# ---- keypad_scanner ----
keypad_scanner/ff_map.png
Bar = 20 um. Other sequential cells in the stronger grey, the rest of the logic in the fainter grey.
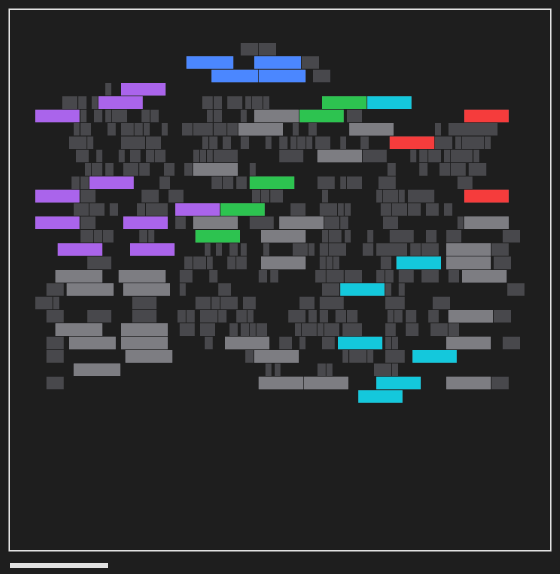

## config.mk

```make
export PLATFORM = sky130hd
export DESIGN_NAME = keypad_scanner
export DESIGN_NICKNAME = d
export VERILOG_FILES = /design/src/rtl/keypad_scanner.sv
export SDC_FILE = /design/constraint.sdc
export NUM_CORES = 1
export LEC_CHECK = 0
export CAP_MARGIN = 20
export CORE_MARGIN = 5
export CORE_UTILIZATION = 30
export DETAILED_ROUTE_END_ITERATION = 8
export RECOVER_POWER = 100
export SLEW_MARGIN = 10
export SYNTH_ARGS = -nofsm -noshare
export SYNTH_HDL_FRONTEND = slang
export SYNTH_SLANG_ARGS = --single-unit
```

## constraint.sdc

```tcl
create_clock -name clk -period 3.5 [get_ports clk]
set_input_delay 0.7 -clock clk [delete_from_list [all_inputs] [get_ports clk]]
set_output_delay 0.7 -clock clk [all_outputs]
set_load 0.05 [all_outputs]
```

## src/rtl/keypad_scanner.sv

```systemverilog
// Matrix keypad scanner: walks an active-low column drive across the matrix,
// debounces whole frames and reports a single held key as ready/keycode/press.
module keypad_scanner #(
    parameter int COLS           = 4,
    parameter int ROWS           = 5,
    parameter int SETTLE_CYCLES  = 1000,
    parameter int DEBOUNCE_SCANS = 4
) (
    input  logic            clk,
    input  logic            rst,
    input  logic [ROWS-1:0] row_n,
    output logic [COLS-1:0] col_n,
    output logic [4:0]      keycode,
    output logic            ready,
    output logic            press
);
    localparam int COL_W = (COLS > 1) ? $clog2(COLS) : 1;
    localparam int SET_W = $clog2(SETTLE_CYCLES);
    localparam int DEB_W = $clog2(DEBOUNCE_SCANS + 1);
    localparam logic [DEB_W-1:0] DEB_MAX = DEB_W'(DEBOUNCE_SCANS);
    localparam logic [COLS-1:0]  COL_ONE = COLS'(1);
    localparam logic [1:0] K_NONE = 2'd0, K_SINGLE = 2'd1, K_MULTI = 2'd2;

    typedef enum logic [1:0] {S_IDLE = 2'd0, S_DRIVE = 2'd1, S_EVAL = 2'd2} state_t;
    typedef struct packed {
        logic [1:0] kind;
        logic [4:0] code;
    } result_t;

    logic [ROWS-1:0]  row_meta_q, row_sync_q, row_hit;
    state_t           state_q, state_d;
    logic [COL_W-1:0] col_idx_q, col_idx_d;
    logic [SET_W-1:0] settle_q, settle_d;
    logic [1:0]       acc_cnt_q, acc_cnt_d;
    logic [4:0]       acc_code_q, acc_code_d;
    result_t          frame_res, cand_q, cand_d, stable_q, stable_d;
    logic [DEB_W-1:0] deb_cnt_q, deb_cnt_d;
    logic [COLS-1:0]  col_n_q, col_n_d;
    logic [4:0]       keycode_q, keycode_d;
    logic             ready_q, ready_d, press_q, press_d;
    logic             last_settle, last_col;

    genvar gi;
    generate
        for (gi = 0; gi < ROWS; gi++) begin : g_row_hit
            assign row_hit[gi] = ~row_sync_q[gi];
        end
    endgenerate

    assign last_settle = (settle_q == SET_W'(SETTLE_CYCLES - 1));
    assign last_col    = (col_idx_q == COL_W'(COLS - 1));

    always_ff @(posedge clk or posedge rst) begin
        if (rst) begin
            row_meta_q <= '1;
            row_sync_q <= '1;
            state_q    <= S_IDLE;
            col_idx_q  <= '0;
            settle_q   <= '0;
            acc_cnt_q  <= '0;
            acc_code_q <= '0;
            cand_q     <= '0;
            deb_cnt_q  <= '0;
            stable_q   <= '0;
            col_n_q    <= '1;
            keycode_q  <= '0;
            ready_q    <= 1'b0;
            press_q    <= 1'b0;
        end else begin
            row_meta_q <= row_n;
            row_sync_q <= row_meta_q;
            state_q    <= state_d;
            col_idx_q  <= col_idx_d;
            settle_q   <= settle_d;
            acc_cnt_q  <= acc_cnt_d;
            acc_code_q <= acc_code_d;
            cand_q     <= cand_d;
            deb_cnt_q  <= deb_cnt_d;
            stable_q   <= stable_d;
            col_n_q    <= col_n_d;
            keycode_q  <= keycode_d;
            ready_q    <= ready_d;
            press_q    <= press_d;
        end
    end

    always_comb begin
        state_d   = state_q;
        col_idx_d = col_idx_q;
        settle_d  = settle_q;
        case (state_q)
            S_IDLE, S_EVAL: begin
                state_d   = S_DRIVE;
                col_idx_d = '0;
                settle_d  = '0;
            end
            S_DRIVE: begin
                if (last_settle) begin
                    settle_d = '0;
                    if (last_col) state_d = S_EVAL;
                    else          col_idx_d = col_idx_q + 1'b1;
                end else begin
                    settle_d = settle_q + 1'b1;
                end
            end
            default: state_d = S_IDLE;
        endcase
    end

    // Column drive is registered from the next state so it always lines up with state_q.
    always_comb begin
        col_n_d = '1;
        if (state_d == S_DRIVE) col_n_d = ~(COL_ONE << col_idx_d);
    end

    always_comb begin
        acc_cnt_d  = acc_cnt_q;
        acc_code_d = acc_code_q;
        if (state_q == S_EVAL) begin
            acc_cnt_d  = '0;
            acc_code_d = '0;
        end else if (state_q == S_DRIVE && last_settle) begin
            for (int r = 0; r < ROWS; r++) begin
                if (row_hit[r]) begin
                    acc_cnt_d  = (acc_cnt_d == 2'd0) ? 2'd1 : 2'd2;
                    acc_code_d = 5'(r * COLS) + 5'(col_idx_q);
                end
            end
        end
    end

    always_comb begin
        frame_res = '0;
        if (acc_cnt_q == 2'd1) begin
            frame_res.kind = K_SINGLE;
            frame_res.code = acc_code_q;
        end else if (acc_cnt_q != 2'd0) begin
            frame_res.kind = K_MULTI;
        end
    end

    // A differing frame restarts the count; a stable result only appears after
    // DEBOUNCE_SCANS identical frames in a row.
    always_comb begin
        cand_d    = cand_q;
        deb_cnt_d = deb_cnt_q;
        stable_d  = stable_q;
        press_d   = 1'b0;
        ready_d   = ready_q;
        keycode_d = keycode_q;
        if (state_q == S_EVAL) begin
            if (frame_res == cand_q) begin
                if (deb_cnt_q != DEB_MAX) deb_cnt_d = deb_cnt_q + 1'b1;
            end else begin
                cand_d    = frame_res;
                deb_cnt_d = DEB_W'(1);
            end
            if (deb_cnt_d == DEB_MAX) stable_d = cand_d;
            ready_d   = (stable_d.kind == K_SINGLE);
            keycode_d = ready_d ? stable_d.code : 5'd0;
            press_d   = ready_d && (stable_d != stable_q);
        end
    end

    assign col_n   = col_n_q;
    assign keycode = keycode_q;
    assign ready   = ready_q;
    assign press   = press_q;
endmodule
```

# ---- if_fetch_stage ----
## src/rtl/if_fetch_stage.sv

```systemverilog
// Instruction-fetch stage: owns the fetch PC, issues single-outstanding imem
// requests, buffers responses in a prefetch queue and drives the IF/ID register.
module if_fetch_stage #(
    parameter logic [31:0] RESET_PC = 32'h0000_0000,
    parameter int unsigned QDEPTH   = 2
) (
    input  logic        clk_i,
    input  logic        rst_i,
    input  logic        start_i,
    input  logic        pc_write_i,
    input  logic        if_id_write_i,
    input  logic        branch_i,
    input  logic [31:0] branch_target_i,
    output logic        imem_req_o,
    output logic [31:0] imem_addr_o,
    input  logic        imem_ack_i,
    input  logic [31:0] imem_rdata_i,
    output logic [31:0] if_id_inst_o,
    output logic [31:0] if_id_pc4_o,
    output logic        if_id_valid_o
);

    localparam int unsigned AW = $clog2(QDEPTH);
    localparam int unsigned CW = $clog2(QDEPTH + 1);

    typedef enum logic [1:0] {
        IDLE,
        REQ,
        DROP
    } state_t;

    state_t        state_q, state_d;
    logic [31:0]   pc_q, pc_d;
    logic [31:0]   drop_addr_q;

    logic [31:0]   q_inst [QDEPTH];
    logic [31:0]   q_pc4  [QDEPTH];
    logic [AW-1:0] head_q, tail_q;
    logic [CW-1:0] count_q, count_post;

    logic accept, q_empty, enq, deq;
    logic issue_pre, issue_post;

    always_comb begin
        accept     = (state_q == REQ) && imem_ack_i && !branch_i;
        q_empty    = (count_q == '0);
        deq        = !branch_i && if_id_write_i && !q_empty;
        // An accepted response bypasses the queue when IF/ID loads from an empty queue.
        enq        = accept && !(if_id_write_i && q_empty);
        count_post = count_q + CW'(enq) - CW'(deq);
        issue_pre  = start_i && pc_write_i && !branch_i && (count_q < CW'(QDEPTH));
        issue_post = start_i && pc_write_i && !branch_i && (count_post < CW'(QDEPTH));
    end

    always_comb begin
        state_d = state_q;
        pc_d    = pc_q;
        case (state_q)
            IDLE: begin
                if (issue_pre) state_d = REQ;
            end
            REQ: begin
                if (branch_i) begin
                    state_d = imem_ack_i ? IDLE : DROP;
                end else if (imem_ack_i) begin
                    pc_d    = pc_q + 32'd4;
                    state_d = issue_post ? REQ : IDLE;
                end
            end
            DROP: begin
                if (imem_ack_i) state_d = IDLE;
            end
            default: state_d = IDLE;
        endcase
        if (branch_i) pc_d = branch_target_i & ~32'h3;

        imem_req_o  = (state_q != IDLE);
        imem_addr_o = (state_q == DROP) ? drop_addr_q : pc_q;
    end

    always_ff @(posedge clk_i) begin
        if (rst_i) begin
            state_q       <= IDLE;
            pc_q          <= RESET_PC;
            drop_addr_q   <= RESET_PC;
            head_q        <= '0;
            tail_q        <= '0;
            count_q       <= '0;
            if_id_inst_o  <= '0;
            if_id_pc4_o   <= '0;
            if_id_valid_o <= 1'b0;
        end else begin
            state_q <= state_d;
            pc_q    <= pc_d;
            // The abandoned request keeps its address on the bus until it completes.
            if ((state_q == REQ) && branch_i && !imem_ack_i) drop_addr_q <= pc_q;

            if (branch_i) begin
                head_q        <= '0;
                tail_q        <= '0;
                count_q       <= '0;
                if_id_inst_o  <= '0;
                if_id_pc4_o   <= '0;
                if_id_valid_o <= 1'b0;
            end else begin
                if (enq) tail_q <= tail_q + AW'(1);
                if (deq) head_q <= head_q + AW'(1);
                count_q <= count_post;
                if (if_id_write_i) begin
                    if (!q_empty) begin
                        if_id_inst_o  <= q_inst[head_q];
                        if_id_pc4_o   <= q_pc4[head_q];
                        if_id_valid_o <= 1'b1;
                    end else if (accept) begin
                        if_id_inst_o  <= imem_rdata_i;
                        if_id_pc4_o   <= pc_q + 32'd4;
                        if_id_valid_o <= 1'b1;
                    end else begin
                        if_id_inst_o  <= '0;
                        if_id_pc4_o   <= '0;
                        if_id_valid_o <= 1'b0;
                    end
                end
            end
        end
    end

    always_ff @(posedge clk_i) begin
        if (!rst_i && enq) begin
            q_inst[tail_q] <= imem_rdata_i;
            q_pc4[tail_q]  <= pc_q + 32'd4;
        end
    end

endmodule
```

## config.mk

```make
export PLATFORM = sky130hd
export DESIGN_NAME = if_fetch_stage
export DESIGN_NICKNAME = d
export VERILOG_FILES = /design/src/rtl/if_fetch_stage.sv
export SDC_FILE = /design/constraint.sdc
export NUM_CORES = 1
export LEC_CHECK = 0
export CAP_MARGIN = 5
export CORE_MARGIN = 1.5
export CORE_UTILIZATION = 40
export CTS_CLUSTER_SIZE = 30
export DETAILED_ROUTE_END_ITERATION = 7
export PLACE_DENSITY = 0.72
export SLEW_MARGIN = 20
export SYNTH_ARGS = -nofsm -noshare
export SYNTH_HDL_FRONTEND = slang
export SYNTH_SLANG_ARGS = --single-unit
```

## constraint.sdc

```tcl
create_clock -name clk_i -period 21.8 [get_ports clk_i]
set_input_delay 4.36 -clock clk_i [delete_from_list [all_inputs] [get_ports clk_i]]
set_output_delay 4.36 -clock clk_i [all_outputs]
set_load 0.005 [all_outputs]
```

if_fetch_stage/placed.png
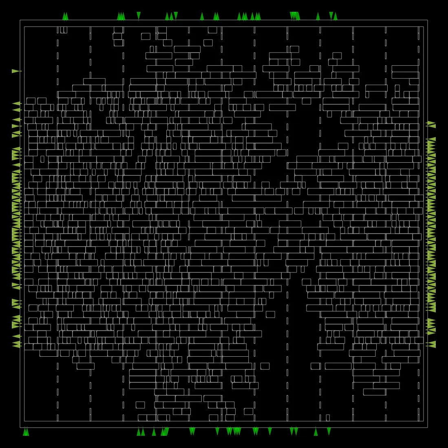
Core Area: 0.0279 mm^2
flop share of the area: 44.5%

if_fetch_stage/route_heat.png
34 x 34 tiles, from dark blue (low) to red (high), scaled to the fullest tile. Values are wire area over tile area, all layers added.
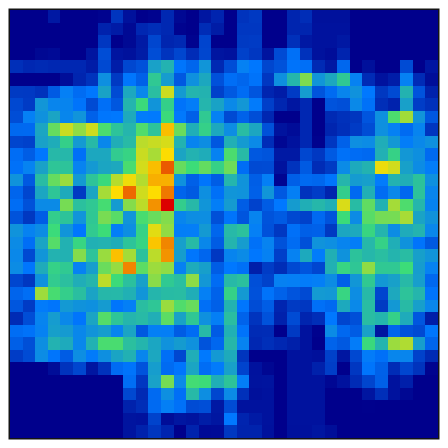
tiles over half the peak	8.3%
fullest tile	0.73
nearly empty tiles	16%
mean over tiles	0.17

==> impl_metrics.ini, if_fetch_stage <==
; synthesis and place-and-route metrics
[routing]
ant_nets = 0
wl_per_cell_um = 19.3

[final_timing]
setup_violations = 0
fin_skew_ns = 0.0104
hold_viol = 0

[global_route]
grt_overflow = 0

[hold_path]
min_path_type = reg2reg

[power]
power_density_mw_per_mm2 = 77.9
pwr-share-clk_pct = 46.5
power_leader = registers
p_seq_uw = 521
combPwrFrac_pct = 6.4
p_sw_share_pct = 21.9

[final_layout]
finalNetCount = 1257
fin_cells = 1583

[clocking]
clock_path_buffers = 3
cts_inserted_buffers = 28

[critical_path]
arrival_ns = 7.38
cp_top_family = buffers and inverters

[outcome]
status = finished, final reports clean

[synth]
yosysMostFrequentCell = dfxtp_1
synth-area-yosys_mm2 = 0.0114
top_area_share_pct = 32.8
[if_fetch_stage: routing by layer]
metal  GRT usage, %  vias up  wire, um
met4           5.23        0       705
met2           31.6      379     13700
met5              0        -         0
met3           3.15       54      2410
met1           29.8     4285     13800
li1               -     4202         -
[if_fetch_stage: final cells by class]
type	count	share of cell area [%]
inverters	19	0.502
well taps	378	3.33
repair buffers	176	12.1
clock buffers	33	5.35
clock inverters	19	1.83
flip-flops and latches	254	44.5
multi-input cells	704	32.3
[if_fetch_stage: state kept, by name, indices dropped and copies added (netlist names), named ones only]
name,count
if_id_valid_o,1
q_inst,64
head_q,1
count_q,2
q_pc4,60
if_id_inst_o,32
pc_q,30
state_q,2
if_id_pc4_o,30
tail_q,1
drop_addr_q,30
[if_fetch_stage: final timing paths]
| check | startpoint | to | cells after the start |
|---|---|---|---|
| setup / recovery | imem_ack_i | q_inst[0][25] | 6 |
| hold / removal | drop_addr_q[18] | drop_addr_q[18] | 2 |
| setup reg to reg | pc_q[6] | pc_q[26] | 4 |
| hold reg to reg | drop_addr_q[18] | drop_addr_q[18] | 2 |
keypad_scanner/sizing.png
Bar = 20 um.
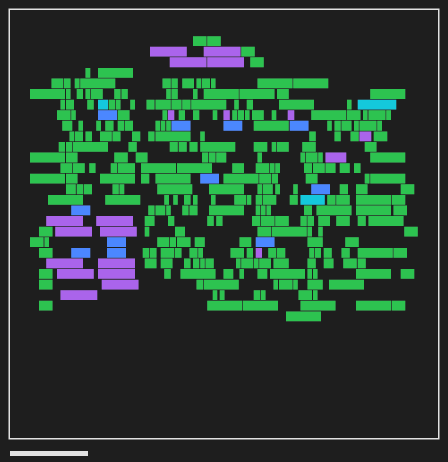
size	colour	cells	share
x2	purple	20	6.3%
x6 and larger	blue	11	3.5%
x3 and x4	cyan	3	0.95%
x1 and smaller	green	282	89%

Notes on keypad_scanner/ff_map.png above:
name in the netlist	colour	flops
`stable_q`	cyan	7
`acc_code_q`	green	5
`settle_q`	purple	10
`col_n`	blue	4
`deb_cnt_q`	red	3

==> impl_metrics.ini, keypad_scanner <==
; synthesis and place-and-route metrics
[synth]
ys_warn_count = 0
ys_seq_share_pct = 49.8
fp_nets = 307
synth_area_per_cell_um2 = 10.1

[clocking]
clkTransAtPathRegs_ns = 0.07
clock_path_buffers = 2
cts_inserted_buffers = 9
insertion_delay_ns = 0.33

[global_route]
first_global_vias = 2262
antenna_found_initial = 0
grt_pass1_wl_um = 10800

[outcome]
status = finished, final reports clean

[final_timing]
clock.fmax_ghz = 0.354
fin_skew_ns = 0.00593
slew_headroom_pct = 25.0
fin_ws_ns = 0.673

[critical_path]
path_max_fanout = 16
crit_type = reg2reg
worst_ep_required_time_ns = 3.72

[final_layout]
nNonClkBuffers = 21
reg_top3 = settle_q: 10 flops, cand_q: 7 flops, stable_q: 7 flops
finalNetCount = 321
clk_share_pct = 5.22
seq_share_pct = 43.6
nMultiInputCombCells = 209
synthToLayoutAreaGrowth_pct = 14.2
sh_comb_area_pct = 39.7

[routing]
drt_wl_total_um = 6010
via_per_inst = 4.93
keypad_scanner: cell families (layout without fill, tap and decap cells):
family | Yosys count | in the layout | share of synthesized area [%]
buffers and inverters | 29 | 48 | 4.09
XOR/XNOR | 10 | 10 | 2.92
AND/OR/NAND/NOR | 108 | 108 | 18.6
flip-flops | 59 | 59 | 49.8
multiplexers | 10 | 10 | 3.84
AND-OR/OR-AND | 77 | 77 | 19.1
adder cells (fa/ha/maj) | 4 | 4 | 1.59
keypad_scanner: through the flow:
stage	utilization, %	total power, uW
finish	35.0	1290
detailed placement	33.6	744
floorplan	-	729
global route	35.0	1340
global placement	33.6	743
CTS	35.4	1310
keypad_scanner: power breakdown:
group	internal [uW]	leakage, uW	switching, uW
sequential	693	0.000761	6.35
combinational	10.7	0.000567	18.0
clock	290	0.0000949	268
keypad_scanner: critical path: stages, from the launching register on:
cell and delay (ns):
dfrtp_1 0.54, or4b_1 0.58, o32a_1 0.19, a222oi_1 0.39, clkbuf_1 0.40, a2111oi_2 0.19
a221o_1 0.40
keypad_scanner: routing by layer:
metal / global-route usage [%] / part of all wire (%)
met5: 0 / 0
met4: 3.21 / 1.5
met3: 3.38 / 3.7
met2: 18.4 / 47
met1: 14.6 / 48

==> layout pictures side by side <==
Clock distribution.
(a)
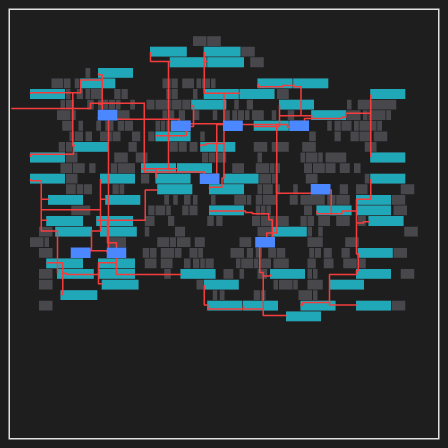
(b)
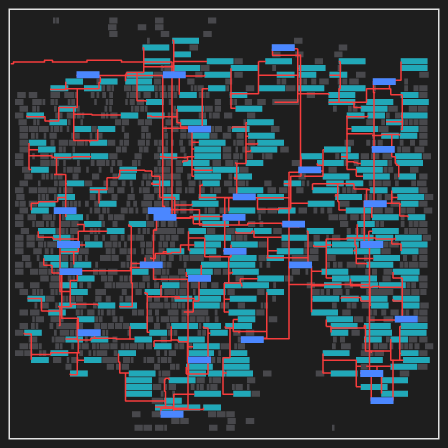
- (b) = if_fetch_stage
- (a) = keypad_scanner

Key to (a):
[flip-flops] cyan | count: 59
[clock wires] red | length: 826 um
[clock-net drivers] blue | count: 9
routed clock nets	10


# ---- control_sequencer ----
control_sequencer/clock_wires.png
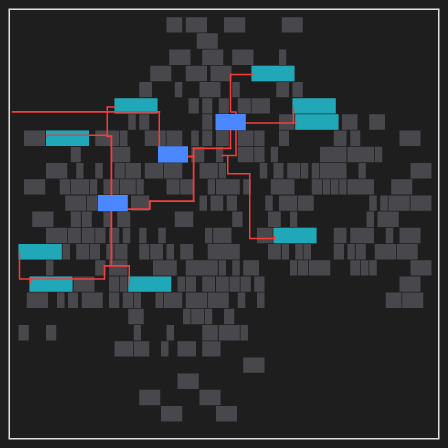

[config.mk]
export PLATFORM = sky130hd
export DESIGN_NAME = control_sequencer
export DESIGN_NICKNAME = d
export VERILOG_FILES = /design/src/rtl/control_sequencer.sv
export SDC_FILE = /design/constraint.sdc
export NUM_CORES = 1
export LEC_CHECK = 0
export CORE_UTILIZATION = 25
export DETAILED_ROUTE_END_ITERATION = 16
export GPL_TIMING_DRIVEN = 0
export HOLD_SLACK_MARGIN = 0.15
export SLEW_MARGIN = 10
export SYNTH_ARGS = -nofsm -noshare
export SYNTH_HDL_FRONTEND = slang
export SYNTH_SLANG_ARGS = --single-unit
[constraint.sdc]
create_clock -name clk -period 5.64 [get_ports clk]
set_input_delay 0.846 -clock clk [delete_from_list [all_inputs] [get_ports clk]]
set_output_delay 0.846 -clock clk [all_outputs]
set_load 0.02 [all_outputs]
[src/rtl/control_sequencer.sv]
// Hardwired fetch/decode/execute control unit for the 32-bit RISC datapath.
// Strobes decode from the registered step; the opcode is captured in T3 for later steps.
//
// state   | meaning
// RESET   | held by clr, all strobes low, run low
// T0      | fetch: PC -> MAR, PC+1 into Z
// T1      | fetch: Z -> PC, memory read into MDR
// T2      | fetch: MDR -> IR
// T3..T7  | execute steps, content depends on instruction class
// HALT    | illegal opcode seen, waits for clr
module control_sequencer (
    input  logic       clk,
    input  logic       clr,
    input  logic [4:0] ir_opcode,
    output logic       pc_out,
    output logic       zlo_out,
    output logic       zhi_out,
    output logic       mdr_out,
    output logic       c_out,
    output logic       mar_enable,
    output logic       z_enable,
    output logic       pc_enable,
    output logic       mdr_enable,
    output logic       ir_enable,
    output logic       y_enable,
    output logic       hi_enable,
    output logic       lo_enable,
    output logic       pc_increment,
    output logic       read,
    output logic       write,
    output logic       gra,
    output logic       grb,
    output logic       grc,
    output logic       r_in,
    output logic       r_out,
    output logic       ba_out,
    output logic [4:0] op_code,
    output logic       run,
    output logic [3:0] step
);

    localparam logic [3:0] S_RESET = 4'd0;
    localparam logic [3:0] S_T0    = 4'd1;
    localparam logic [3:0] S_T1    = 4'd2;
    localparam logic [3:0] S_T2    = 4'd3;
    localparam logic [3:0] S_T3    = 4'd4;
    localparam logic [3:0] S_T4    = 4'd5;
    localparam logic [3:0] S_T5    = 4'd6;
    localparam logic [3:0] S_T6    = 4'd7;
    localparam logic [3:0] S_T7    = 4'd8;
    localparam logic [3:0] S_HALT  = 4'd9;

    localparam logic [4:0] OP_ADD  = 5'b00011;

    logic [3:0] state_q, state_d;
    logic [4:0] opc_q, opc_d;
    logic [4:0] cur_op;
    logic       is_ld, is_ldi, is_st, is_alu, is_imm, is_md, is_nn, is_ill;

    // In T3 the IR has just loaded, so decode live; afterwards use the captured copy.
    always_comb begin
        cur_op = (state_q == S_T3) ? ir_opcode : opc_q;
        is_ld  = (cur_op == 5'd0);
        is_ldi = (cur_op == 5'd1);
        is_st  = (cur_op == 5'd2);
        is_alu = (cur_op >= 5'd3)  && (cur_op <= 5'd11);
        is_imm = (cur_op >= 5'd12) && (cur_op <= 5'd14);
        is_md  = (cur_op == 5'd15) || (cur_op == 5'd16);
        is_nn  = (cur_op == 5'd17) || (cur_op == 5'd18);
        is_ill = (cur_op > 5'd18);
    end

    always_comb begin
        opc_d   = (state_q == S_T3) ? ir_opcode : opc_q;
        state_d = state_q;
        case (state_q)
            S_RESET: state_d = S_T0;
            S_T0:    state_d = S_T1;
            S_T1:    state_d = S_T2;
            S_T2:    state_d = S_T3;
            S_T3:    state_d = is_ill ? S_HALT : S_T4;
            S_T4:    state_d = is_nn ? S_T0 : S_T5;
            S_T5:    state_d = (is_alu || is_imm || is_ldi) ? S_T0 : S_T6;
            S_T6:    state_d = is_md ? S_T0 : S_T7;
            S_T7:    state_d = S_T0;
            S_HALT:  state_d = S_HALT;
            default: state_d = S_RESET;
        endcase
    end

    always_ff @(posedge clk) begin
        if (clr) begin
            state_q <= S_RESET;
            opc_q   <= 5'd0;
        end else begin
            state_q <= state_d;
            opc_q   <= opc_d;
        end
    end

    always_comb begin
        pc_out       = 1'b0;
        zlo_out      = 1'b0;
        zhi_out      = 1'b0;
        mdr_out      = 1'b0;
        c_out        = 1'b0;
        mar_enable   = 1'b0;
        z_enable     = 1'b0;
        pc_enable    = 1'b0;
        mdr_enable   = 1'b0;
        ir_enable    = 1'b0;
        y_enable     = 1'b0;
        hi_enable    = 1'b0;
        lo_enable    = 1'b0;
        pc_increment = 1'b0;
        read         = 1'b0;
        write        = 1'b0;
        gra          = 1'b0;
        grb          = 1'b0;
        grc          = 1'b0;
        r_in         = 1'b0;
        r_out        = 1'b0;
        ba_out       = 1'b0;
        op_code      = 5'd0;
        run          = (state_q >= S_T0) && (state_q <= S_T7);
        step         = run ? (state_q - 4'd1) : 4'd0;
        case (state_q)
            S_T0: begin
                pc_out       = 1'b1;
                mar_enable   = 1'b1;
                pc_increment = 1'b1;
                z_enable     = 1'b1;
                op_code      = OP_ADD;
            end
            S_T1: begin
                zlo_out    = 1'b1;
                pc_enable  = 1'b1;
                read       = 1'b1;
                mdr_enable = 1'b1;
            end
            S_T2: begin
                mdr_out   = 1'b1;
                ir_enable = 1'b1;
            end
            S_T3: begin
                if (is_alu || is_imm) begin
                    grb      = 1'b1;
                    r_out    = 1'b1;
                    y_enable = 1'b1;
                end else if (is_nn) begin
                    grb      = 1'b1;
                    r_out    = 1'b1;
                    op_code  = cur_op;
                    z_enable = 1'b1;
                end else if (is_md) begin
                    gra      = 1'b1;
                    r_out    = 1'b1;
                    y_enable = 1'b1;
                end else if (is_ld || is_ldi || is_st) begin
                    grb      = 1'b1;
                    ba_out   = 1'b1;
                    y_enable = 1'b1;
                end
            end
            S_T4: begin
                if (is_alu || is_md) begin
                    grc      = is_alu;
                    grb      = is_md;
                    r_out    = 1'b1;
                    op_code  = cur_op;
                    z_enable = 1'b1;
                end else if (is_imm) begin
                    c_out    = 1'b1;
                    op_code  = cur_op;
                    z_enable = 1'b1;
                end else if (is_nn) begin
                    zlo_out = 1'b1;
                    gra     = 1'b1;
                    r_in    = 1'b1;
                end else begin
                    c_out    = 1'b1;
                    op_code  = OP_ADD;
                    z_enable = 1'b1;
                end
            end
            S_T5: begin
                zlo_out = 1'b1;
                if (is_alu || is_imm || is_ldi) begin
                    gra  = 1'b1;
                    r_in = 1'b1;
                end else if (is_md) begin
                    lo_enable = 1'b1;
                end else begin
                    mar_enable = 1'b1;
                end
            end
            S_T6: begin
                if (is_md) begin
                    zhi_out   = 1'b1;
                    hi_enable = 1'b1;
                end else if (is_ld) begin
                    read       = 1'b1;
                    mdr_enable = 1'b1;
                end else begin
                    gra        = 1'b1;
                    r_out      = 1'b1;
                    mdr_enable = 1'b1;
                end
            end
            S_T7: begin
                if (is_ld) begin
                    mdr_out = 1'b1;
                    gra     = 1'b1;
                    r_in    = 1'b1;
                end else begin
                    write = 1'b1;
                end
            end
            default: ;
        endcase
    end

endmodule

# ---- instruction_issuer ----
**config.mk**
```make
export PLATFORM = sky130hd
export DESIGN_NAME = instruction_issuer
export DESIGN_NICKNAME = d
export VERILOG_FILES = /design/src/rtl/gpu_defs.sv /design/src/rtl/instruction_fifo.sv /design/src/rtl/instruction_issuer.sv
export SDC_FILE = /design/constraint.sdc
export NUM_CORES = 1
export LEC_CHECK = 0
export ABC_AREA = 1
export CELL_PAD_IN_SITES_DETAIL_PLACEMENT = 1
export CELL_PAD_IN_SITES_GLOBAL_PLACEMENT = 1
export CORE_MARGIN = 2
export CORE_UTILIZATION = 45
export CTS_CLUSTER_DIAMETER = 30
export DETAILED_ROUTE_END_ITERATION = 10
export GPL_TIMING_DRIVEN = 0
export PLACE_DENSITY = 0.82
export SYNTH_ARGS = -nofsm -noshare
export SYNTH_HDL_FRONTEND = slang
export SYNTH_SLANG_ARGS = --single-unit
```
**constraint.sdc**
```tcl
create_clock -name i_clk -period 3.2 [get_ports i_clk]
set_input_delay 0.64 -clock i_clk [delete_from_list [all_inputs] [get_ports i_clk]]
set_output_delay 0.64 -clock i_clk [all_outputs]
set_load 0.02 [all_outputs]
```
**src/rtl/gpu_defs.sv**
```systemverilog
// Shared constants for the GPU instruction path: opcodes, visible-area limits
// and the instruction word layout.
package gpu_defs;

    localparam int unsigned INSTR_W  = 32;
    localparam int unsigned OPCODE_W = 8;

    localparam logic [OPCODE_W-1:0] SET_BG_COLOR       = 8'h01;
    localparam logic [OPCODE_W-1:0] SET_RED_BG_COLOR   = 8'h02;
    localparam logic [OPCODE_W-1:0] SET_GREEN_BG_COLOR = 8'h03;
    localparam logic [OPCODE_W-1:0] SET_BLUE_BG_COLOR  = 8'h04;

    localparam logic [9:0] H_VISIBLE = 10'd640;
    localparam logic [9:0] V_VISIBLE = 10'd480;

    typedef enum logic {
        ASM_IDLE,
        ASM_COLLECT
    } asm_state_e;

endpackage

```
**src/rtl/instruction_fifo.sv**
```systemverilog
// Synchronous instruction FIFO; full/empty are judged on the registered count,
// so a push into a full FIFO is dropped even if a pop happens on the same edge.
module instruction_fifo
    import gpu_defs::*;
#(
    parameter int unsigned DEPTH_LOG2 = 2
) (
    input  logic               i_clk,
    input  logic               i_reset,
    input  logic               i_push,
    input  logic [INSTR_W-1:0] i_data,
    input  logic               i_pop,
    output logic [INSTR_W-1:0] o_head,
    output logic               o_full,
    output logic               o_empty
);

    localparam int unsigned DEPTH = 2 ** DEPTH_LOG2;

    logic [INSTR_W-1:0]    mem_q [DEPTH];
    logic [DEPTH_LOG2-1:0] wr_ptr_q;
    logic [DEPTH_LOG2-1:0] rd_ptr_q;
    logic [DEPTH_LOG2:0]   count_q;
    logic                  do_push;
    logic                  do_pop;

    assign o_full  = (count_q == (DEPTH_LOG2 + 1)'(DEPTH));
    assign o_empty = (count_q == '0);
    assign o_head  = mem_q[rd_ptr_q];
    assign do_push = i_push && !o_full;
    assign do_pop  = i_pop && !o_empty;

    always_ff @(posedge i_clk) begin
        if (do_push) begin
            mem_q[wr_ptr_q] <= i_data;
        end
    end

    always_ff @(posedge i_clk) begin
        if (i_reset) begin
            wr_ptr_q <= '0;
            rd_ptr_q <= '0;
            count_q  <= '0;
        end else begin
            if (do_push) begin
                wr_ptr_q <= wr_ptr_q + 1'b1;
            end
            if (do_pop) begin
                rd_ptr_q <= rd_ptr_q + 1'b1;
            end
            if (do_push && !do_pop) begin
                count_q <= count_q + 1'b1;
            end else if (!do_push && do_pop) begin
                count_q <= count_q - 1'b1;
            end
        end
    end

endmodule

```
**src/rtl/instruction_issuer.sv**
```systemverilog
// Assembles host bytes into 32-bit instructions, buffers them and issues one
// per cycle to the pixel generator, optionally only while the beam is blanking.
module instruction_issuer
    import gpu_defs::*;
#(
    parameter int unsigned BYTE_TIMEOUT    = 50000,
    parameter int unsigned FIFO_DEPTH_LOG2 = 2,
    parameter int unsigned SYNC_TO_BLANK   = 1
) (
    input  logic               i_clk,
    input  logic               i_reset,
    input  logic [7:0]         i_byte,
    input  logic               i_byte_valid,
    input  logic [9:0]         i_pixel_x,
    input  logic [9:0]         i_pixel_y,
    output logic [INSTR_W-1:0] o_instruction,
    output logic               o_instruction_ready,
    output logic               o_fifo_full,
    output logic               o_overflow,
    output logic               o_frame_error
);

    localparam int unsigned TW = $clog2(BYTE_TIMEOUT);

    asm_state_e         state_q, state_d;
    logic [1:0]         cnt_q, cnt_d;
    logic [23:0]        word_q, word_d;
    logic [TW-1:0]      timer_q, timer_d;
    logic               fe_d;
    logic               push;
    logic               pop;
    logic               blank;
    logic               fifo_empty;
    logic [INSTR_W-1:0] fifo_head;
    logic [INSTR_W-1:0] instr_q;
    logic               ready_q;
    logic               overflow_q;
    logic               fe_q;

    // A byte on the timeout cycle wins: the byte branch is checked first.
    always_comb begin
        state_d = state_q;
        cnt_d   = cnt_q;
        word_d  = word_q;
        timer_d = timer_q;
        fe_d    = 1'b0;
        push    = 1'b0;
        if (i_byte_valid) begin
            timer_d = '0;
            if (cnt_q == 2'd3) begin
                push    = 1'b1;
                cnt_d   = '0;
                state_d = ASM_IDLE;
            end else begin
                word_d[{cnt_q, 3'b000} +: 8] = i_byte;
                cnt_d   = cnt_q + 1'b1;
                state_d = ASM_COLLECT;
            end
        end else if (state_q == ASM_COLLECT) begin
            if (timer_q == TW'(BYTE_TIMEOUT - 1)) begin
                timer_d = '0;
                cnt_d   = '0;
                fe_d    = 1'b1;
                state_d = ASM_IDLE;
            end else begin
                timer_d = timer_q + 1'b1;
            end
        end
    end

    always_ff @(posedge i_clk) begin
        if (i_reset) begin
            state_q <= ASM_IDLE;
            cnt_q   <= '0;
            word_q  <= '0;
            timer_q <= '0;
        end else begin
            state_q <= state_d;
            cnt_q   <= cnt_d;
            word_q  <= word_d;
            timer_q <= timer_d;
        end
    end

    instruction_fifo #(
        .DEPTH_LOG2(FIFO_DEPTH_LOG2)
    ) u_fifo (
        .i_clk   (i_clk),
        .i_reset (i_reset),
        .i_push  (push),
        .i_data  ({i_byte, word_q}),
        .i_pop   (pop),
        .o_head  (fifo_head),
        .o_full  (o_fifo_full),
        .o_empty (fifo_empty)
    );

    assign blank = (i_pixel_x >= H_VISIBLE) || (i_pixel_y >= V_VISIBLE);
    assign pop   = !fifo_empty && (blank || (SYNC_TO_BLANK == 0));

    always_ff @(posedge i_clk) begin
        if (i_reset) begin
            instr_q    <= '0;
            ready_q    <= 1'b0;
            overflow_q <= 1'b0;
            fe_q       <= 1'b0;
        end else begin
            ready_q    <= pop;
            overflow_q <= overflow_q | (push && o_fifo_full);
            fe_q       <= fe_d;
            if (pop) begin
                instr_q <= fifo_head;
            end
        end
    end

    assign o_instruction       = instr_q;
    assign o_instruction_ready = ready_q;
    assign o_overflow          = overflow_q;
    assign o_frame_error       = fe_q;

endmodule

```
# ---- fetch_sequencer ----
**config.mk**
```make
export PLATFORM = sky130hd
export DESIGN_NAME = fetch_sequencer
export DESIGN_NICKNAME = d
export VERILOG_FILES = /design/src/rtl/fetch_sequencer.sv
export SDC_FILE = /design/constraint.sdc
export NUM_CORES = 1
export LEC_CHECK = 0
export CORE_ASPECT_RATIO = 0.6
export CORE_MARGIN = 8
export CORE_UTILIZATION = 45
export CTS_CLUSTER_SIZE = 14
export DETAILED_ROUTE_END_ITERATION = 16
export PLACE_DENSITY = 0.82
export SYNTH_ARGS = -nofsm -noshare
export SYNTH_HDL_FRONTEND = slang
export SYNTH_SLANG_ARGS = --single-unit
export TNS_END_PERCENT = 5
```
**constraint.sdc**
```tcl
create_clock -name clk -period 3.55 [get_ports clk]
set_input_delay 0.71 -clock clk [delete_from_list [all_inputs] [get_ports clk]]
set_output_delay 0.71 -clock clk [all_outputs]
set_load 0.03 [all_outputs]
```
**src/rtl/fetch_sequencer.sv**
```systemverilog
// Instruction-fetch controller: owns the fetch PC, buffers fetched words in a
// 2-entry FIFO toward decode, and handles redirects, the halt sentinel and range faults.
module fetch_sequencer #(
    parameter logic [31:0] RESET_PC  = 32'h0000_0000,
    parameter int unsigned MEM_BYTES = 65536,
    parameter logic [31:0] HALT_WORD = 32'hFFFF_FFFF
) (
    input  logic        clk,
    input  logic        reset_n,
    input  logic        start,
    output logic [31:0] imem_addr,
    input  logic [31:0] imem_data,
    input  logic        redirect_valid,
    input  logic [31:0] redirect_pc,
    output logic        out_valid,
    input  logic        out_ready,
    output logic [31:0] out_instr,
    output logic [31:0] out_pc,
    output logic        halted,
    output logic        fault,
    output logic [31:0] fetch_count
);

    typedef enum logic [1:0] {IDLE, FETCH, HALT, FAULT} state_t;

    localparam logic [31:0] LAST_ADDR = 32'(MEM_BYTES - 4);

    state_t      state, state_next;
    logic [31:0] pc, pc_next;
    logic [31:0] head_pc, head_instr, tail_pc, tail_instr;
    logic [1:0]  count;
    logic        deq, enq, flush, can_enq;
    logic [31:0] redirect_aligned;

    assign imem_addr        = pc;
    assign out_valid        = (count != 2'd0);
    assign out_pc           = head_pc;
    assign out_instr        = head_instr;
    assign deq              = out_valid & out_ready;
    assign can_enq          = (count < 2'd2) | ((count == 2'd2) & deq);
    assign halted           = (state == HALT) && (count == 2'd0);
    assign fault            = (state == FAULT);
    assign redirect_aligned = redirect_pc & ~32'd3;

    always_ff @(posedge clk or negedge reset_n) begin
        if (!reset_n) begin
            state <= IDLE;
            pc    <= RESET_PC;
        end else begin
            state <= state_next;
            pc    <= pc_next;
        end
    end

    // Redirect outranks fault, halt detection and enqueue in both FETCH and HALT.
    always_comb begin
        state_next = state;
        pc_next    = pc;
        enq        = 1'b0;
        flush      = 1'b0;
        case (state)
            IDLE: begin
                if (start) begin
                    state_next = FETCH;
                    pc_next    = RESET_PC;
                end
            end
            FETCH: begin
                if (redirect_valid) begin
                    flush   = 1'b1;
                    pc_next = redirect_aligned;
                end else if (can_enq) begin
                    if (pc > LAST_ADDR) begin
                        state_next = FAULT;
                    end else if (imem_data == HALT_WORD) begin
                        state_next = HALT;
                    end else begin
                        enq     = 1'b1;
                        pc_next = pc + 32'd4;
                    end
                end
            end
            HALT: begin
                if (redirect_valid) begin
                    flush      = 1'b1;
                    pc_next    = redirect_aligned;
                    state_next = FETCH;
                end
            end
            FAULT: begin
            end
            default: state_next = IDLE;
        endcase
    end

    // Head always at entry 0; a dequeue shifts the tail forward so order is kept.
    always_ff @(posedge clk or negedge reset_n) begin
        if (!reset_n) begin
            count      <= 2'd0;
            head_pc    <= 32'd0;
            head_instr <= 32'd0;
            tail_pc    <= 32'd0;
            tail_instr <= 32'd0;
        end else if (flush) begin
            count <= 2'd0;
        end else begin
            case ({enq, deq})
                2'b10: begin
                    if (count == 2'd0) begin
                        head_pc    <= pc;
                        head_instr <= imem_data;
                        count      <= 2'd1;
                    end else begin
                        tail_pc    <= pc;
                        tail_instr <= imem_data;
                        count      <= 2'd2;
                    end
                end
                2'b01: begin
                    head_pc    <= tail_pc;
                    head_instr <= tail_instr;
                    count      <= count - 2'd1;
                end
                2'b11: begin
                    if (count == 2'd1) begin
                        head_pc    <= pc;
                        head_instr <= imem_data;
                    end else begin
                        head_pc    <= tail_pc;
                        head_instr <= tail_instr;
                        tail_pc    <= pc;
                        tail_instr <= imem_data;
                    end
                end
                default: begin
                end
            endcase
        end
    end

    always_ff @(posedge clk or negedge reset_n) begin
        if (!reset_n) begin
            fetch_count <= 32'd0;
        end else if (deq) begin
            fetch_count <= fetch_count + 32'd1;
        end
    end

endmodule

```
control_sequencer/ff_map.png
Bar = 20 um. Other cells in grey.
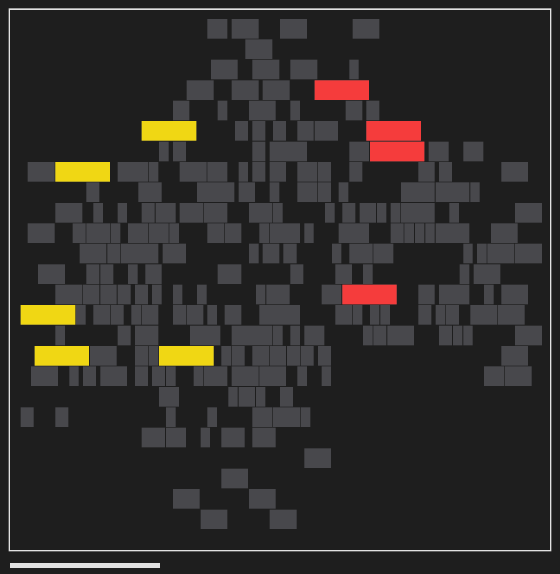
name in the netlist	colour	flops
`state_q`	red	4
`opc_q`	yellow	5
flop share of the area: 10.5%
seq pwr: 82.9 uW

About control_sequencer/clock_wires.png:
[clock-net drivers] blue | count: 3
[clock wires] red | length: 200 um
[flip-flops] cyan | count: 9
routed clock nets	4

==> impl_metrics.ini, control_sequencer <==
; synthesis and place-and-route metrics
[final_layout]
final-comb-area_um2 = 923
fill_cells = 513
buf_share_pct = 26.1
n_clock_buffer = 4

[global_route]
first_global_vias = 1311
grt_pass1_wl_um = 6430

[die]
die_w_um = 71.9

[critical_path]
rr_startpoint = state_q[0]
cp-start-kind = primary input
cp_top_family = buffers and inverters

[synth]
async_flop_share_pct = 0
fp_nets = 194
synth_area_per_cell_um2 = 6.67
ys_seq_share_pct = 14.8

[final_timing]
tightestPinTransition_ns = 0.514
setup_violations = 0
hold_viol = 0
slew_headroom_pct = 65.7
fin_skew_ns = 0.00615

[power]
seqPwrFrac_pct = 13.8
leakagePower_uw = 0.000674
pwr-share-clk_pct = 13.7
p_sw_share_pct = 46.7
clock_net_power_uw = 82.0
p_int_uw = 319

[job]
warnings = 29

[place]
hpwl_um = 3070

[routing]
drt_wl_total_um = 3990

[outcome]
status = finished, final reports clean
## control_sequencer: path summary, 6_finish.rpt
path / endpoint / slack (ns) / depth (start not counted)
min: opc_q[0] / 0.58 / 3
min reg2reg: opc_q[0] / 0.58 / 3
max: op_code[0] / 1.39 / 8
max reg2reg: state_q[1] / 3.54 / 8
## control_sequencer: sequential cells by signal, indices dropped and copies added (netlist names)
register and cells:
state_q 4, opc_q 5
## control_sequencer: metal layers
layer,wire length (um),vias to the layer above,global-route usage [%]
met5,0,-,0
met4,66,0,3.92
met3,216,9,2.53
met2,1820,61,25.4
met1,1890,675,22.1
li1,-,734,-
## control_sequencer: metrics by stage
step	power, uW	instance area (um^2)
2_1_floorplan	345	1220
3_3_place_gp	517	1660
3_5_place_dp	517	1660
4_1_cts	598	1710
5_1_grt	643	1710
6_report	599	1710
## control_sequencer: kinds of logic after synthesis
logic type,share of synthesized area [%]
AOI/OAI and AO/OA,24.1
xor gates and xnor gates,2.87
adders and majority gates,4.10
buffers and inverters,9.54
DFF,14.8
muxes,8.41
and+or+nand+nor,36.2
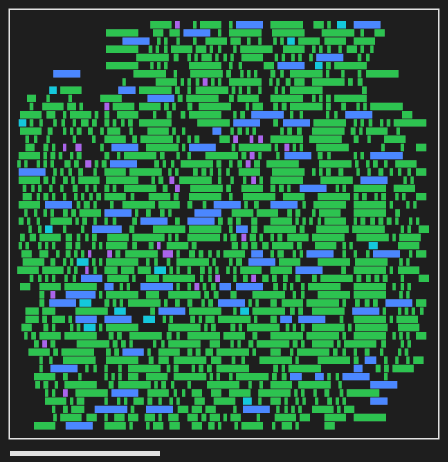
instruction_issuer/sizing.png
Bar = 50 um.
size	colour	cells	share	most used
x6 and larger	blue	65	6.3%	clkbuf_16
x1 and smaller	green	922	90%	nor2_1
x3 and x4	cyan	15	1.5%	clkinvlp_4
x2	purple	27	2.6%	buf_2
PnR worst setup slack: 0.404 ns
area grow syn2layout: 28.0%

==> impl_metrics.ini, instruction_issuer <==
; synthesis and place-and-route metrics
[outcome]
status = finished, final reports clean

[synth]
ys_ff = 213
synth-area-yosys_mm2 = 0.00860
ys_seq_share_pct = 64.5
top_area_share_pct = 44.7

[clocking]
hold_buffers = 0
cts_inserted_buffers = 43
clock_sinks = 213

[global_route]
grt_pass1_wl_um = 41000

[final_timing]
rsz0062_at_grt = false
slew_headroom_pct = 55.5
final_max_slew_viol_count = 0

[routing]
wl_per_cell_um = 20.4

[power]
switching_power_uw = 3550
p_seq_uw = 3300
p_int_uw = 6970

[die]
die_area_mm2 = 0.0202

[hold_path]
holdCritStartpoint = i_reset
hold_end = word_q[2]

[critical_path]
reg2reg_to = u_fifo.count_q[2]
slowest_stage = buf_1

[final_layout]
seq_share_pct = 50.4
flops = 213
seq_area_mm2 = 0.00555
fin_cells = 1263

[job]
warnings = 45
[instruction_issuer: sequential cells by signal (all words and copies together) (netlist names)]
name	flops
o_instruction_ready	1
o_overflow	1
timer_q	16
u_fifo.rd_ptr_q	2
o_frame_error	1
word_q	24
cnt_q	2
u_fifo.mem_q	128
u_fifo.count_q	3
state_q	1
o_instruction	32
u_fifo.wr_ptr_q	2
[instruction_issuer: routing by layer]
layer	global-route usage, %	wire [um]	vias to the layer above
met1	30.3	10100	3409
met4	10.7	754	0
met3	4.21	1130	62
met5	0	0	-
met2	49.2	13800	194
li1	-	-	3161
[instruction_issuer: cells by family (layout without fill, tap and decap cells)]
| kind of cell | after synthesis | after routing | share of synthesized area (%) |
|---|---|---|---|
| xor+xnor | 7 | 7 | 0.713 |
| simple gates | 400 | 400 | 19.1 |
| flops | 213 | 213 | 64.5 |
| compound gates | 149 | 149 | 8.70 |
| buf+inv | 111 | 248 | 5.21 |
| fa+ha+maj | 12 | 12 | 1.83 |
[instruction_issuer: worst max-delay path: cells and delay by family]
family          cells  cell delay, ns
buf+inv             3            0.95
simple gates        5            0.64
fa+ha+maj           2            0.64
compound gates      3            0.36
fetch_sequencer/route_heat.png
20 x 13 tiles, from dark blue (low) to red (high), scaled to the fullest tile. Values are wire area over tile area, all layers added.
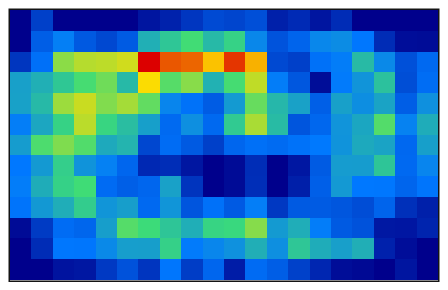
mean over tiles	0.17
nearly empty tiles	8.1%
fullest tile	0.61
total number of vias: 7662
Routed WL per cell: 20.7 um
Tot GR Track Use: 20.6%
Detailed Route WL: 26400 um

==> impl_metrics.ini, fetch_sequencer <==
; synthesis and place-and-route metrics
[outcome]
status = finished, final reports clean

[critical_path]
worst_ep_required_time_ns = 3.87
reg2reg_to = imem_addr[3]
cp_cell_sequence = nor4_1, nand4_2, a221o_1, a21oi_1, mux2_2

[global_route]
grt_start_max_net_pins = 84
grt_pass1_wl_um = 43200
antenna_found_initial = 0

[final_timing]
tightestPinTransition_ns = 1.27
final_max_slew_viol_count = 0
period_used_pct = 91.8

[clocking]
cts_resized = 0
cts-root-buf = clkbuf_16

[synth]
synth-edff-count = 0
ys_seq_share_pct = 51.6
ys_warn_count = 0

[final_layout]
synthToLayoutAreaGrowth_pct = 31.1
fin_cells = 1274

[die]
die_w_um = 201
die_area_mm2 = 0.0256

[place]
hpwl_um = 18300
fetch_sequencer: worst max-delay path by stage:
stage | start | to | slack (ns) | cells after the start
floorplan | state[0] | imem_addr[10] | 1.08 | 9
CTS | imem_addr[22] | imem_addr[3] | 0.40 | 5
global route | imem_addr[23] | imem_addr[28] | 0.10 | 5
detailed placement | out_ready | imem_addr[3] | 0.04 | 6
finish | imem_addr[23] | imem_addr[3] | 0.29 | 5
global placement | out_ready | imem_addr[5] | 0.08 | 6
fetch_sequencer: routing by layer:
layer / track usage [%] / vias to the layer above / part of all wire [%]
met5: 0 / - / 0
met4: 5.65 / 0 / 1.6
met3: 6.26 / 33 / 9.2
met2: 29.4 / 380 / 42
met1: 29.8 / 3808 / 47
li1: - / 3441 / -
fetch_sequencer: layout make-up:
class | count | area share, %
tap | 273 | 2.81
clock inverter | 14 | 1.31
sequential | 191 | 39.3
timing repair buffer | 226 | 18.4
multi-input combinational | 534 | 34.0
inverter | 19 | 0.587
clock buffer | 17 | 3.50
fetch_sequencer: registers in the layout, indices dropped and copies added, names as in the netlist:
signal       cells
fetch_count     32
out_instr       32
tail_instr      32
out_pc          31
imem_addr       30
tail_pc         30
count            2
state            2

# ---- ddr4_fine_sweep_flat ----
### config.mk
export PLATFORM = sky130hd
export DESIGN_NAME = ddr4_fine_sweep_flat
export DESIGN_NICKNAME = d
export VERILOG_FILES = /design/src/rtl/ddr4_fine_sweep_if.sv /design/src/rtl/ddr4_fine_sweep.sv /design/src/flat_wrapper.sv
export SDC_FILE = /design/constraint.sdc
export NUM_CORES = 2
export LEC_CHECK = 0
export CAP_MARGIN = 20
export CORE_ASPECT_RATIO = 0.5
export CORE_MARGIN = 3
export CORE_UTILIZATION = 55
export CTS_CLUSTER_DIAMETER = 80
export CTS_CLUSTER_SIZE = 24
export DETAILED_ROUTE_END_ITERATION = 7
export GPL_ROUTABILITY_DRIVEN = 0
export PLACE_DENSITY = 0.79
export RECOVER_POWER = 50
export SLEW_MARGIN = 20
export SYNTH_ARGS = -nofsm -noshare
export SYNTH_HDL_FRONTEND = slang
export SYNTH_SLANG_ARGS = --single-unit
### constraint.sdc
create_clock -name clk -period 18.53 [get_ports clk]
set_input_delay 2.7795 -clock clk [delete_from_list [all_inputs] [get_ports clk]]
set_output_delay 2.7795 -clock clk [all_outputs]
set_load 0.01 [all_outputs]
### src/rtl/ddr4_fine_sweep_if.sv
// Handshake and result bundle between the DDR4 training sequencer and the fine DQS sweep engine.
interface ddr4_fine_sweep_if #(
  parameter int LANES = 16,
  parameter int TAPW  = 6,
  parameter int WW    = 7,
  parameter int CSW   = 3
);
  logic                  fine_start;
  logic [CSW-1:0]        coarse_sel;
  logic [LANES-1:0]      read_ok;
  logic                  read_valid;
  logic [TAPW-1:0]       delay_tap;
  logic                  read_req;
  logic                  busy;
  logic                  fine_done;
  logic                  fine_failed;
  logic [LANES-1:0]      lane_valid;
  logic [LANES*TAPW-1:0] best_start;
  logic [LANES*TAPW-1:0] best_end;
  logic [LANES*WW-1:0]   best_width;

  modport master (
    output fine_start, coarse_sel, read_ok, read_valid,
    input  delay_tap, read_req, busy, fine_done, fine_failed,
    input  lane_valid, best_start, best_end, best_width
  );

  modport slave (
    input  fine_start, coarse_sel, read_ok, read_valid,
    output delay_tap, read_req, busy, fine_done, fine_failed,
    output lane_valid, best_start, best_end, best_width
  );
endinterface

### src/rtl/ddr4_fine_sweep.sv
// Fine read-DQS sweep: steps the tap across a span from the coarse base, issues SAMPLES reads
// per tap and keeps the widest fully-passing window per lane (earliest window wins ties).
module ddr4_fine_sweep #(
  parameter int LANES        = 16,
  parameter int DELAY_TAPS   = 64,
  parameter int COARSE_STEPS = 8,
  parameter int SPAN         = 32,
  parameter int SAMPLES      = 4,
  parameter int SETTLE       = 2,
  parameter int MIN_WIDTH    = 6,
  parameter int TIMEOUT      = 256
) (
  input logic              clk,
  input logic              rst,
  ddr4_fine_sweep_if.slave sw
);
  localparam int TAPW  = $clog2(DELAY_TAPS);
  localparam int WW    = $clog2(DELAY_TAPS + 1);
  localparam int STEP  = DELAY_TAPS / COARSE_STEPS;
  localparam int SCW   = $clog2(SETTLE + 1);
  localparam int SMW   = $clog2(SAMPLES + 1);
  localparam int TOW   = $clog2(TIMEOUT + 1);
  localparam int LASTW = TAPW + 2;

  localparam logic [2:0] S_IDLE   = 3'd0;
  localparam logic [2:0] S_SETTLE = 3'd1;
  localparam logic [2:0] S_RREQ   = 3'd2;
  localparam logic [2:0] S_RWAIT  = 3'd3;
  localparam logic [2:0] S_EVAL   = 3'd4;
  localparam logic [2:0] S_FINISH = 3'd5;
  localparam logic [2:0] S_REPORT = 3'd6;

  logic [2:0]       r_state;
  logic [TAPW-1:0]  r_tap;
  logic [TAPW-1:0]  r_last;
  logic [SCW-1:0]   r_settle;
  logic [SMW-1:0]   r_cnt;
  logic [TOW-1:0]   r_to;
  logic [LANES-1:0] r_pass_acc;
  logic [LANES-1:0] r_run_open;
  logic [LANES-1:0] r_lane_valid;
  logic             r_done;
  logic             r_failed;
  logic [TAPW-1:0]  r_run_start  [LANES];
  logic [WW-1:0]    r_run_len    [LANES];
  logic [TAPW-1:0]  r_best_start [LANES];
  logic [WW-1:0]    r_best_width [LANES];

  logic [LASTW-1:0] w_base_x;
  logic [LASTW-1:0] w_last_x;
  logic [TAPW-1:0]  w_last;
  logic [TAPW-1:0]  w_close_start [LANES];
  logic [WW-1:0]    w_close_width [LANES];

  // Sweep end clamps to the last physical tap so the delay line never wraps.
  assign w_base_x = LASTW'(sw.coarse_sel) * LASTW'(STEP);
  assign w_last_x = w_base_x + LASTW'(SPAN - 1);
  assign w_last   = (w_last_x > LASTW'(DELAY_TAPS - 1)) ? TAPW'(DELAY_TAPS - 1)
                                                        : w_last_x[TAPW-1:0];

  // Best window after closing the open run; strict '>' keeps the earlier window on a tie.
  always_comb begin
    for (int l = 0; l < LANES; l++) begin
      w_close_start[l] = r_best_start[l];
      w_close_width[l] = r_best_width[l];
      if (r_run_open[l] && (r_run_len[l] > r_best_width[l])) begin
        w_close_start[l] = r_run_start[l];
        w_close_width[l] = r_run_len[l];
      end
    end
  end

  always_ff @(posedge clk or posedge rst) begin
    if (rst) begin
      r_state      <= S_IDLE;
      r_tap        <= '0;
      r_last       <= '0;
      r_settle     <= '0;
      r_cnt        <= '0;
      r_to         <= '0;
      r_pass_acc   <= '0;
      r_run_open   <= '0;
      r_lane_valid <= '0;
      r_done       <= 1'b0;
      r_failed     <= 1'b0;
      for (int l = 0; l < LANES; l++) begin
        r_run_start[l]  <= '0;
        r_run_len[l]    <= '0;
        r_best_start[l] <= '0;
        r_best_width[l] <= '0;
      end
    end else begin
      r_done   <= 1'b0;
      r_failed <= 1'b0;
      case (r_state)
        S_IDLE: begin
          if (sw.fine_start) begin
            r_tap        <= w_base_x[TAPW-1:0];
            r_last       <= w_last;
            r_pass_acc   <= '1;
            r_cnt        <= '0;
            r_settle     <= '0;
            r_run_open   <= '0;
            r_lane_valid <= '0;
            for (int l = 0; l < LANES; l++) begin
              r_run_start[l]  <= '0;
              r_run_len[l]    <= '0;
              r_best_start[l] <= '0;
              r_best_width[l] <= '0;
            end
            r_state <= S_SETTLE;
          end
        end
        S_SETTLE: begin
          if (r_settle == SCW'(SETTLE - 1)) begin
            r_settle <= '0;
            r_state  <= S_RREQ;
          end else begin
            r_settle <= r_settle + 1'b1;
          end
        end
        S_RREQ: begin
          r_to    <= '0;
          r_state <= S_RWAIT;
        end
        S_RWAIT: begin
          if (sw.read_valid) begin
            r_pass_acc <= r_pass_acc & sw.read_ok;
            r_cnt      <= r_cnt + 1'b1;
            r_state    <= (r_cnt == SMW'(SAMPLES - 1)) ? S_EVAL : S_RREQ;
          end else if (r_to == TOW'(TIMEOUT - 1)) begin
            // Dead read path: abort with nothing reported as valid.
            r_lane_valid <= '0;
            r_run_open   <= '0;
            for (int l = 0; l < LANES; l++) begin
              r_best_start[l] <= '0;
              r_best_width[l] <= '0;
            end
            r_failed <= 1'b1;
            r_state  <= S_IDLE;
          end else begin
            r_to <= r_to + 1'b1;
          end
        end
        S_EVAL: begin
          for (int l = 0; l < LANES; l++) begin
            if (r_pass_acc[l]) begin
              if (!r_run_open[l]) begin
                r_run_open[l]  <= 1'b1;
                r_run_start[l] <= r_tap;
                r_run_len[l]   <= WW'(1);
              end else if (r_run_len[l] != '1) begin
                r_run_len[l] <= r_run_len[l] + 1'b1;
              end
            end else begin
              r_best_start[l] <= w_close_start[l];
              r_best_width[l] <= w_close_width[l];
              r_run_open[l]   <= 1'b0;
            end
          end
          if (r_tap == r_last) begin
            r_state <= S_FINISH;
          end else begin
            r_tap      <= r_tap + 1'b1;
            r_pass_acc <= '1;
            r_cnt      <= '0;
            r_settle   <= '0;
            r_state    <= S_SETTLE;
          end
        end
        S_FINISH: begin
          for (int l = 0; l < LANES; l++) begin
            r_best_start[l] <= w_close_start[l];
            r_best_width[l] <= w_close_width[l];
            r_lane_valid[l] <= (w_close_width[l] >= WW'(MIN_WIDTH));
          end
          r_run_open <= '0;
          r_state    <= S_REPORT;
        end
        S_REPORT: begin
          r_done   <= &r_lane_valid;
          r_failed <= ~&r_lane_valid;
          r_state  <= S_IDLE;
        end
        default: r_state <= S_IDLE;
      endcase
    end
  end

  assign sw.delay_tap   = r_tap;
  assign sw.read_req    = (r_state == S_RREQ);
  assign sw.busy        = (r_state != S_IDLE);
  assign sw.fine_done   = r_done;
  assign sw.fine_failed = r_failed;
  assign sw.lane_valid  = r_lane_valid;

  for (genvar g = 0; g < LANES; g++) begin : g_lane
    assign sw.best_start[g*TAPW +: TAPW] = r_best_start[g];
    assign sw.best_width[g*WW +: WW]     = r_best_width[g];
    assign sw.best_end[g*TAPW +: TAPW]   = (r_best_width[g] == '0) ? '0 :
        r_best_start[g] + TAPW'(r_best_width[g]) - TAPW'(1);
  end
endmodule

### src/flat_wrapper.sv
// flat-port wrapper written by rule: the top's interface ports become plain ports
module ddr4_fine_sweep_flat 
#(
  parameter int LANES        = 16,
  parameter int DELAY_TAPS   = 64,
  parameter int COARSE_STEPS = 8,
  parameter int SPAN         = 32,
  parameter int SAMPLES      = 4,
  parameter int SETTLE       = 2,
  parameter int MIN_WIDTH    = 6,
  parameter int TIMEOUT      = 256
)
  (clk, rst, sw_fine_start, sw_coarse_sel, sw_read_ok, sw_read_valid, sw_delay_tap, sw_read_req, sw_busy, sw_fine_done, sw_fine_failed, sw_lane_valid, sw_best_start, sw_best_end, sw_best_width);
  ddr4_fine_sweep_if #(.LANES(LANES), .TAPW(6), .WW(7), .CSW(3)) sw_i ();
  input logic clk;
  input logic rst;
  input wire logic [$bits(sw_i.fine_start)-1:0] sw_fine_start;
  input wire logic [$bits(sw_i.coarse_sel)-1:0] sw_coarse_sel;
  input wire logic [$bits(sw_i.read_ok)-1:0] sw_read_ok;
  input wire logic [$bits(sw_i.read_valid)-1:0] sw_read_valid;
  output wire logic [$bits(sw_i.delay_tap)-1:0] sw_delay_tap;
  output wire logic [$bits(sw_i.read_req)-1:0] sw_read_req;
  output wire logic [$bits(sw_i.busy)-1:0] sw_busy;
  output wire logic [$bits(sw_i.fine_done)-1:0] sw_fine_done;
  output wire logic [$bits(sw_i.fine_failed)-1:0] sw_fine_failed;
  output wire logic [$bits(sw_i.lane_valid)-1:0] sw_lane_valid;
  output wire logic [$bits(sw_i.best_start)-1:0] sw_best_start;
  output wire logic [$bits(sw_i.best_end)-1:0] sw_best_end;
  output wire logic [$bits(sw_i.best_width)-1:0] sw_best_width;
  assign sw_i.fine_start = sw_fine_start;
  assign sw_i.coarse_sel = sw_coarse_sel;
  assign sw_i.read_ok = sw_read_ok;
  assign sw_i.read_valid = sw_read_valid;
  assign sw_delay_tap = sw_i.delay_tap;
  assign sw_read_req = sw_i.read_req;
  assign sw_busy = sw_i.busy;
  assign sw_fine_done = sw_i.fine_done;
  assign sw_fine_failed = sw_i.fine_failed;
  assign sw_lane_valid = sw_i.lane_valid;
  assign sw_best_start = sw_i.best_start;
  assign sw_best_end = sw_i.best_end;
  assign sw_best_width = sw_i.best_width;
  ddr4_fine_sweep #(.LANES(LANES), .DELAY_TAPS(DELAY_TAPS), .COARSE_STEPS(COARSE_STEPS), .SPAN(SPAN), .SAMPLES(SAMPLES), .SETTLE(SETTLE), .MIN_WIDTH(MIN_WIDTH), .TIMEOUT(TIMEOUT)) u_core (.clk(clk), .rst(rst), .sw(sw_i));
endmodule
# ---- nfc_req_arbiter ----
**src/rtl/nfc_req_arbiter.sv**
```systemverilog
`default_nettype none
// ============================================================================
// Module   : nfc_req_arbiter
// Purpose  : Round-robin command arbiter feeding one channel request FIFO,
//            tracking commands issued but not yet completed.
// Revision : 1.0
// ============================================================================
module nfc_req_arbiter #(
   parameter int REQ_NUM   = 2,
   parameter int MAX_OUTST = 8
) (
   input  logic                    clk,
   input  logic                    rst_n,
   input  logic [REQ_NUM-1:0]      i_valid,
   output logic [REQ_NUM-1:0]      o_ready,
   input  logic [REQ_NUM*16-1:0]   i_opc,
   input  logic [REQ_NUM*48-1:0]   i_lba,
   input  logic [REQ_NUM*24-1:0]   i_len,
   input  logic                    req_fifo_almost_full,
   input  logic                    i_req_ready,
   output logic                    o_req_valid,
   output logic [263:0]            o_req_data,
   input  logic                    i_done,
   output logic [3:0]              o_outst,
   output logic                    o_busy,
   output logic                    o_err
);

   localparam int              c_idx_w     = (REQ_NUM > 2) ? 2 : 1;
   localparam logic [3:0]      c_max_outst = 4'(MAX_OUTST);

   typedef enum logic [0:0] {
      IDLE  = 1'b0,
      ISSUE = 1'b1
   } state_t;

   state_t               r_state;
   logic [c_idx_w-1:0]   r_rr;
   logic [c_idx_w-1:0]   r_gnt;
   logic [15:0]          r_opc;
   logic [47:0]          r_lba;
   logic [23:0]          r_len;

   logic [c_idx_w:0]     w_idx;
   logic                 w_found;
   logic [c_idx_w-1:0]   w_gnt;
   logic [15:0]          w_opc;
   logic [47:0]          w_lba;
   logic [23:0]          w_len;
   logic                 w_allow;
   logic                 w_accept;
   logic                 w_fire;
   logic                 w_dec;

   // First valid requester at or above the round-robin pointer, wrapping.
   always_comb begin
      w_found = 1'b0;
      w_gnt   = '0;
      w_idx   = '0;
      for (int i = 0; i < REQ_NUM; i++) begin
         w_idx = {1'b0, r_rr} + (c_idx_w+1)'(i);
         if (w_idx >= (c_idx_w+1)'(REQ_NUM))
            w_idx = w_idx - (c_idx_w+1)'(REQ_NUM);
         if (!w_found && i_valid[w_idx[c_idx_w-1:0]]) begin
            w_found = 1'b1;
            w_gnt   = w_idx[c_idx_w-1:0];
         end
      end
   end

   always_comb begin
      w_opc = '0;
      w_lba = '0;
      w_len = '0;
      for (int k = 0; k < REQ_NUM; k++) begin
         if (w_gnt == c_idx_w'(k)) begin
            w_opc = i_opc[k*16 +: 16];
            w_lba = i_lba[k*48 +: 48];
            w_len = i_len[k*24 +: 24];
         end
      end
   end

   // Gated by rst_n so no requester sees an accept while reset is held.
   assign w_allow  = rst_n && (r_state == IDLE) && w_found &&
                     !req_fifo_almost_full && (o_outst < c_max_outst);
   assign o_ready  = w_allow ? ({{(REQ_NUM-1){1'b0}}, 1'b1} << w_gnt) : '0;
   assign w_accept = |(i_valid & o_ready);
   assign w_fire   = o_req_valid & i_req_ready;
   assign w_dec    = i_done && (o_outst != 4'd0);

   assign o_req_data = {172'd0, 4'(r_gnt), r_len, r_lba, r_opc};
   assign o_busy     = (r_state != IDLE) || (o_outst != 4'd0);

   always_ff @(posedge clk or negedge rst_n) begin
      if (!rst_n) begin
         r_state     <= IDLE;
         r_rr        <= '0;
         r_gnt       <= '0;
         r_opc       <= '0;
         r_lba       <= '0;
         r_len       <= '0;
         o_req_valid <= 1'b0;
         o_outst     <= 4'd0;
         o_err       <= 1'b0;
      end else begin
         case (r_state)
            IDLE: begin
               if (w_accept) begin
                  r_opc       <= w_opc;
                  r_lba       <= w_lba;
                  r_len       <= w_len;
                  r_gnt       <= w_gnt;
                  o_req_valid <= 1'b1;
                  r_state     <= ISSUE;
               end
            end
            ISSUE: begin
               if (w_fire) begin
                  o_req_valid <= 1'b0;
                  r_rr        <= (r_gnt == c_idx_w'(REQ_NUM-1)) ? '0 : r_gnt + 1'b1;
                  r_state     <= IDLE;
               end
            end
            default: r_state <= IDLE;
         endcase

         // Simultaneous issue and completion cancel out.
         if (w_fire && !w_dec)
            o_outst <= o_outst + 4'd1;
         else if (!w_fire && w_dec)
            o_outst <= o_outst - 4'd1;

         if (i_done && (o_outst == 4'd0))
            o_err <= 1'b1;
      end
   end

endmodule
`default_nettype wire

```
**config.mk**
```make
export PLATFORM = sky130hd
export DESIGN_NAME = nfc_req_arbiter
export DESIGN_NICKNAME = d
export VERILOG_FILES = /design/src/rtl/nfc_req_arbiter.sv
export SDC_FILE = /design/constraint.sdc
export NUM_CORES = 1
export LEC_CHECK = 0
export CAP_MARGIN = 20
export CORE_AREA = 4 4 174 176
export CTS_BUF_LIST = sky130_fd_sc_hd__clkbuf_8
export CTS_CLUSTER_DIAMETER = 60
export DETAILED_ROUTE_END_ITERATION = 10
export DIE_AREA = 0 0 178 180
export HOLD_SLACK_MARGIN = 0.02
export PLACE_DENSITY = 0.64
export SETUP_SLACK_MARGIN = 0.02
export SLEW_MARGIN = 20
export SYNTH_ARGS = -nofsm -noshare
export SYNTH_HDL_FRONTEND = slang
export SYNTH_SLANG_ARGS = --single-unit
```
**constraint.sdc**
```tcl
create_clock -name clk -period 2.5 [get_ports clk]
set_input_delay 0.5 -clock clk [delete_from_list [all_inputs] [get_ports clk]]
set_output_delay 0.5 -clock clk [all_outputs]
set_load 0.01 [all_outputs]
```
# ---- mem_port_arbiter ----
[config.mk]
export PLATFORM = sky130hd
export DESIGN_NAME = mem_port_arbiter
export DESIGN_NICKNAME = d
export VERILOG_FILES = /design/src/rtl/mem_arb_pkg.sv /design/src/rtl/mem_rr_picker.sv /design/src/rtl/mem_port_arbiter.sv
export SDC_FILE = /design/constraint.sdc
export NUM_CORES = 1
export LEC_CHECK = 0
export ABC_AREA = 1
export CAP_MARGIN = 30
export CORE_ASPECT_RATIO = 1.25
export CORE_UTILIZATION = 35
export DETAILED_ROUTE_END_ITERATION = 12
export DONT_BUFFER_PORTS = 1
export GPL_TIMING_DRIVEN = 0
export SETUP_SLACK_MARGIN = 0.05
export SYNTH_ARGS = -nofsm -noshare
export SYNTH_HDL_FRONTEND = slang
export SYNTH_SLANG_ARGS = --single-unit
[constraint.sdc]
create_clock -name clk -period 1.9 [get_ports clk]
set_clock_uncertainty 0.2 [all_clocks]
set_input_delay 0.285 -clock clk [delete_from_list [all_inputs] [get_ports clk]]
set_output_delay 0.285 -clock clk [all_outputs]
set_load 0.1 [all_outputs]
[src/rtl/mem_arb_pkg.sv]
// mem_arb_pkg
// Shared types and constants for the memory port arbiter.
//   arb_state_t : arbiter FSM states (IDLE -> BUS -> RESP -> IDLE)
//   port_t      : requester identity (instruction fetch / load-store)
//   IF_BE       : byte enables used for every instruction-fetch read
package mem_arb_pkg;

    typedef enum logic [1:0] {
        IDLE = 2'd0,
        BUS  = 2'd1,
        RESP = 2'd2
    } arb_state_t;

    typedef enum logic {
        PORT_IF = 1'b0,
        PORT_LS = 1'b1
    } port_t;

    localparam logic [3:0] IF_BE = 4'b1111;

endpackage

[src/rtl/mem_rr_picker.sv]
// mem_rr_picker
// Combinational two-way round-robin choice between the IF and LS requesters.
// Ports:
//   if_req, ls_req : incoming requests
//   last_grant     : port granted most recently
//   winner         : selected port (meaningful only when valid=1)
//   valid          : at least one request present
module mem_rr_picker
    import mem_arb_pkg::*;
(
    input  logic  if_req,
    input  logic  ls_req,
    input  port_t last_grant,
    output port_t winner,
    output logic  valid
);

    always_comb begin
        valid  = if_req | ls_req;
        winner = PORT_IF;
        if (if_req && ls_req) begin
            // Contention: the port that did not win last time goes first.
            winner = (last_grant == PORT_IF) ? PORT_LS : PORT_IF;
        end else if (ls_req) begin
            winner = PORT_LS;
        end
    end

endmodule

[src/rtl/mem_port_arbiter.sv]
// mem_port_arbiter
// Shares one Avalon memory master between the instruction-fetch (IF) and
// load/store (LS) requesters. One transfer at a time: the winner's command
// is latched in IDLE, driven on the bus in BUS until waitrequest drops, and
// acknowledged with a one-cycle ack in RESP.
// Ports:
//   clk, rst_n                 : clock, asynchronous active-low reset
//   if_req/if_addr             : IF read request (held until if_ack)
//   if_ack/if_rdata            : IF completion pulse and read data
//   ls_req/ls_we/ls_addr/
//   ls_wdata/ls_be             : LS request and payload (held until ls_ack)
//   ls_ack/ls_rdata/ls_err     : LS completion pulse, read data, abort flag
//   mem_*/waitrequest          : Avalon master interface
// Configuration:
//   MEM_TIMEOUT_EN : when defined, a transfer stalled by waitrequest for
//                    TIMEOUT_CYCLES consecutive cycles is aborted (LS gets
//                    ls_err, IF gets zero read data). Undefined: BUS waits
//                    indefinitely and ls_err is tied 0.
module mem_port_arbiter
    import mem_arb_pkg::*;
#(
    parameter int TIMEOUT_CYCLES = 255
) (
    input  logic        clk,
    input  logic        rst_n,
    input  logic        if_req,
    input  logic [31:0] if_addr,
    output logic        if_ack,
    output logic [31:0] if_rdata,
    input  logic        ls_req,
    input  logic        ls_we,
    input  logic [31:0] ls_addr,
    input  logic [31:0] ls_wdata,
    input  logic [3:0]  ls_be,
    output logic        ls_ack,
    output logic [31:0] ls_rdata,
    output logic        ls_err,
    output logic [31:0] mem_address,
    output logic        mem_read,
    output logic        mem_write,
    output logic [31:0] mem_writedata,
    output logic [3:0]  mem_byteenable,
    input  logic [31:0] mem_readdata,
    input  logic        waitrequest
);

    localparam int CNT_W = $clog2(TIMEOUT_CYCLES + 1);

    arb_state_t  r_state;
    arb_state_t  w_state_next;
    port_t       r_last_grant;
    port_t       r_port;
    logic        r_we;
    logic [31:0] r_addr;
    logic [31:0] r_wdata;
    logic [3:0]  r_be;
    logic [31:0] r_if_rdata;
    logic [31:0] r_ls_rdata;
    port_t       w_winner;
    logic        w_valid;
    logic        w_done;
    logic        w_abort;

    mem_rr_picker u_picker (
        .if_req     (if_req),
        .ls_req     (ls_req),
        .last_grant (r_last_grant),
        .winner     (w_winner),
        .valid      (w_valid)
    );

`ifdef MEM_TIMEOUT_EN
    logic [CNT_W-1:0] r_wait_cnt;
    logic             r_aborted;

    // Abort on the TIMEOUT_CYCLES-th consecutive stalled BUS cycle.
    assign w_abort = (r_state == BUS) && waitrequest &&
                     (r_wait_cnt == CNT_W'(TIMEOUT_CYCLES - 1));

    always_ff @(posedge clk or negedge rst_n) begin
        if (!rst_n) begin
            r_wait_cnt <= '0;
            r_aborted  <= 1'b0;
        end else if (r_state == IDLE) begin
            r_wait_cnt <= '0;
            r_aborted  <= 1'b0;
        end else if (r_state == BUS) begin
            if (waitrequest) begin
                r_wait_cnt <= r_wait_cnt + 1'b1;
            end
            r_aborted <= w_abort;
        end
    end

    assign ls_err = (r_state == RESP) && (r_port == PORT_LS) && r_aborted;
`else
    logic [CNT_W-1:0] w_unused_timeout;
    assign w_unused_timeout = CNT_W'(TIMEOUT_CYCLES);
    assign w_abort          = 1'b0;
    assign ls_err           = 1'b0;
`endif

    assign w_done = (r_state == BUS) && (!waitrequest || w_abort);

    always_ff @(posedge clk or negedge rst_n) begin
        if (!rst_n) begin
            r_state <= IDLE;
        end else begin
            r_state <= w_state_next;
        end
    end

    always_comb begin
        w_state_next = r_state;
        case (r_state)
            IDLE:    if (w_valid) w_state_next = BUS;
            BUS:     if (w_done)  w_state_next = RESP;
            RESP:    w_state_next = IDLE;
            default: w_state_next = IDLE;
        endcase
    end

    // Command latch and read-data capture.
    always_ff @(posedge clk or negedge rst_n) begin
        if (!rst_n) begin
            r_last_grant <= PORT_IF;
            r_port       <= PORT_IF;
            r_we         <= 1'b0;
            r_addr       <= '0;
            r_wdata      <= '0;
            r_be         <= '0;
            r_if_rdata   <= '0;
            r_ls_rdata   <= '0;
        end else begin
            if (r_state == IDLE && w_valid) begin
                r_last_grant <= w_winner;
                r_port       <= w_winner;
                if (w_winner == PORT_IF) begin
                    r_we    <= 1'b0;
                    r_addr  <= if_addr & ~32'h3;
                    r_wdata <= '0;
                    r_be    <= IF_BE;
                end else begin
                    r_we    <= ls_we;
                    r_addr  <= ls_addr & ~32'h3;
                    r_wdata <= ls_wdata;
                    r_be    <= ls_be;
                end
            end
            if (w_done && !r_we) begin
                // An aborted IF read returns zero; an aborted LS read keeps
                // its old data and is flagged through ls_err instead.
                if (r_port == PORT_IF) begin
                    r_if_rdata <= w_abort ? 32'h0 : mem_readdata;
                end else if (!w_abort) begin
                    r_ls_rdata <= mem_readdata;
                end
            end
        end
    end

    // Strobes derive from the state register so reset removes them at once.
    assign mem_read       = (r_state == BUS) && !r_we;
    assign mem_write      = (r_state == BUS) &&  r_we;
    assign mem_address    = r_addr;
    assign mem_writedata  = r_wdata;
    assign mem_byteenable = r_be;

    assign if_ack   = (r_state == RESP) && (r_port == PORT_IF);
    assign ls_ack   = (r_state == RESP) && (r_port == PORT_LS);
    assign if_rdata = r_if_rdata;
    assign ls_rdata = r_ls_rdata;

endmodule

# ---- mgr_array_sync_barrier ----
### src/rtl/mgr_sync_pkg.sv
// Shared types and constants for the manager-array barrier synchroniser.
`default_nettype none

package mgr_sync_pkg;

  typedef enum logic [1:0] {
    ST_IDLE   = 2'd0,
    ST_GATHER = 2'd1,
    ST_ERROR  = 2'd2
  } sync_state_t;

  localparam int MGR_SYNC_EPOCH_RANGE   = 4;
  localparam int MGR_SYNC_TIMEOUT_RANGE = 16;

  // Replicated across NUM_MGR: every manager participates out of reset.
  localparam logic MGR_SYNC_DEFAULT_MASK_BIT = 1'b1;

endpackage

`default_nettype wire

### src/rtl/mgr_sync_timer.sv
// Loadable gather timer; terminal flags the last cycle before the timeout (timeout 0 disables).
`default_nettype none

module mgr_sync_timer #(
  parameter int WIDTH = 16
) (
  input  logic             clk,
  input  logic             rst,
  input  logic             load,
  input  logic [WIDTH-1:0] load_val,
  input  logic             enable,
  input  logic [WIDTH-1:0] timeout,
  output logic             terminal
);

  logic [WIDTH-1:0] count;

  always_ff @(posedge clk) begin
    if (rst) begin
      count <= '0;
    end else if (load) begin
      count <= load_val;
    end else if (enable) begin
      count <= count + WIDTH'(1);
    end
  end

  assign terminal = (timeout != '0) && (count == (timeout - WIDTH'(1)));

endmodule

`default_nettype wire

### src/rtl/mgr_array_sync_barrier.sv
// Barrier controller: gathers per-manager arrivals and releases all participants together,
// with runtime participant mask, epoch count and gather timeout.
`default_nettype none

module mgr_array_sync_barrier
  import mgr_sync_pkg::*;
#(
  parameter int NUM_MGR   = 64,
  parameter int TIMEOUT_W = MGR_SYNC_TIMEOUT_RANGE,
  parameter int EPOCH_W   = MGR_SYNC_EPOCH_RANGE
) (
  input  logic                 clk,
  input  logic                 reset_poweron,
  input  logic [NUM_MGR-1:0]   cfg__sync__participantMask,
  input  logic                 cfg__sync__maskValid,
  input  logic [TIMEOUT_W-1:0] cfg__sync__timeout,
  input  logic                 cfg__sync__clear,
  input  logic [NUM_MGR-1:0]   mgr__sys__arrive,
  output logic [NUM_MGR-1:0]   sys__mgr__thisSynchronized,
  output logic [NUM_MGR-1:0]   sys__mgr__ready,
  output logic [EPOCH_W-1:0]   sys__sync__epoch,
  output logic                 sys__sync__busy,
  output logic                 sys__sync__timeoutErr,
  output logic [NUM_MGR-1:0]   sys__sync__missing,
  output logic                 sys__sync__cfgRejected
);

  sync_state_t        state, state_n;
  logic [NUM_MGR-1:0] mask, mask_n;
  logic [NUM_MGR-1:0] arrived, arrived_n;
  logic [NUM_MGR-1:0] eff_arrive;
  logic [NUM_MGR-1:0] sync_n, ready_n, missing_n;
  logic [EPOCH_W-1:0] epoch_n;
  logic               err_n, reject_n;
  logic               all_done, release_go, mask_accept, timer_term;

  assign eff_arrive  = mgr__sys__arrive & mask;
  assign all_done    = &(arrived | eff_arrive | ~mask);
  assign release_go  = (state != ST_ERROR) && (mask != '0) && all_done;
  assign mask_accept = (state == ST_IDLE) && (arrived == '0);

  // Held at zero outside GATHER so the count starts fresh on every gather.
  mgr_sync_timer #(
    .WIDTH(TIMEOUT_W)
  ) u_timer (
    .clk      (clk),
    .rst      (reset_poweron),
    .load     (state != ST_GATHER),
    .load_val ('0),
    .enable   (state == ST_GATHER),
    .timeout  (cfg__sync__timeout),
    .terminal (timer_term)
  );

  always_comb begin
    state_n   = state;
    mask_n    = mask;
    arrived_n = arrived;
    epoch_n   = sys__sync__epoch;
    err_n     = sys__sync__timeoutErr;
    missing_n = sys__sync__missing;
    sync_n    = '0;
    reject_n  = 1'b0;

    if (cfg__sync__maskValid) begin
      if (mask_accept) mask_n = cfg__sync__participantMask;
      else             reject_n = 1'b1;
    end

    case (state)
      ST_IDLE, ST_GATHER: begin
        // Completion is checked first so it wins over a coincident timeout.
        if (release_go) begin
          sync_n    = mask;
          arrived_n = '0;
          epoch_n   = sys__sync__epoch + EPOCH_W'(1);
          state_n   = ST_IDLE;
        end else if ((state == ST_GATHER) && timer_term) begin
          state_n   = ST_ERROR;
          err_n     = 1'b1;
          missing_n = mask & ~(arrived | eff_arrive);
          arrived_n = arrived | eff_arrive;
        end else if (eff_arrive != '0) begin
          arrived_n = arrived | eff_arrive;
          state_n   = ST_GATHER;
        end
      end
      ST_ERROR: begin
        if (cfg__sync__clear) begin
          state_n   = ST_IDLE;
          arrived_n = '0;
          err_n     = 1'b0;
          missing_n = '0;
        end
      end
      default: begin
        state_n   = ST_IDLE;
        arrived_n = '0;
      end
    endcase

    ready_n = (state_n == ST_ERROR) ? '0 : (mask_n & ~arrived_n);
  end

  always_ff @(posedge clk) begin
    if (reset_poweron) begin
      state                      <= ST_IDLE;
      mask                       <= {NUM_MGR{MGR_SYNC_DEFAULT_MASK_BIT}};
      arrived                    <= '0;
      sys__sync__epoch           <= '0;
      sys__mgr__thisSynchronized <= '0;
      sys__mgr__ready            <= {NUM_MGR{MGR_SYNC_DEFAULT_MASK_BIT}};
      sys__sync__busy            <= 1'b0;
      sys__sync__timeoutErr      <= 1'b0;
      sys__sync__missing         <= '0;
      sys__sync__cfgRejected     <= 1'b0;
    end else begin
      state                      <= state_n;
      mask                       <= mask_n;
      arrived                    <= arrived_n;
      sys__sync__epoch           <= epoch_n;
      sys__mgr__thisSynchronized <= sync_n;
      sys__mgr__ready            <= ready_n;
      sys__sync__busy            <= (state_n == ST_GATHER);
      sys__sync__timeoutErr      <= err_n;
      sys__sync__missing         <= missing_n;
      sys__sync__cfgRejected     <= reject_n;
    end
  end

endmodule

`default_nettype wire
### config.mk
export PLATFORM = sky130hd
export DESIGN_NAME = mgr_array_sync_barrier
export DESIGN_NICKNAME = d
export VERILOG_FILES = /design/src/rtl/mgr_sync_pkg.sv /design/src/rtl/mgr_sync_timer.sv /design/src/rtl/mgr_array_sync_barrier.sv
export SDC_FILE = /design/constraint.sdc
export NUM_CORES = 1
export LEC_CHECK = 0
export CORE_MARGIN = 3
export CORE_UTILIZATION = 44
export CTS_CLUSTER_SIZE = 40
export DETAILED_ROUTE_END_ITERATION = 8
export PLACE_DENSITY_LB_ADDON = 0.3
export SYNTH_ARGS = -nofsm -noshare
export SYNTH_HDL_FRONTEND = slang
export SYNTH_SLANG_ARGS = --single-unit
export TNS_END_PERCENT = 30
### constraint.sdc
create_clock -name clk -period 2.9 [get_ports clk]
set_clock_uncertainty 0.05 [all_clocks]
set_input_delay 0.58 -clock clk [delete_from_list [all_inputs] [get_ports clk]]
set_output_delay 0.58 -clock clk [all_outputs]
set_load 0.02 [all_outputs]
ddr4_fine_sweep_flat/sizing.png
Bar = 100 um.
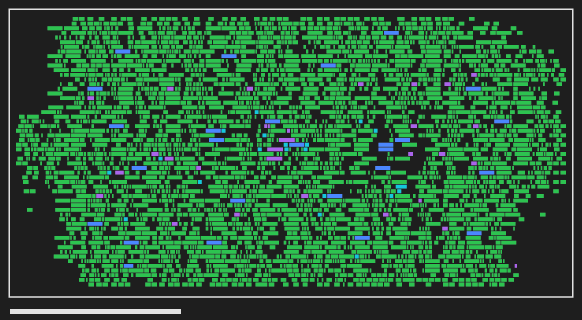
size	colour	cells	share	most used
x3 and x4	cyan	20	0.61%	buf_4
x6 and larger	blue	26	0.79%	clkbuf_16
x1 and smaller	green	3222	98%	dfrtp_1
x2	purple	30	0.91%	o211a_2
non-clock buffer count: 377
final instance area: 0.0333 mm^2

==> impl_metrics.ini, ddr4_fine_sweep_flat <==
; synthesis and place-and-route metrics
[outcome]
status = finished, violations left
violations = max-capacitance violations, max-slew violations

[final_layout]
buf_share_pct = 11.1
seq_area_mm2 = 0.0123

[job]
maxCapViolCount = 8
warnings = 31

[routing]
via_per_inst = 5.94

[global_route]
use_met2_pct = 47.0

[final_timing]
final_max_slew_viol_count = 456
tightestPinTransition_ns = 5.73

[synth]
ys_sh_adder_pct = 13.4
yosysTopAreaCell = dfrtp_1

[hold_path]
min_path_type = reg2reg

[critical_path]
cp_top_family = buffers and inverters
cp.depth = 3

[place]
placed_area_mm2 = 0.0327
-- ddr4_fine_sweep_flat: placed cells by master, fill, tap and decap left out, types with 6 or more instances in the layout --
cell	instances
o211ai_1	22
inv_1	367
o21a_1	15
dfrtp_1	490
nand2_1	301
nor3_1	37
a21o_1	47
o21ai_0	145
o211a_2	9
nand3_1	69
nand4bb_1	11
mux2i_1	18
nand3b_1	16
clkbuf_1	8
xor2_1	55
nand4_1	59
and3_1	11
a31oi_1	7
fa_1	16
or3_1	18
nand2b_1	11
or4_1	18
ha_1	279
a21oi_1	166
or2_1	6
dlygate4sd3_1	235
nor2_1	173
nor4_1	30
nor2b_1	39
clkbuf_16	25
a211oi_1	9
xnor2_1	76
and4_1	6
buf_4	19
o21ai_1	52
a22o_1	220
and2_1	19
clkdlybuf4s50_1	117
nfc_req_arbiter/route_heat.png
36 x 36 tiles, from dark blue (low) to red (high), scaled to the fullest tile. Values are wire area over tile area, all layers added.
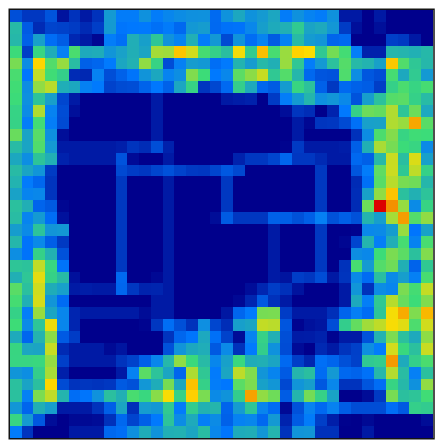
emptiest ninth of the die	middle
tiles over half the peak	12%
fullest tile	0.52
nearly empty tiles	28%
mean over tiles	0.12
Detailed Route WL: 22800 um
total number of vias: 6045
Tot GR Track Use: 13.1%

==> impl_metrics.ini, nfc_req_arbiter <==
; synthesis and place-and-route metrics
[synth]
ys.flop_type = dfrtp_1
ys_seq_share_pct = 36.9
synth-area-yosys_mm2 = 0.00658
ys_ff = 97
topCellsByArea = dfrtp_1, buf_4, nand3b_1
synth.area.mux_share_pct = 0.494

[final_layout]
mostFrequentLayoutCell = clkdlybuf4s50_1
largest_class = logic gates
seq_area_mm2 = 0.00243
nNonClkBuffers = 304
fin_cells = 1372
drive_gt1_share_pct = 6.78

[critical_path]
arrival_ns = 1.85
cp.depth = 4

[clocking]
cts_setup_buffers = 0
htreeDepth = 3

[global_route]
grt_pass1_wl_um = 33600
antenna_found_initial = 0
grt_overflow = 0

[final_timing]
fin_skew_ns = 0.00898
finalCriticalPeriod_ns = 2.35

[job]
warnings = 28
maxCapViolCount = 0

[place]
port_buffers = 280

[die]
die_area_mm2 = 0.0320
tap_cells = 384

[outcome]
status = finished, final reports clean
[nfc_req_arbiter: worst paths after layout]
check	endpoint	slack (ns)
max in group asynchronous	r_lba[5]	1.02
worst max-delay path	o_busy	0.15
worst min-delay path	r_len[22]	0.21
min in group clk	o_err	0.47
worst min register to register	o_err	0.47
worst max register to register	o_outst[3]	0.25
[nfc_req_arbiter: per-layer routing]
metal	vias to the layer above	part of all wire (%)
met3	14	9.2
li1	2779	-
met4	0	1.2
met2	318	50
met5	-	0
met1	2934	40
[nfc_req_arbiter: synthesized netlist by cell type, drive strengths merged, types with 2 or more instances]
cell,n
buf,194
dfrtp,97
o21ai,91
a21oi,90
nand3b,89
a31oi,88
clkbuf,51
nand2,7
ha,3
inv,3
nand3,3
and2,2
mux2,2
nor2,2
nor3,2
o211ai,2
xnor2,2
[nfc_req_arbiter: worst reg2reg max path: stages (launching register included)]
cell	delay (ns)
dfrtp_1	0.40
nor4_1	0.37
nand2b_1	0.16
ha_1	0.16
inv_1	0.06
ha_1	0.29
or4_1	0.50
o211ai_1	0.11
o211ai_1	0.10
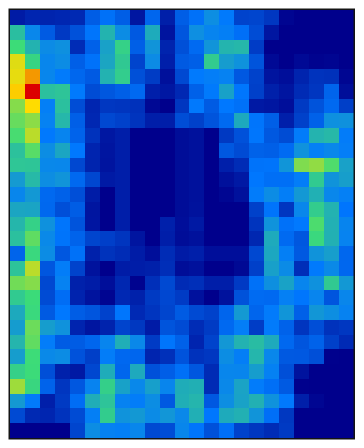
mem_port_arbiter/route_heat.png
23 x 29 tiles, from dark blue (low) to red (high), scaled to the fullest tile. Values are wire area over tile area, all layers added.
nearly empty tiles	14%
fullest tile	0.95
densest ninth of the die	top left
emptiest ninth of the die	middle
tiles over half the peak	3.6%
mean over tiles	0.19

mem_port_arbiter/ff_map.png
Bar = 20 um. Other sequential cells in the stronger grey, the rest of the logic in the fainter grey.
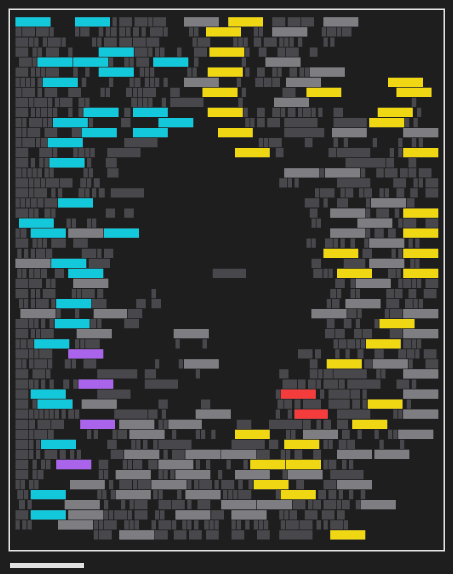
name in the netlist	colour	flops
`mem_address`	cyan	30
`if_rdata`	yellow	32
`mem_byteenable`	purple	4
`r_state`	red	2
not coloured	66
Sequential cell area: 0.00352 mm^2
post-layout util: 52.0%

==> impl_metrics.ini, mem_port_arbiter <==
; synthesis and place-and-route metrics
[outcome]
status = finished, violations left
violations = negative hold slack, negative setup slack

[routing]
met3_length_um = 1610
drc = 0

[synth]
ys.flop_type = dfrtp_1
async_flop_share_pct = 100
ys_sh_xor_pct = 0

[final_layout]
nMultiInputCombCells = 503
largest_class = flip-flops and latches
antenna_cells = 0

[clocking]
clkTransAtPathRegs_ns = 0.06

[critical_path]
cp-end-kind = primary output
reg2reg_depth = 9

[final_timing]
tightestPinTransition_ns = 1.04
setup_violations = 3
slew_headroom_pct = 30.5
holdWs_ns = -0.638
fin_ws_ns = -0.441
hold_viol = 134
-- mem_port_arbiter: worst max-delay path: stages, from the launching register on --
cell and delay [ns]:
dfrtp_1 0.37, buf_6 0.15, clkbuf_16 0.15, nor3_4 0.77
-- mem_port_arbiter: placed cells by master (no fill, tap or decap), types with 2 or more instances in the layout --
cell type      netlist  routed
nand2_4              0       3
nand3_1             30      30
inv_2                1       2
inv_1                4       3
dlygate4sd3_1        0     130
o21ai_0              6       6
clkinvlp_4           0       5
dfrtp_2              0     131
buf_4               25      30
clkbuf_1            16      12
nand2_1            382     382
buf_6                0       7
inv_6                0       2
buf_2               12      11
nor2_1               9       5
clkbuf_16            0      20
nor2_2               0       2
dfrtp_1            134       3
nor3_4               0       2
clkinv_4             0       3
nor2_4               1       3
bufinv_16            0       3
conb_1               1       3
nand4_1             66      66
-- mem_port_arbiter: routing by layer --
layer,up-vias,track usage [%]
met4,0,11.8
met5,-,0
met2,278,38.9
met3,59,7.31
met1,2577,25.3
li1,2545,-
mgr_array_sync_barrier/route_heat.png
36 x 36 tiles, from dark blue (low) to red (high), scaled to the fullest tile. Values are wire area over tile area, all layers added.
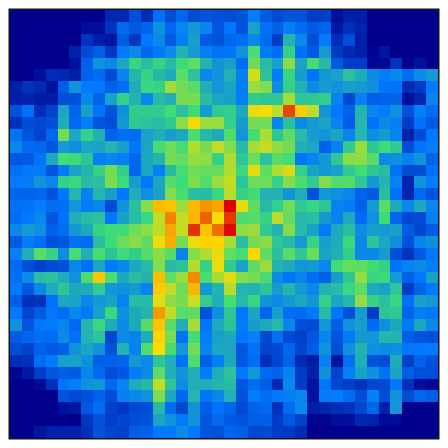
densest ninth of the die	middle
fullest tile	0.87
mean over tiles	0.27
Detailed Route WL: 51900 um
Tot GR Track Use: 29.9%
Routed WL per cell: 22.3 um

==> impl_metrics.ini, mgr_array_sync_barrier <==
; synthesis and place-and-route metrics
[outcome]
status = finished, violations left
violations = negative setup slack

[clocking]
htreeDepth = 2
clkTransAtPathRegs_ns = 0.06

[final_timing]
fin_ws_ns = -0.220
setup-tns-final_ns = -22.53
setup_violations = 130

[synth]
simple_gate_area_share_pct = 23.2
yosysTopAreaCell = dfxtp_1
synth-area-yosys_mm2 = 0.0133

[routing]
via_per_inst = 5.59
dr.pass1.iters = 8

[critical_path]
regToRegSetupSlack_ns = -0.17
path_max_fanout = 25
critPathLaunch = mgr__sys__arrive[58]

[die]
die_h_um = 180
-- mgr_array_sync_barrier: sequential cells by signal, summed over array words and instances, names as in the netlist --
signal	flops
sys__sync__cfgRejected	1
sys__sync__epoch	4
u_timer.count	16
arrived	64
sys__mgr__thisSynchronized	64
sys__sync__missing	64
mask	64
sys__sync__busy	1
sys__mgr__ready	64
sys__sync__timeoutErr	1
state	2
-- mgr_array_sync_barrier: stage by stage --
| step | area (um^2) | cells |
|---|---|---|
| after CTS | 20200 | 2320 |
| final | 20400 | 2328 |
| after detailed placement | 18700 | 2248 |
| after floorplan | 13300 | 1373 |
| after global routing | 20400 | 2328 |
| after global placement | 18700 | 2248 |
-- mgr_array_sync_barrier: timing repair --
item	4_1_cts	5_1_grt
gates resized	60	24
cloned	2	4
pin swaps	19	8
setup buffers	3	2
setup endpoints to repair	153	152
-- mgr_array_sync_barrier: layer usage --
metal | wire, um | GRT usage [%] | part of all wire [%] | vias up
met5 | 36 | 0 | 0.069 | -
met4 | 1900 | 10.6 | 3.7 | 6
met3 | 4970 | 8.65 | 9.6 | 108
met2 | 23800 | 49.1 | 46 | 657
met1 | 21100 | 37.8 | 41 | 6233
li1 | - | - | - | 6017


==> notes/layouts.md <==
Pictures saved along the way, in no particular order.

Clock distribution.
panel A
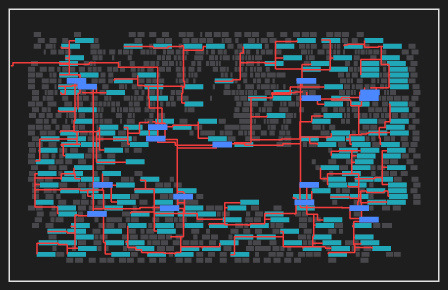
panel B
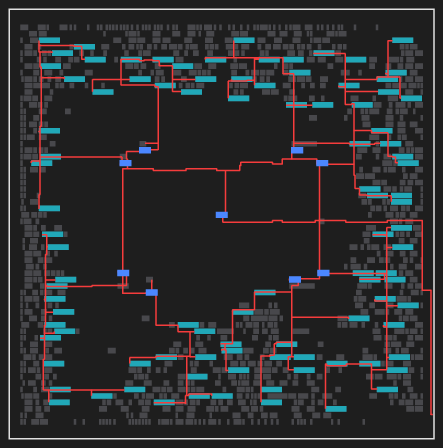
panel C
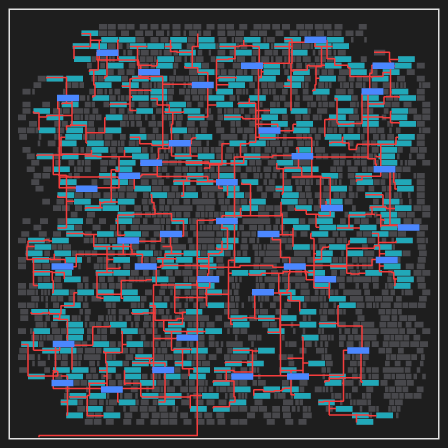
panel D
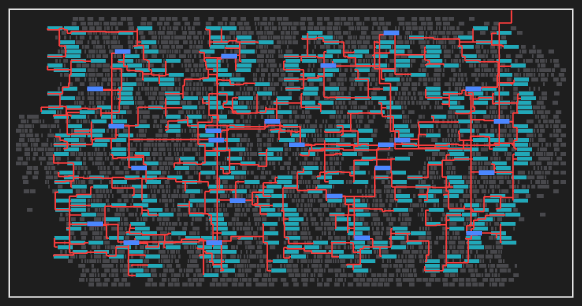
panel E
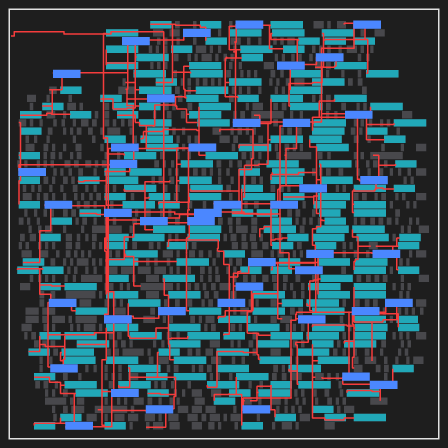
panel F
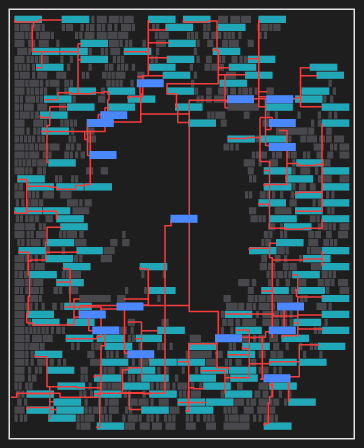
| from | picture |
|---|---|
| mem_port_arbiter | panel F |
| fetch_sequencer | panel A |
| instruction_issuer | panel E |
| nfc_req_arbiter | panel B |
| mgr_array_sync_barrier | panel C |
| ddr4_fine_sweep_flat | panel D |


==> gallery <==
Wire density map.
image #1
33 x 17 tiles, from dark blue (low) to red (high), scaled to the fullest tile. Values are wire area over tile area, all layers added.
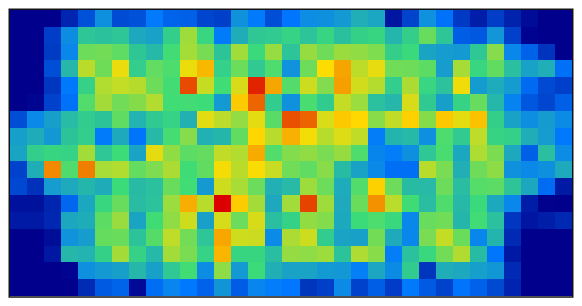
image #2
28 x 28 tiles, from dark blue (low) to red (high), scaled to the fullest tile. Values are wire area over tile area, all layers added.
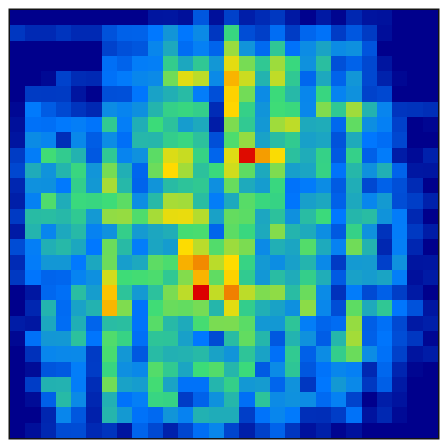
image #3
22 x 22 tiles, from dark blue (low) to red (high), scaled to the fullest tile. Values are wire area over tile area, all layers added.
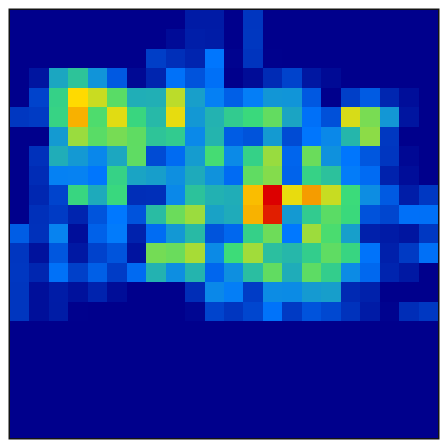
image #4
14 x 14 tiles, from dark blue (low) to red (high), scaled to the fullest tile. Values are wire area over tile area, all layers added.
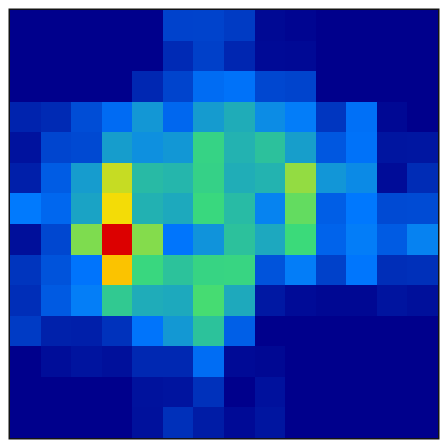
Image #1 is ddr4_fine_sweep_flat.
Image #4 is control_sequencer.
Image #2 is instruction_issuer.
Image #3 is keypad_scanner.

Power is estimated from default activity; no workload was simulated.
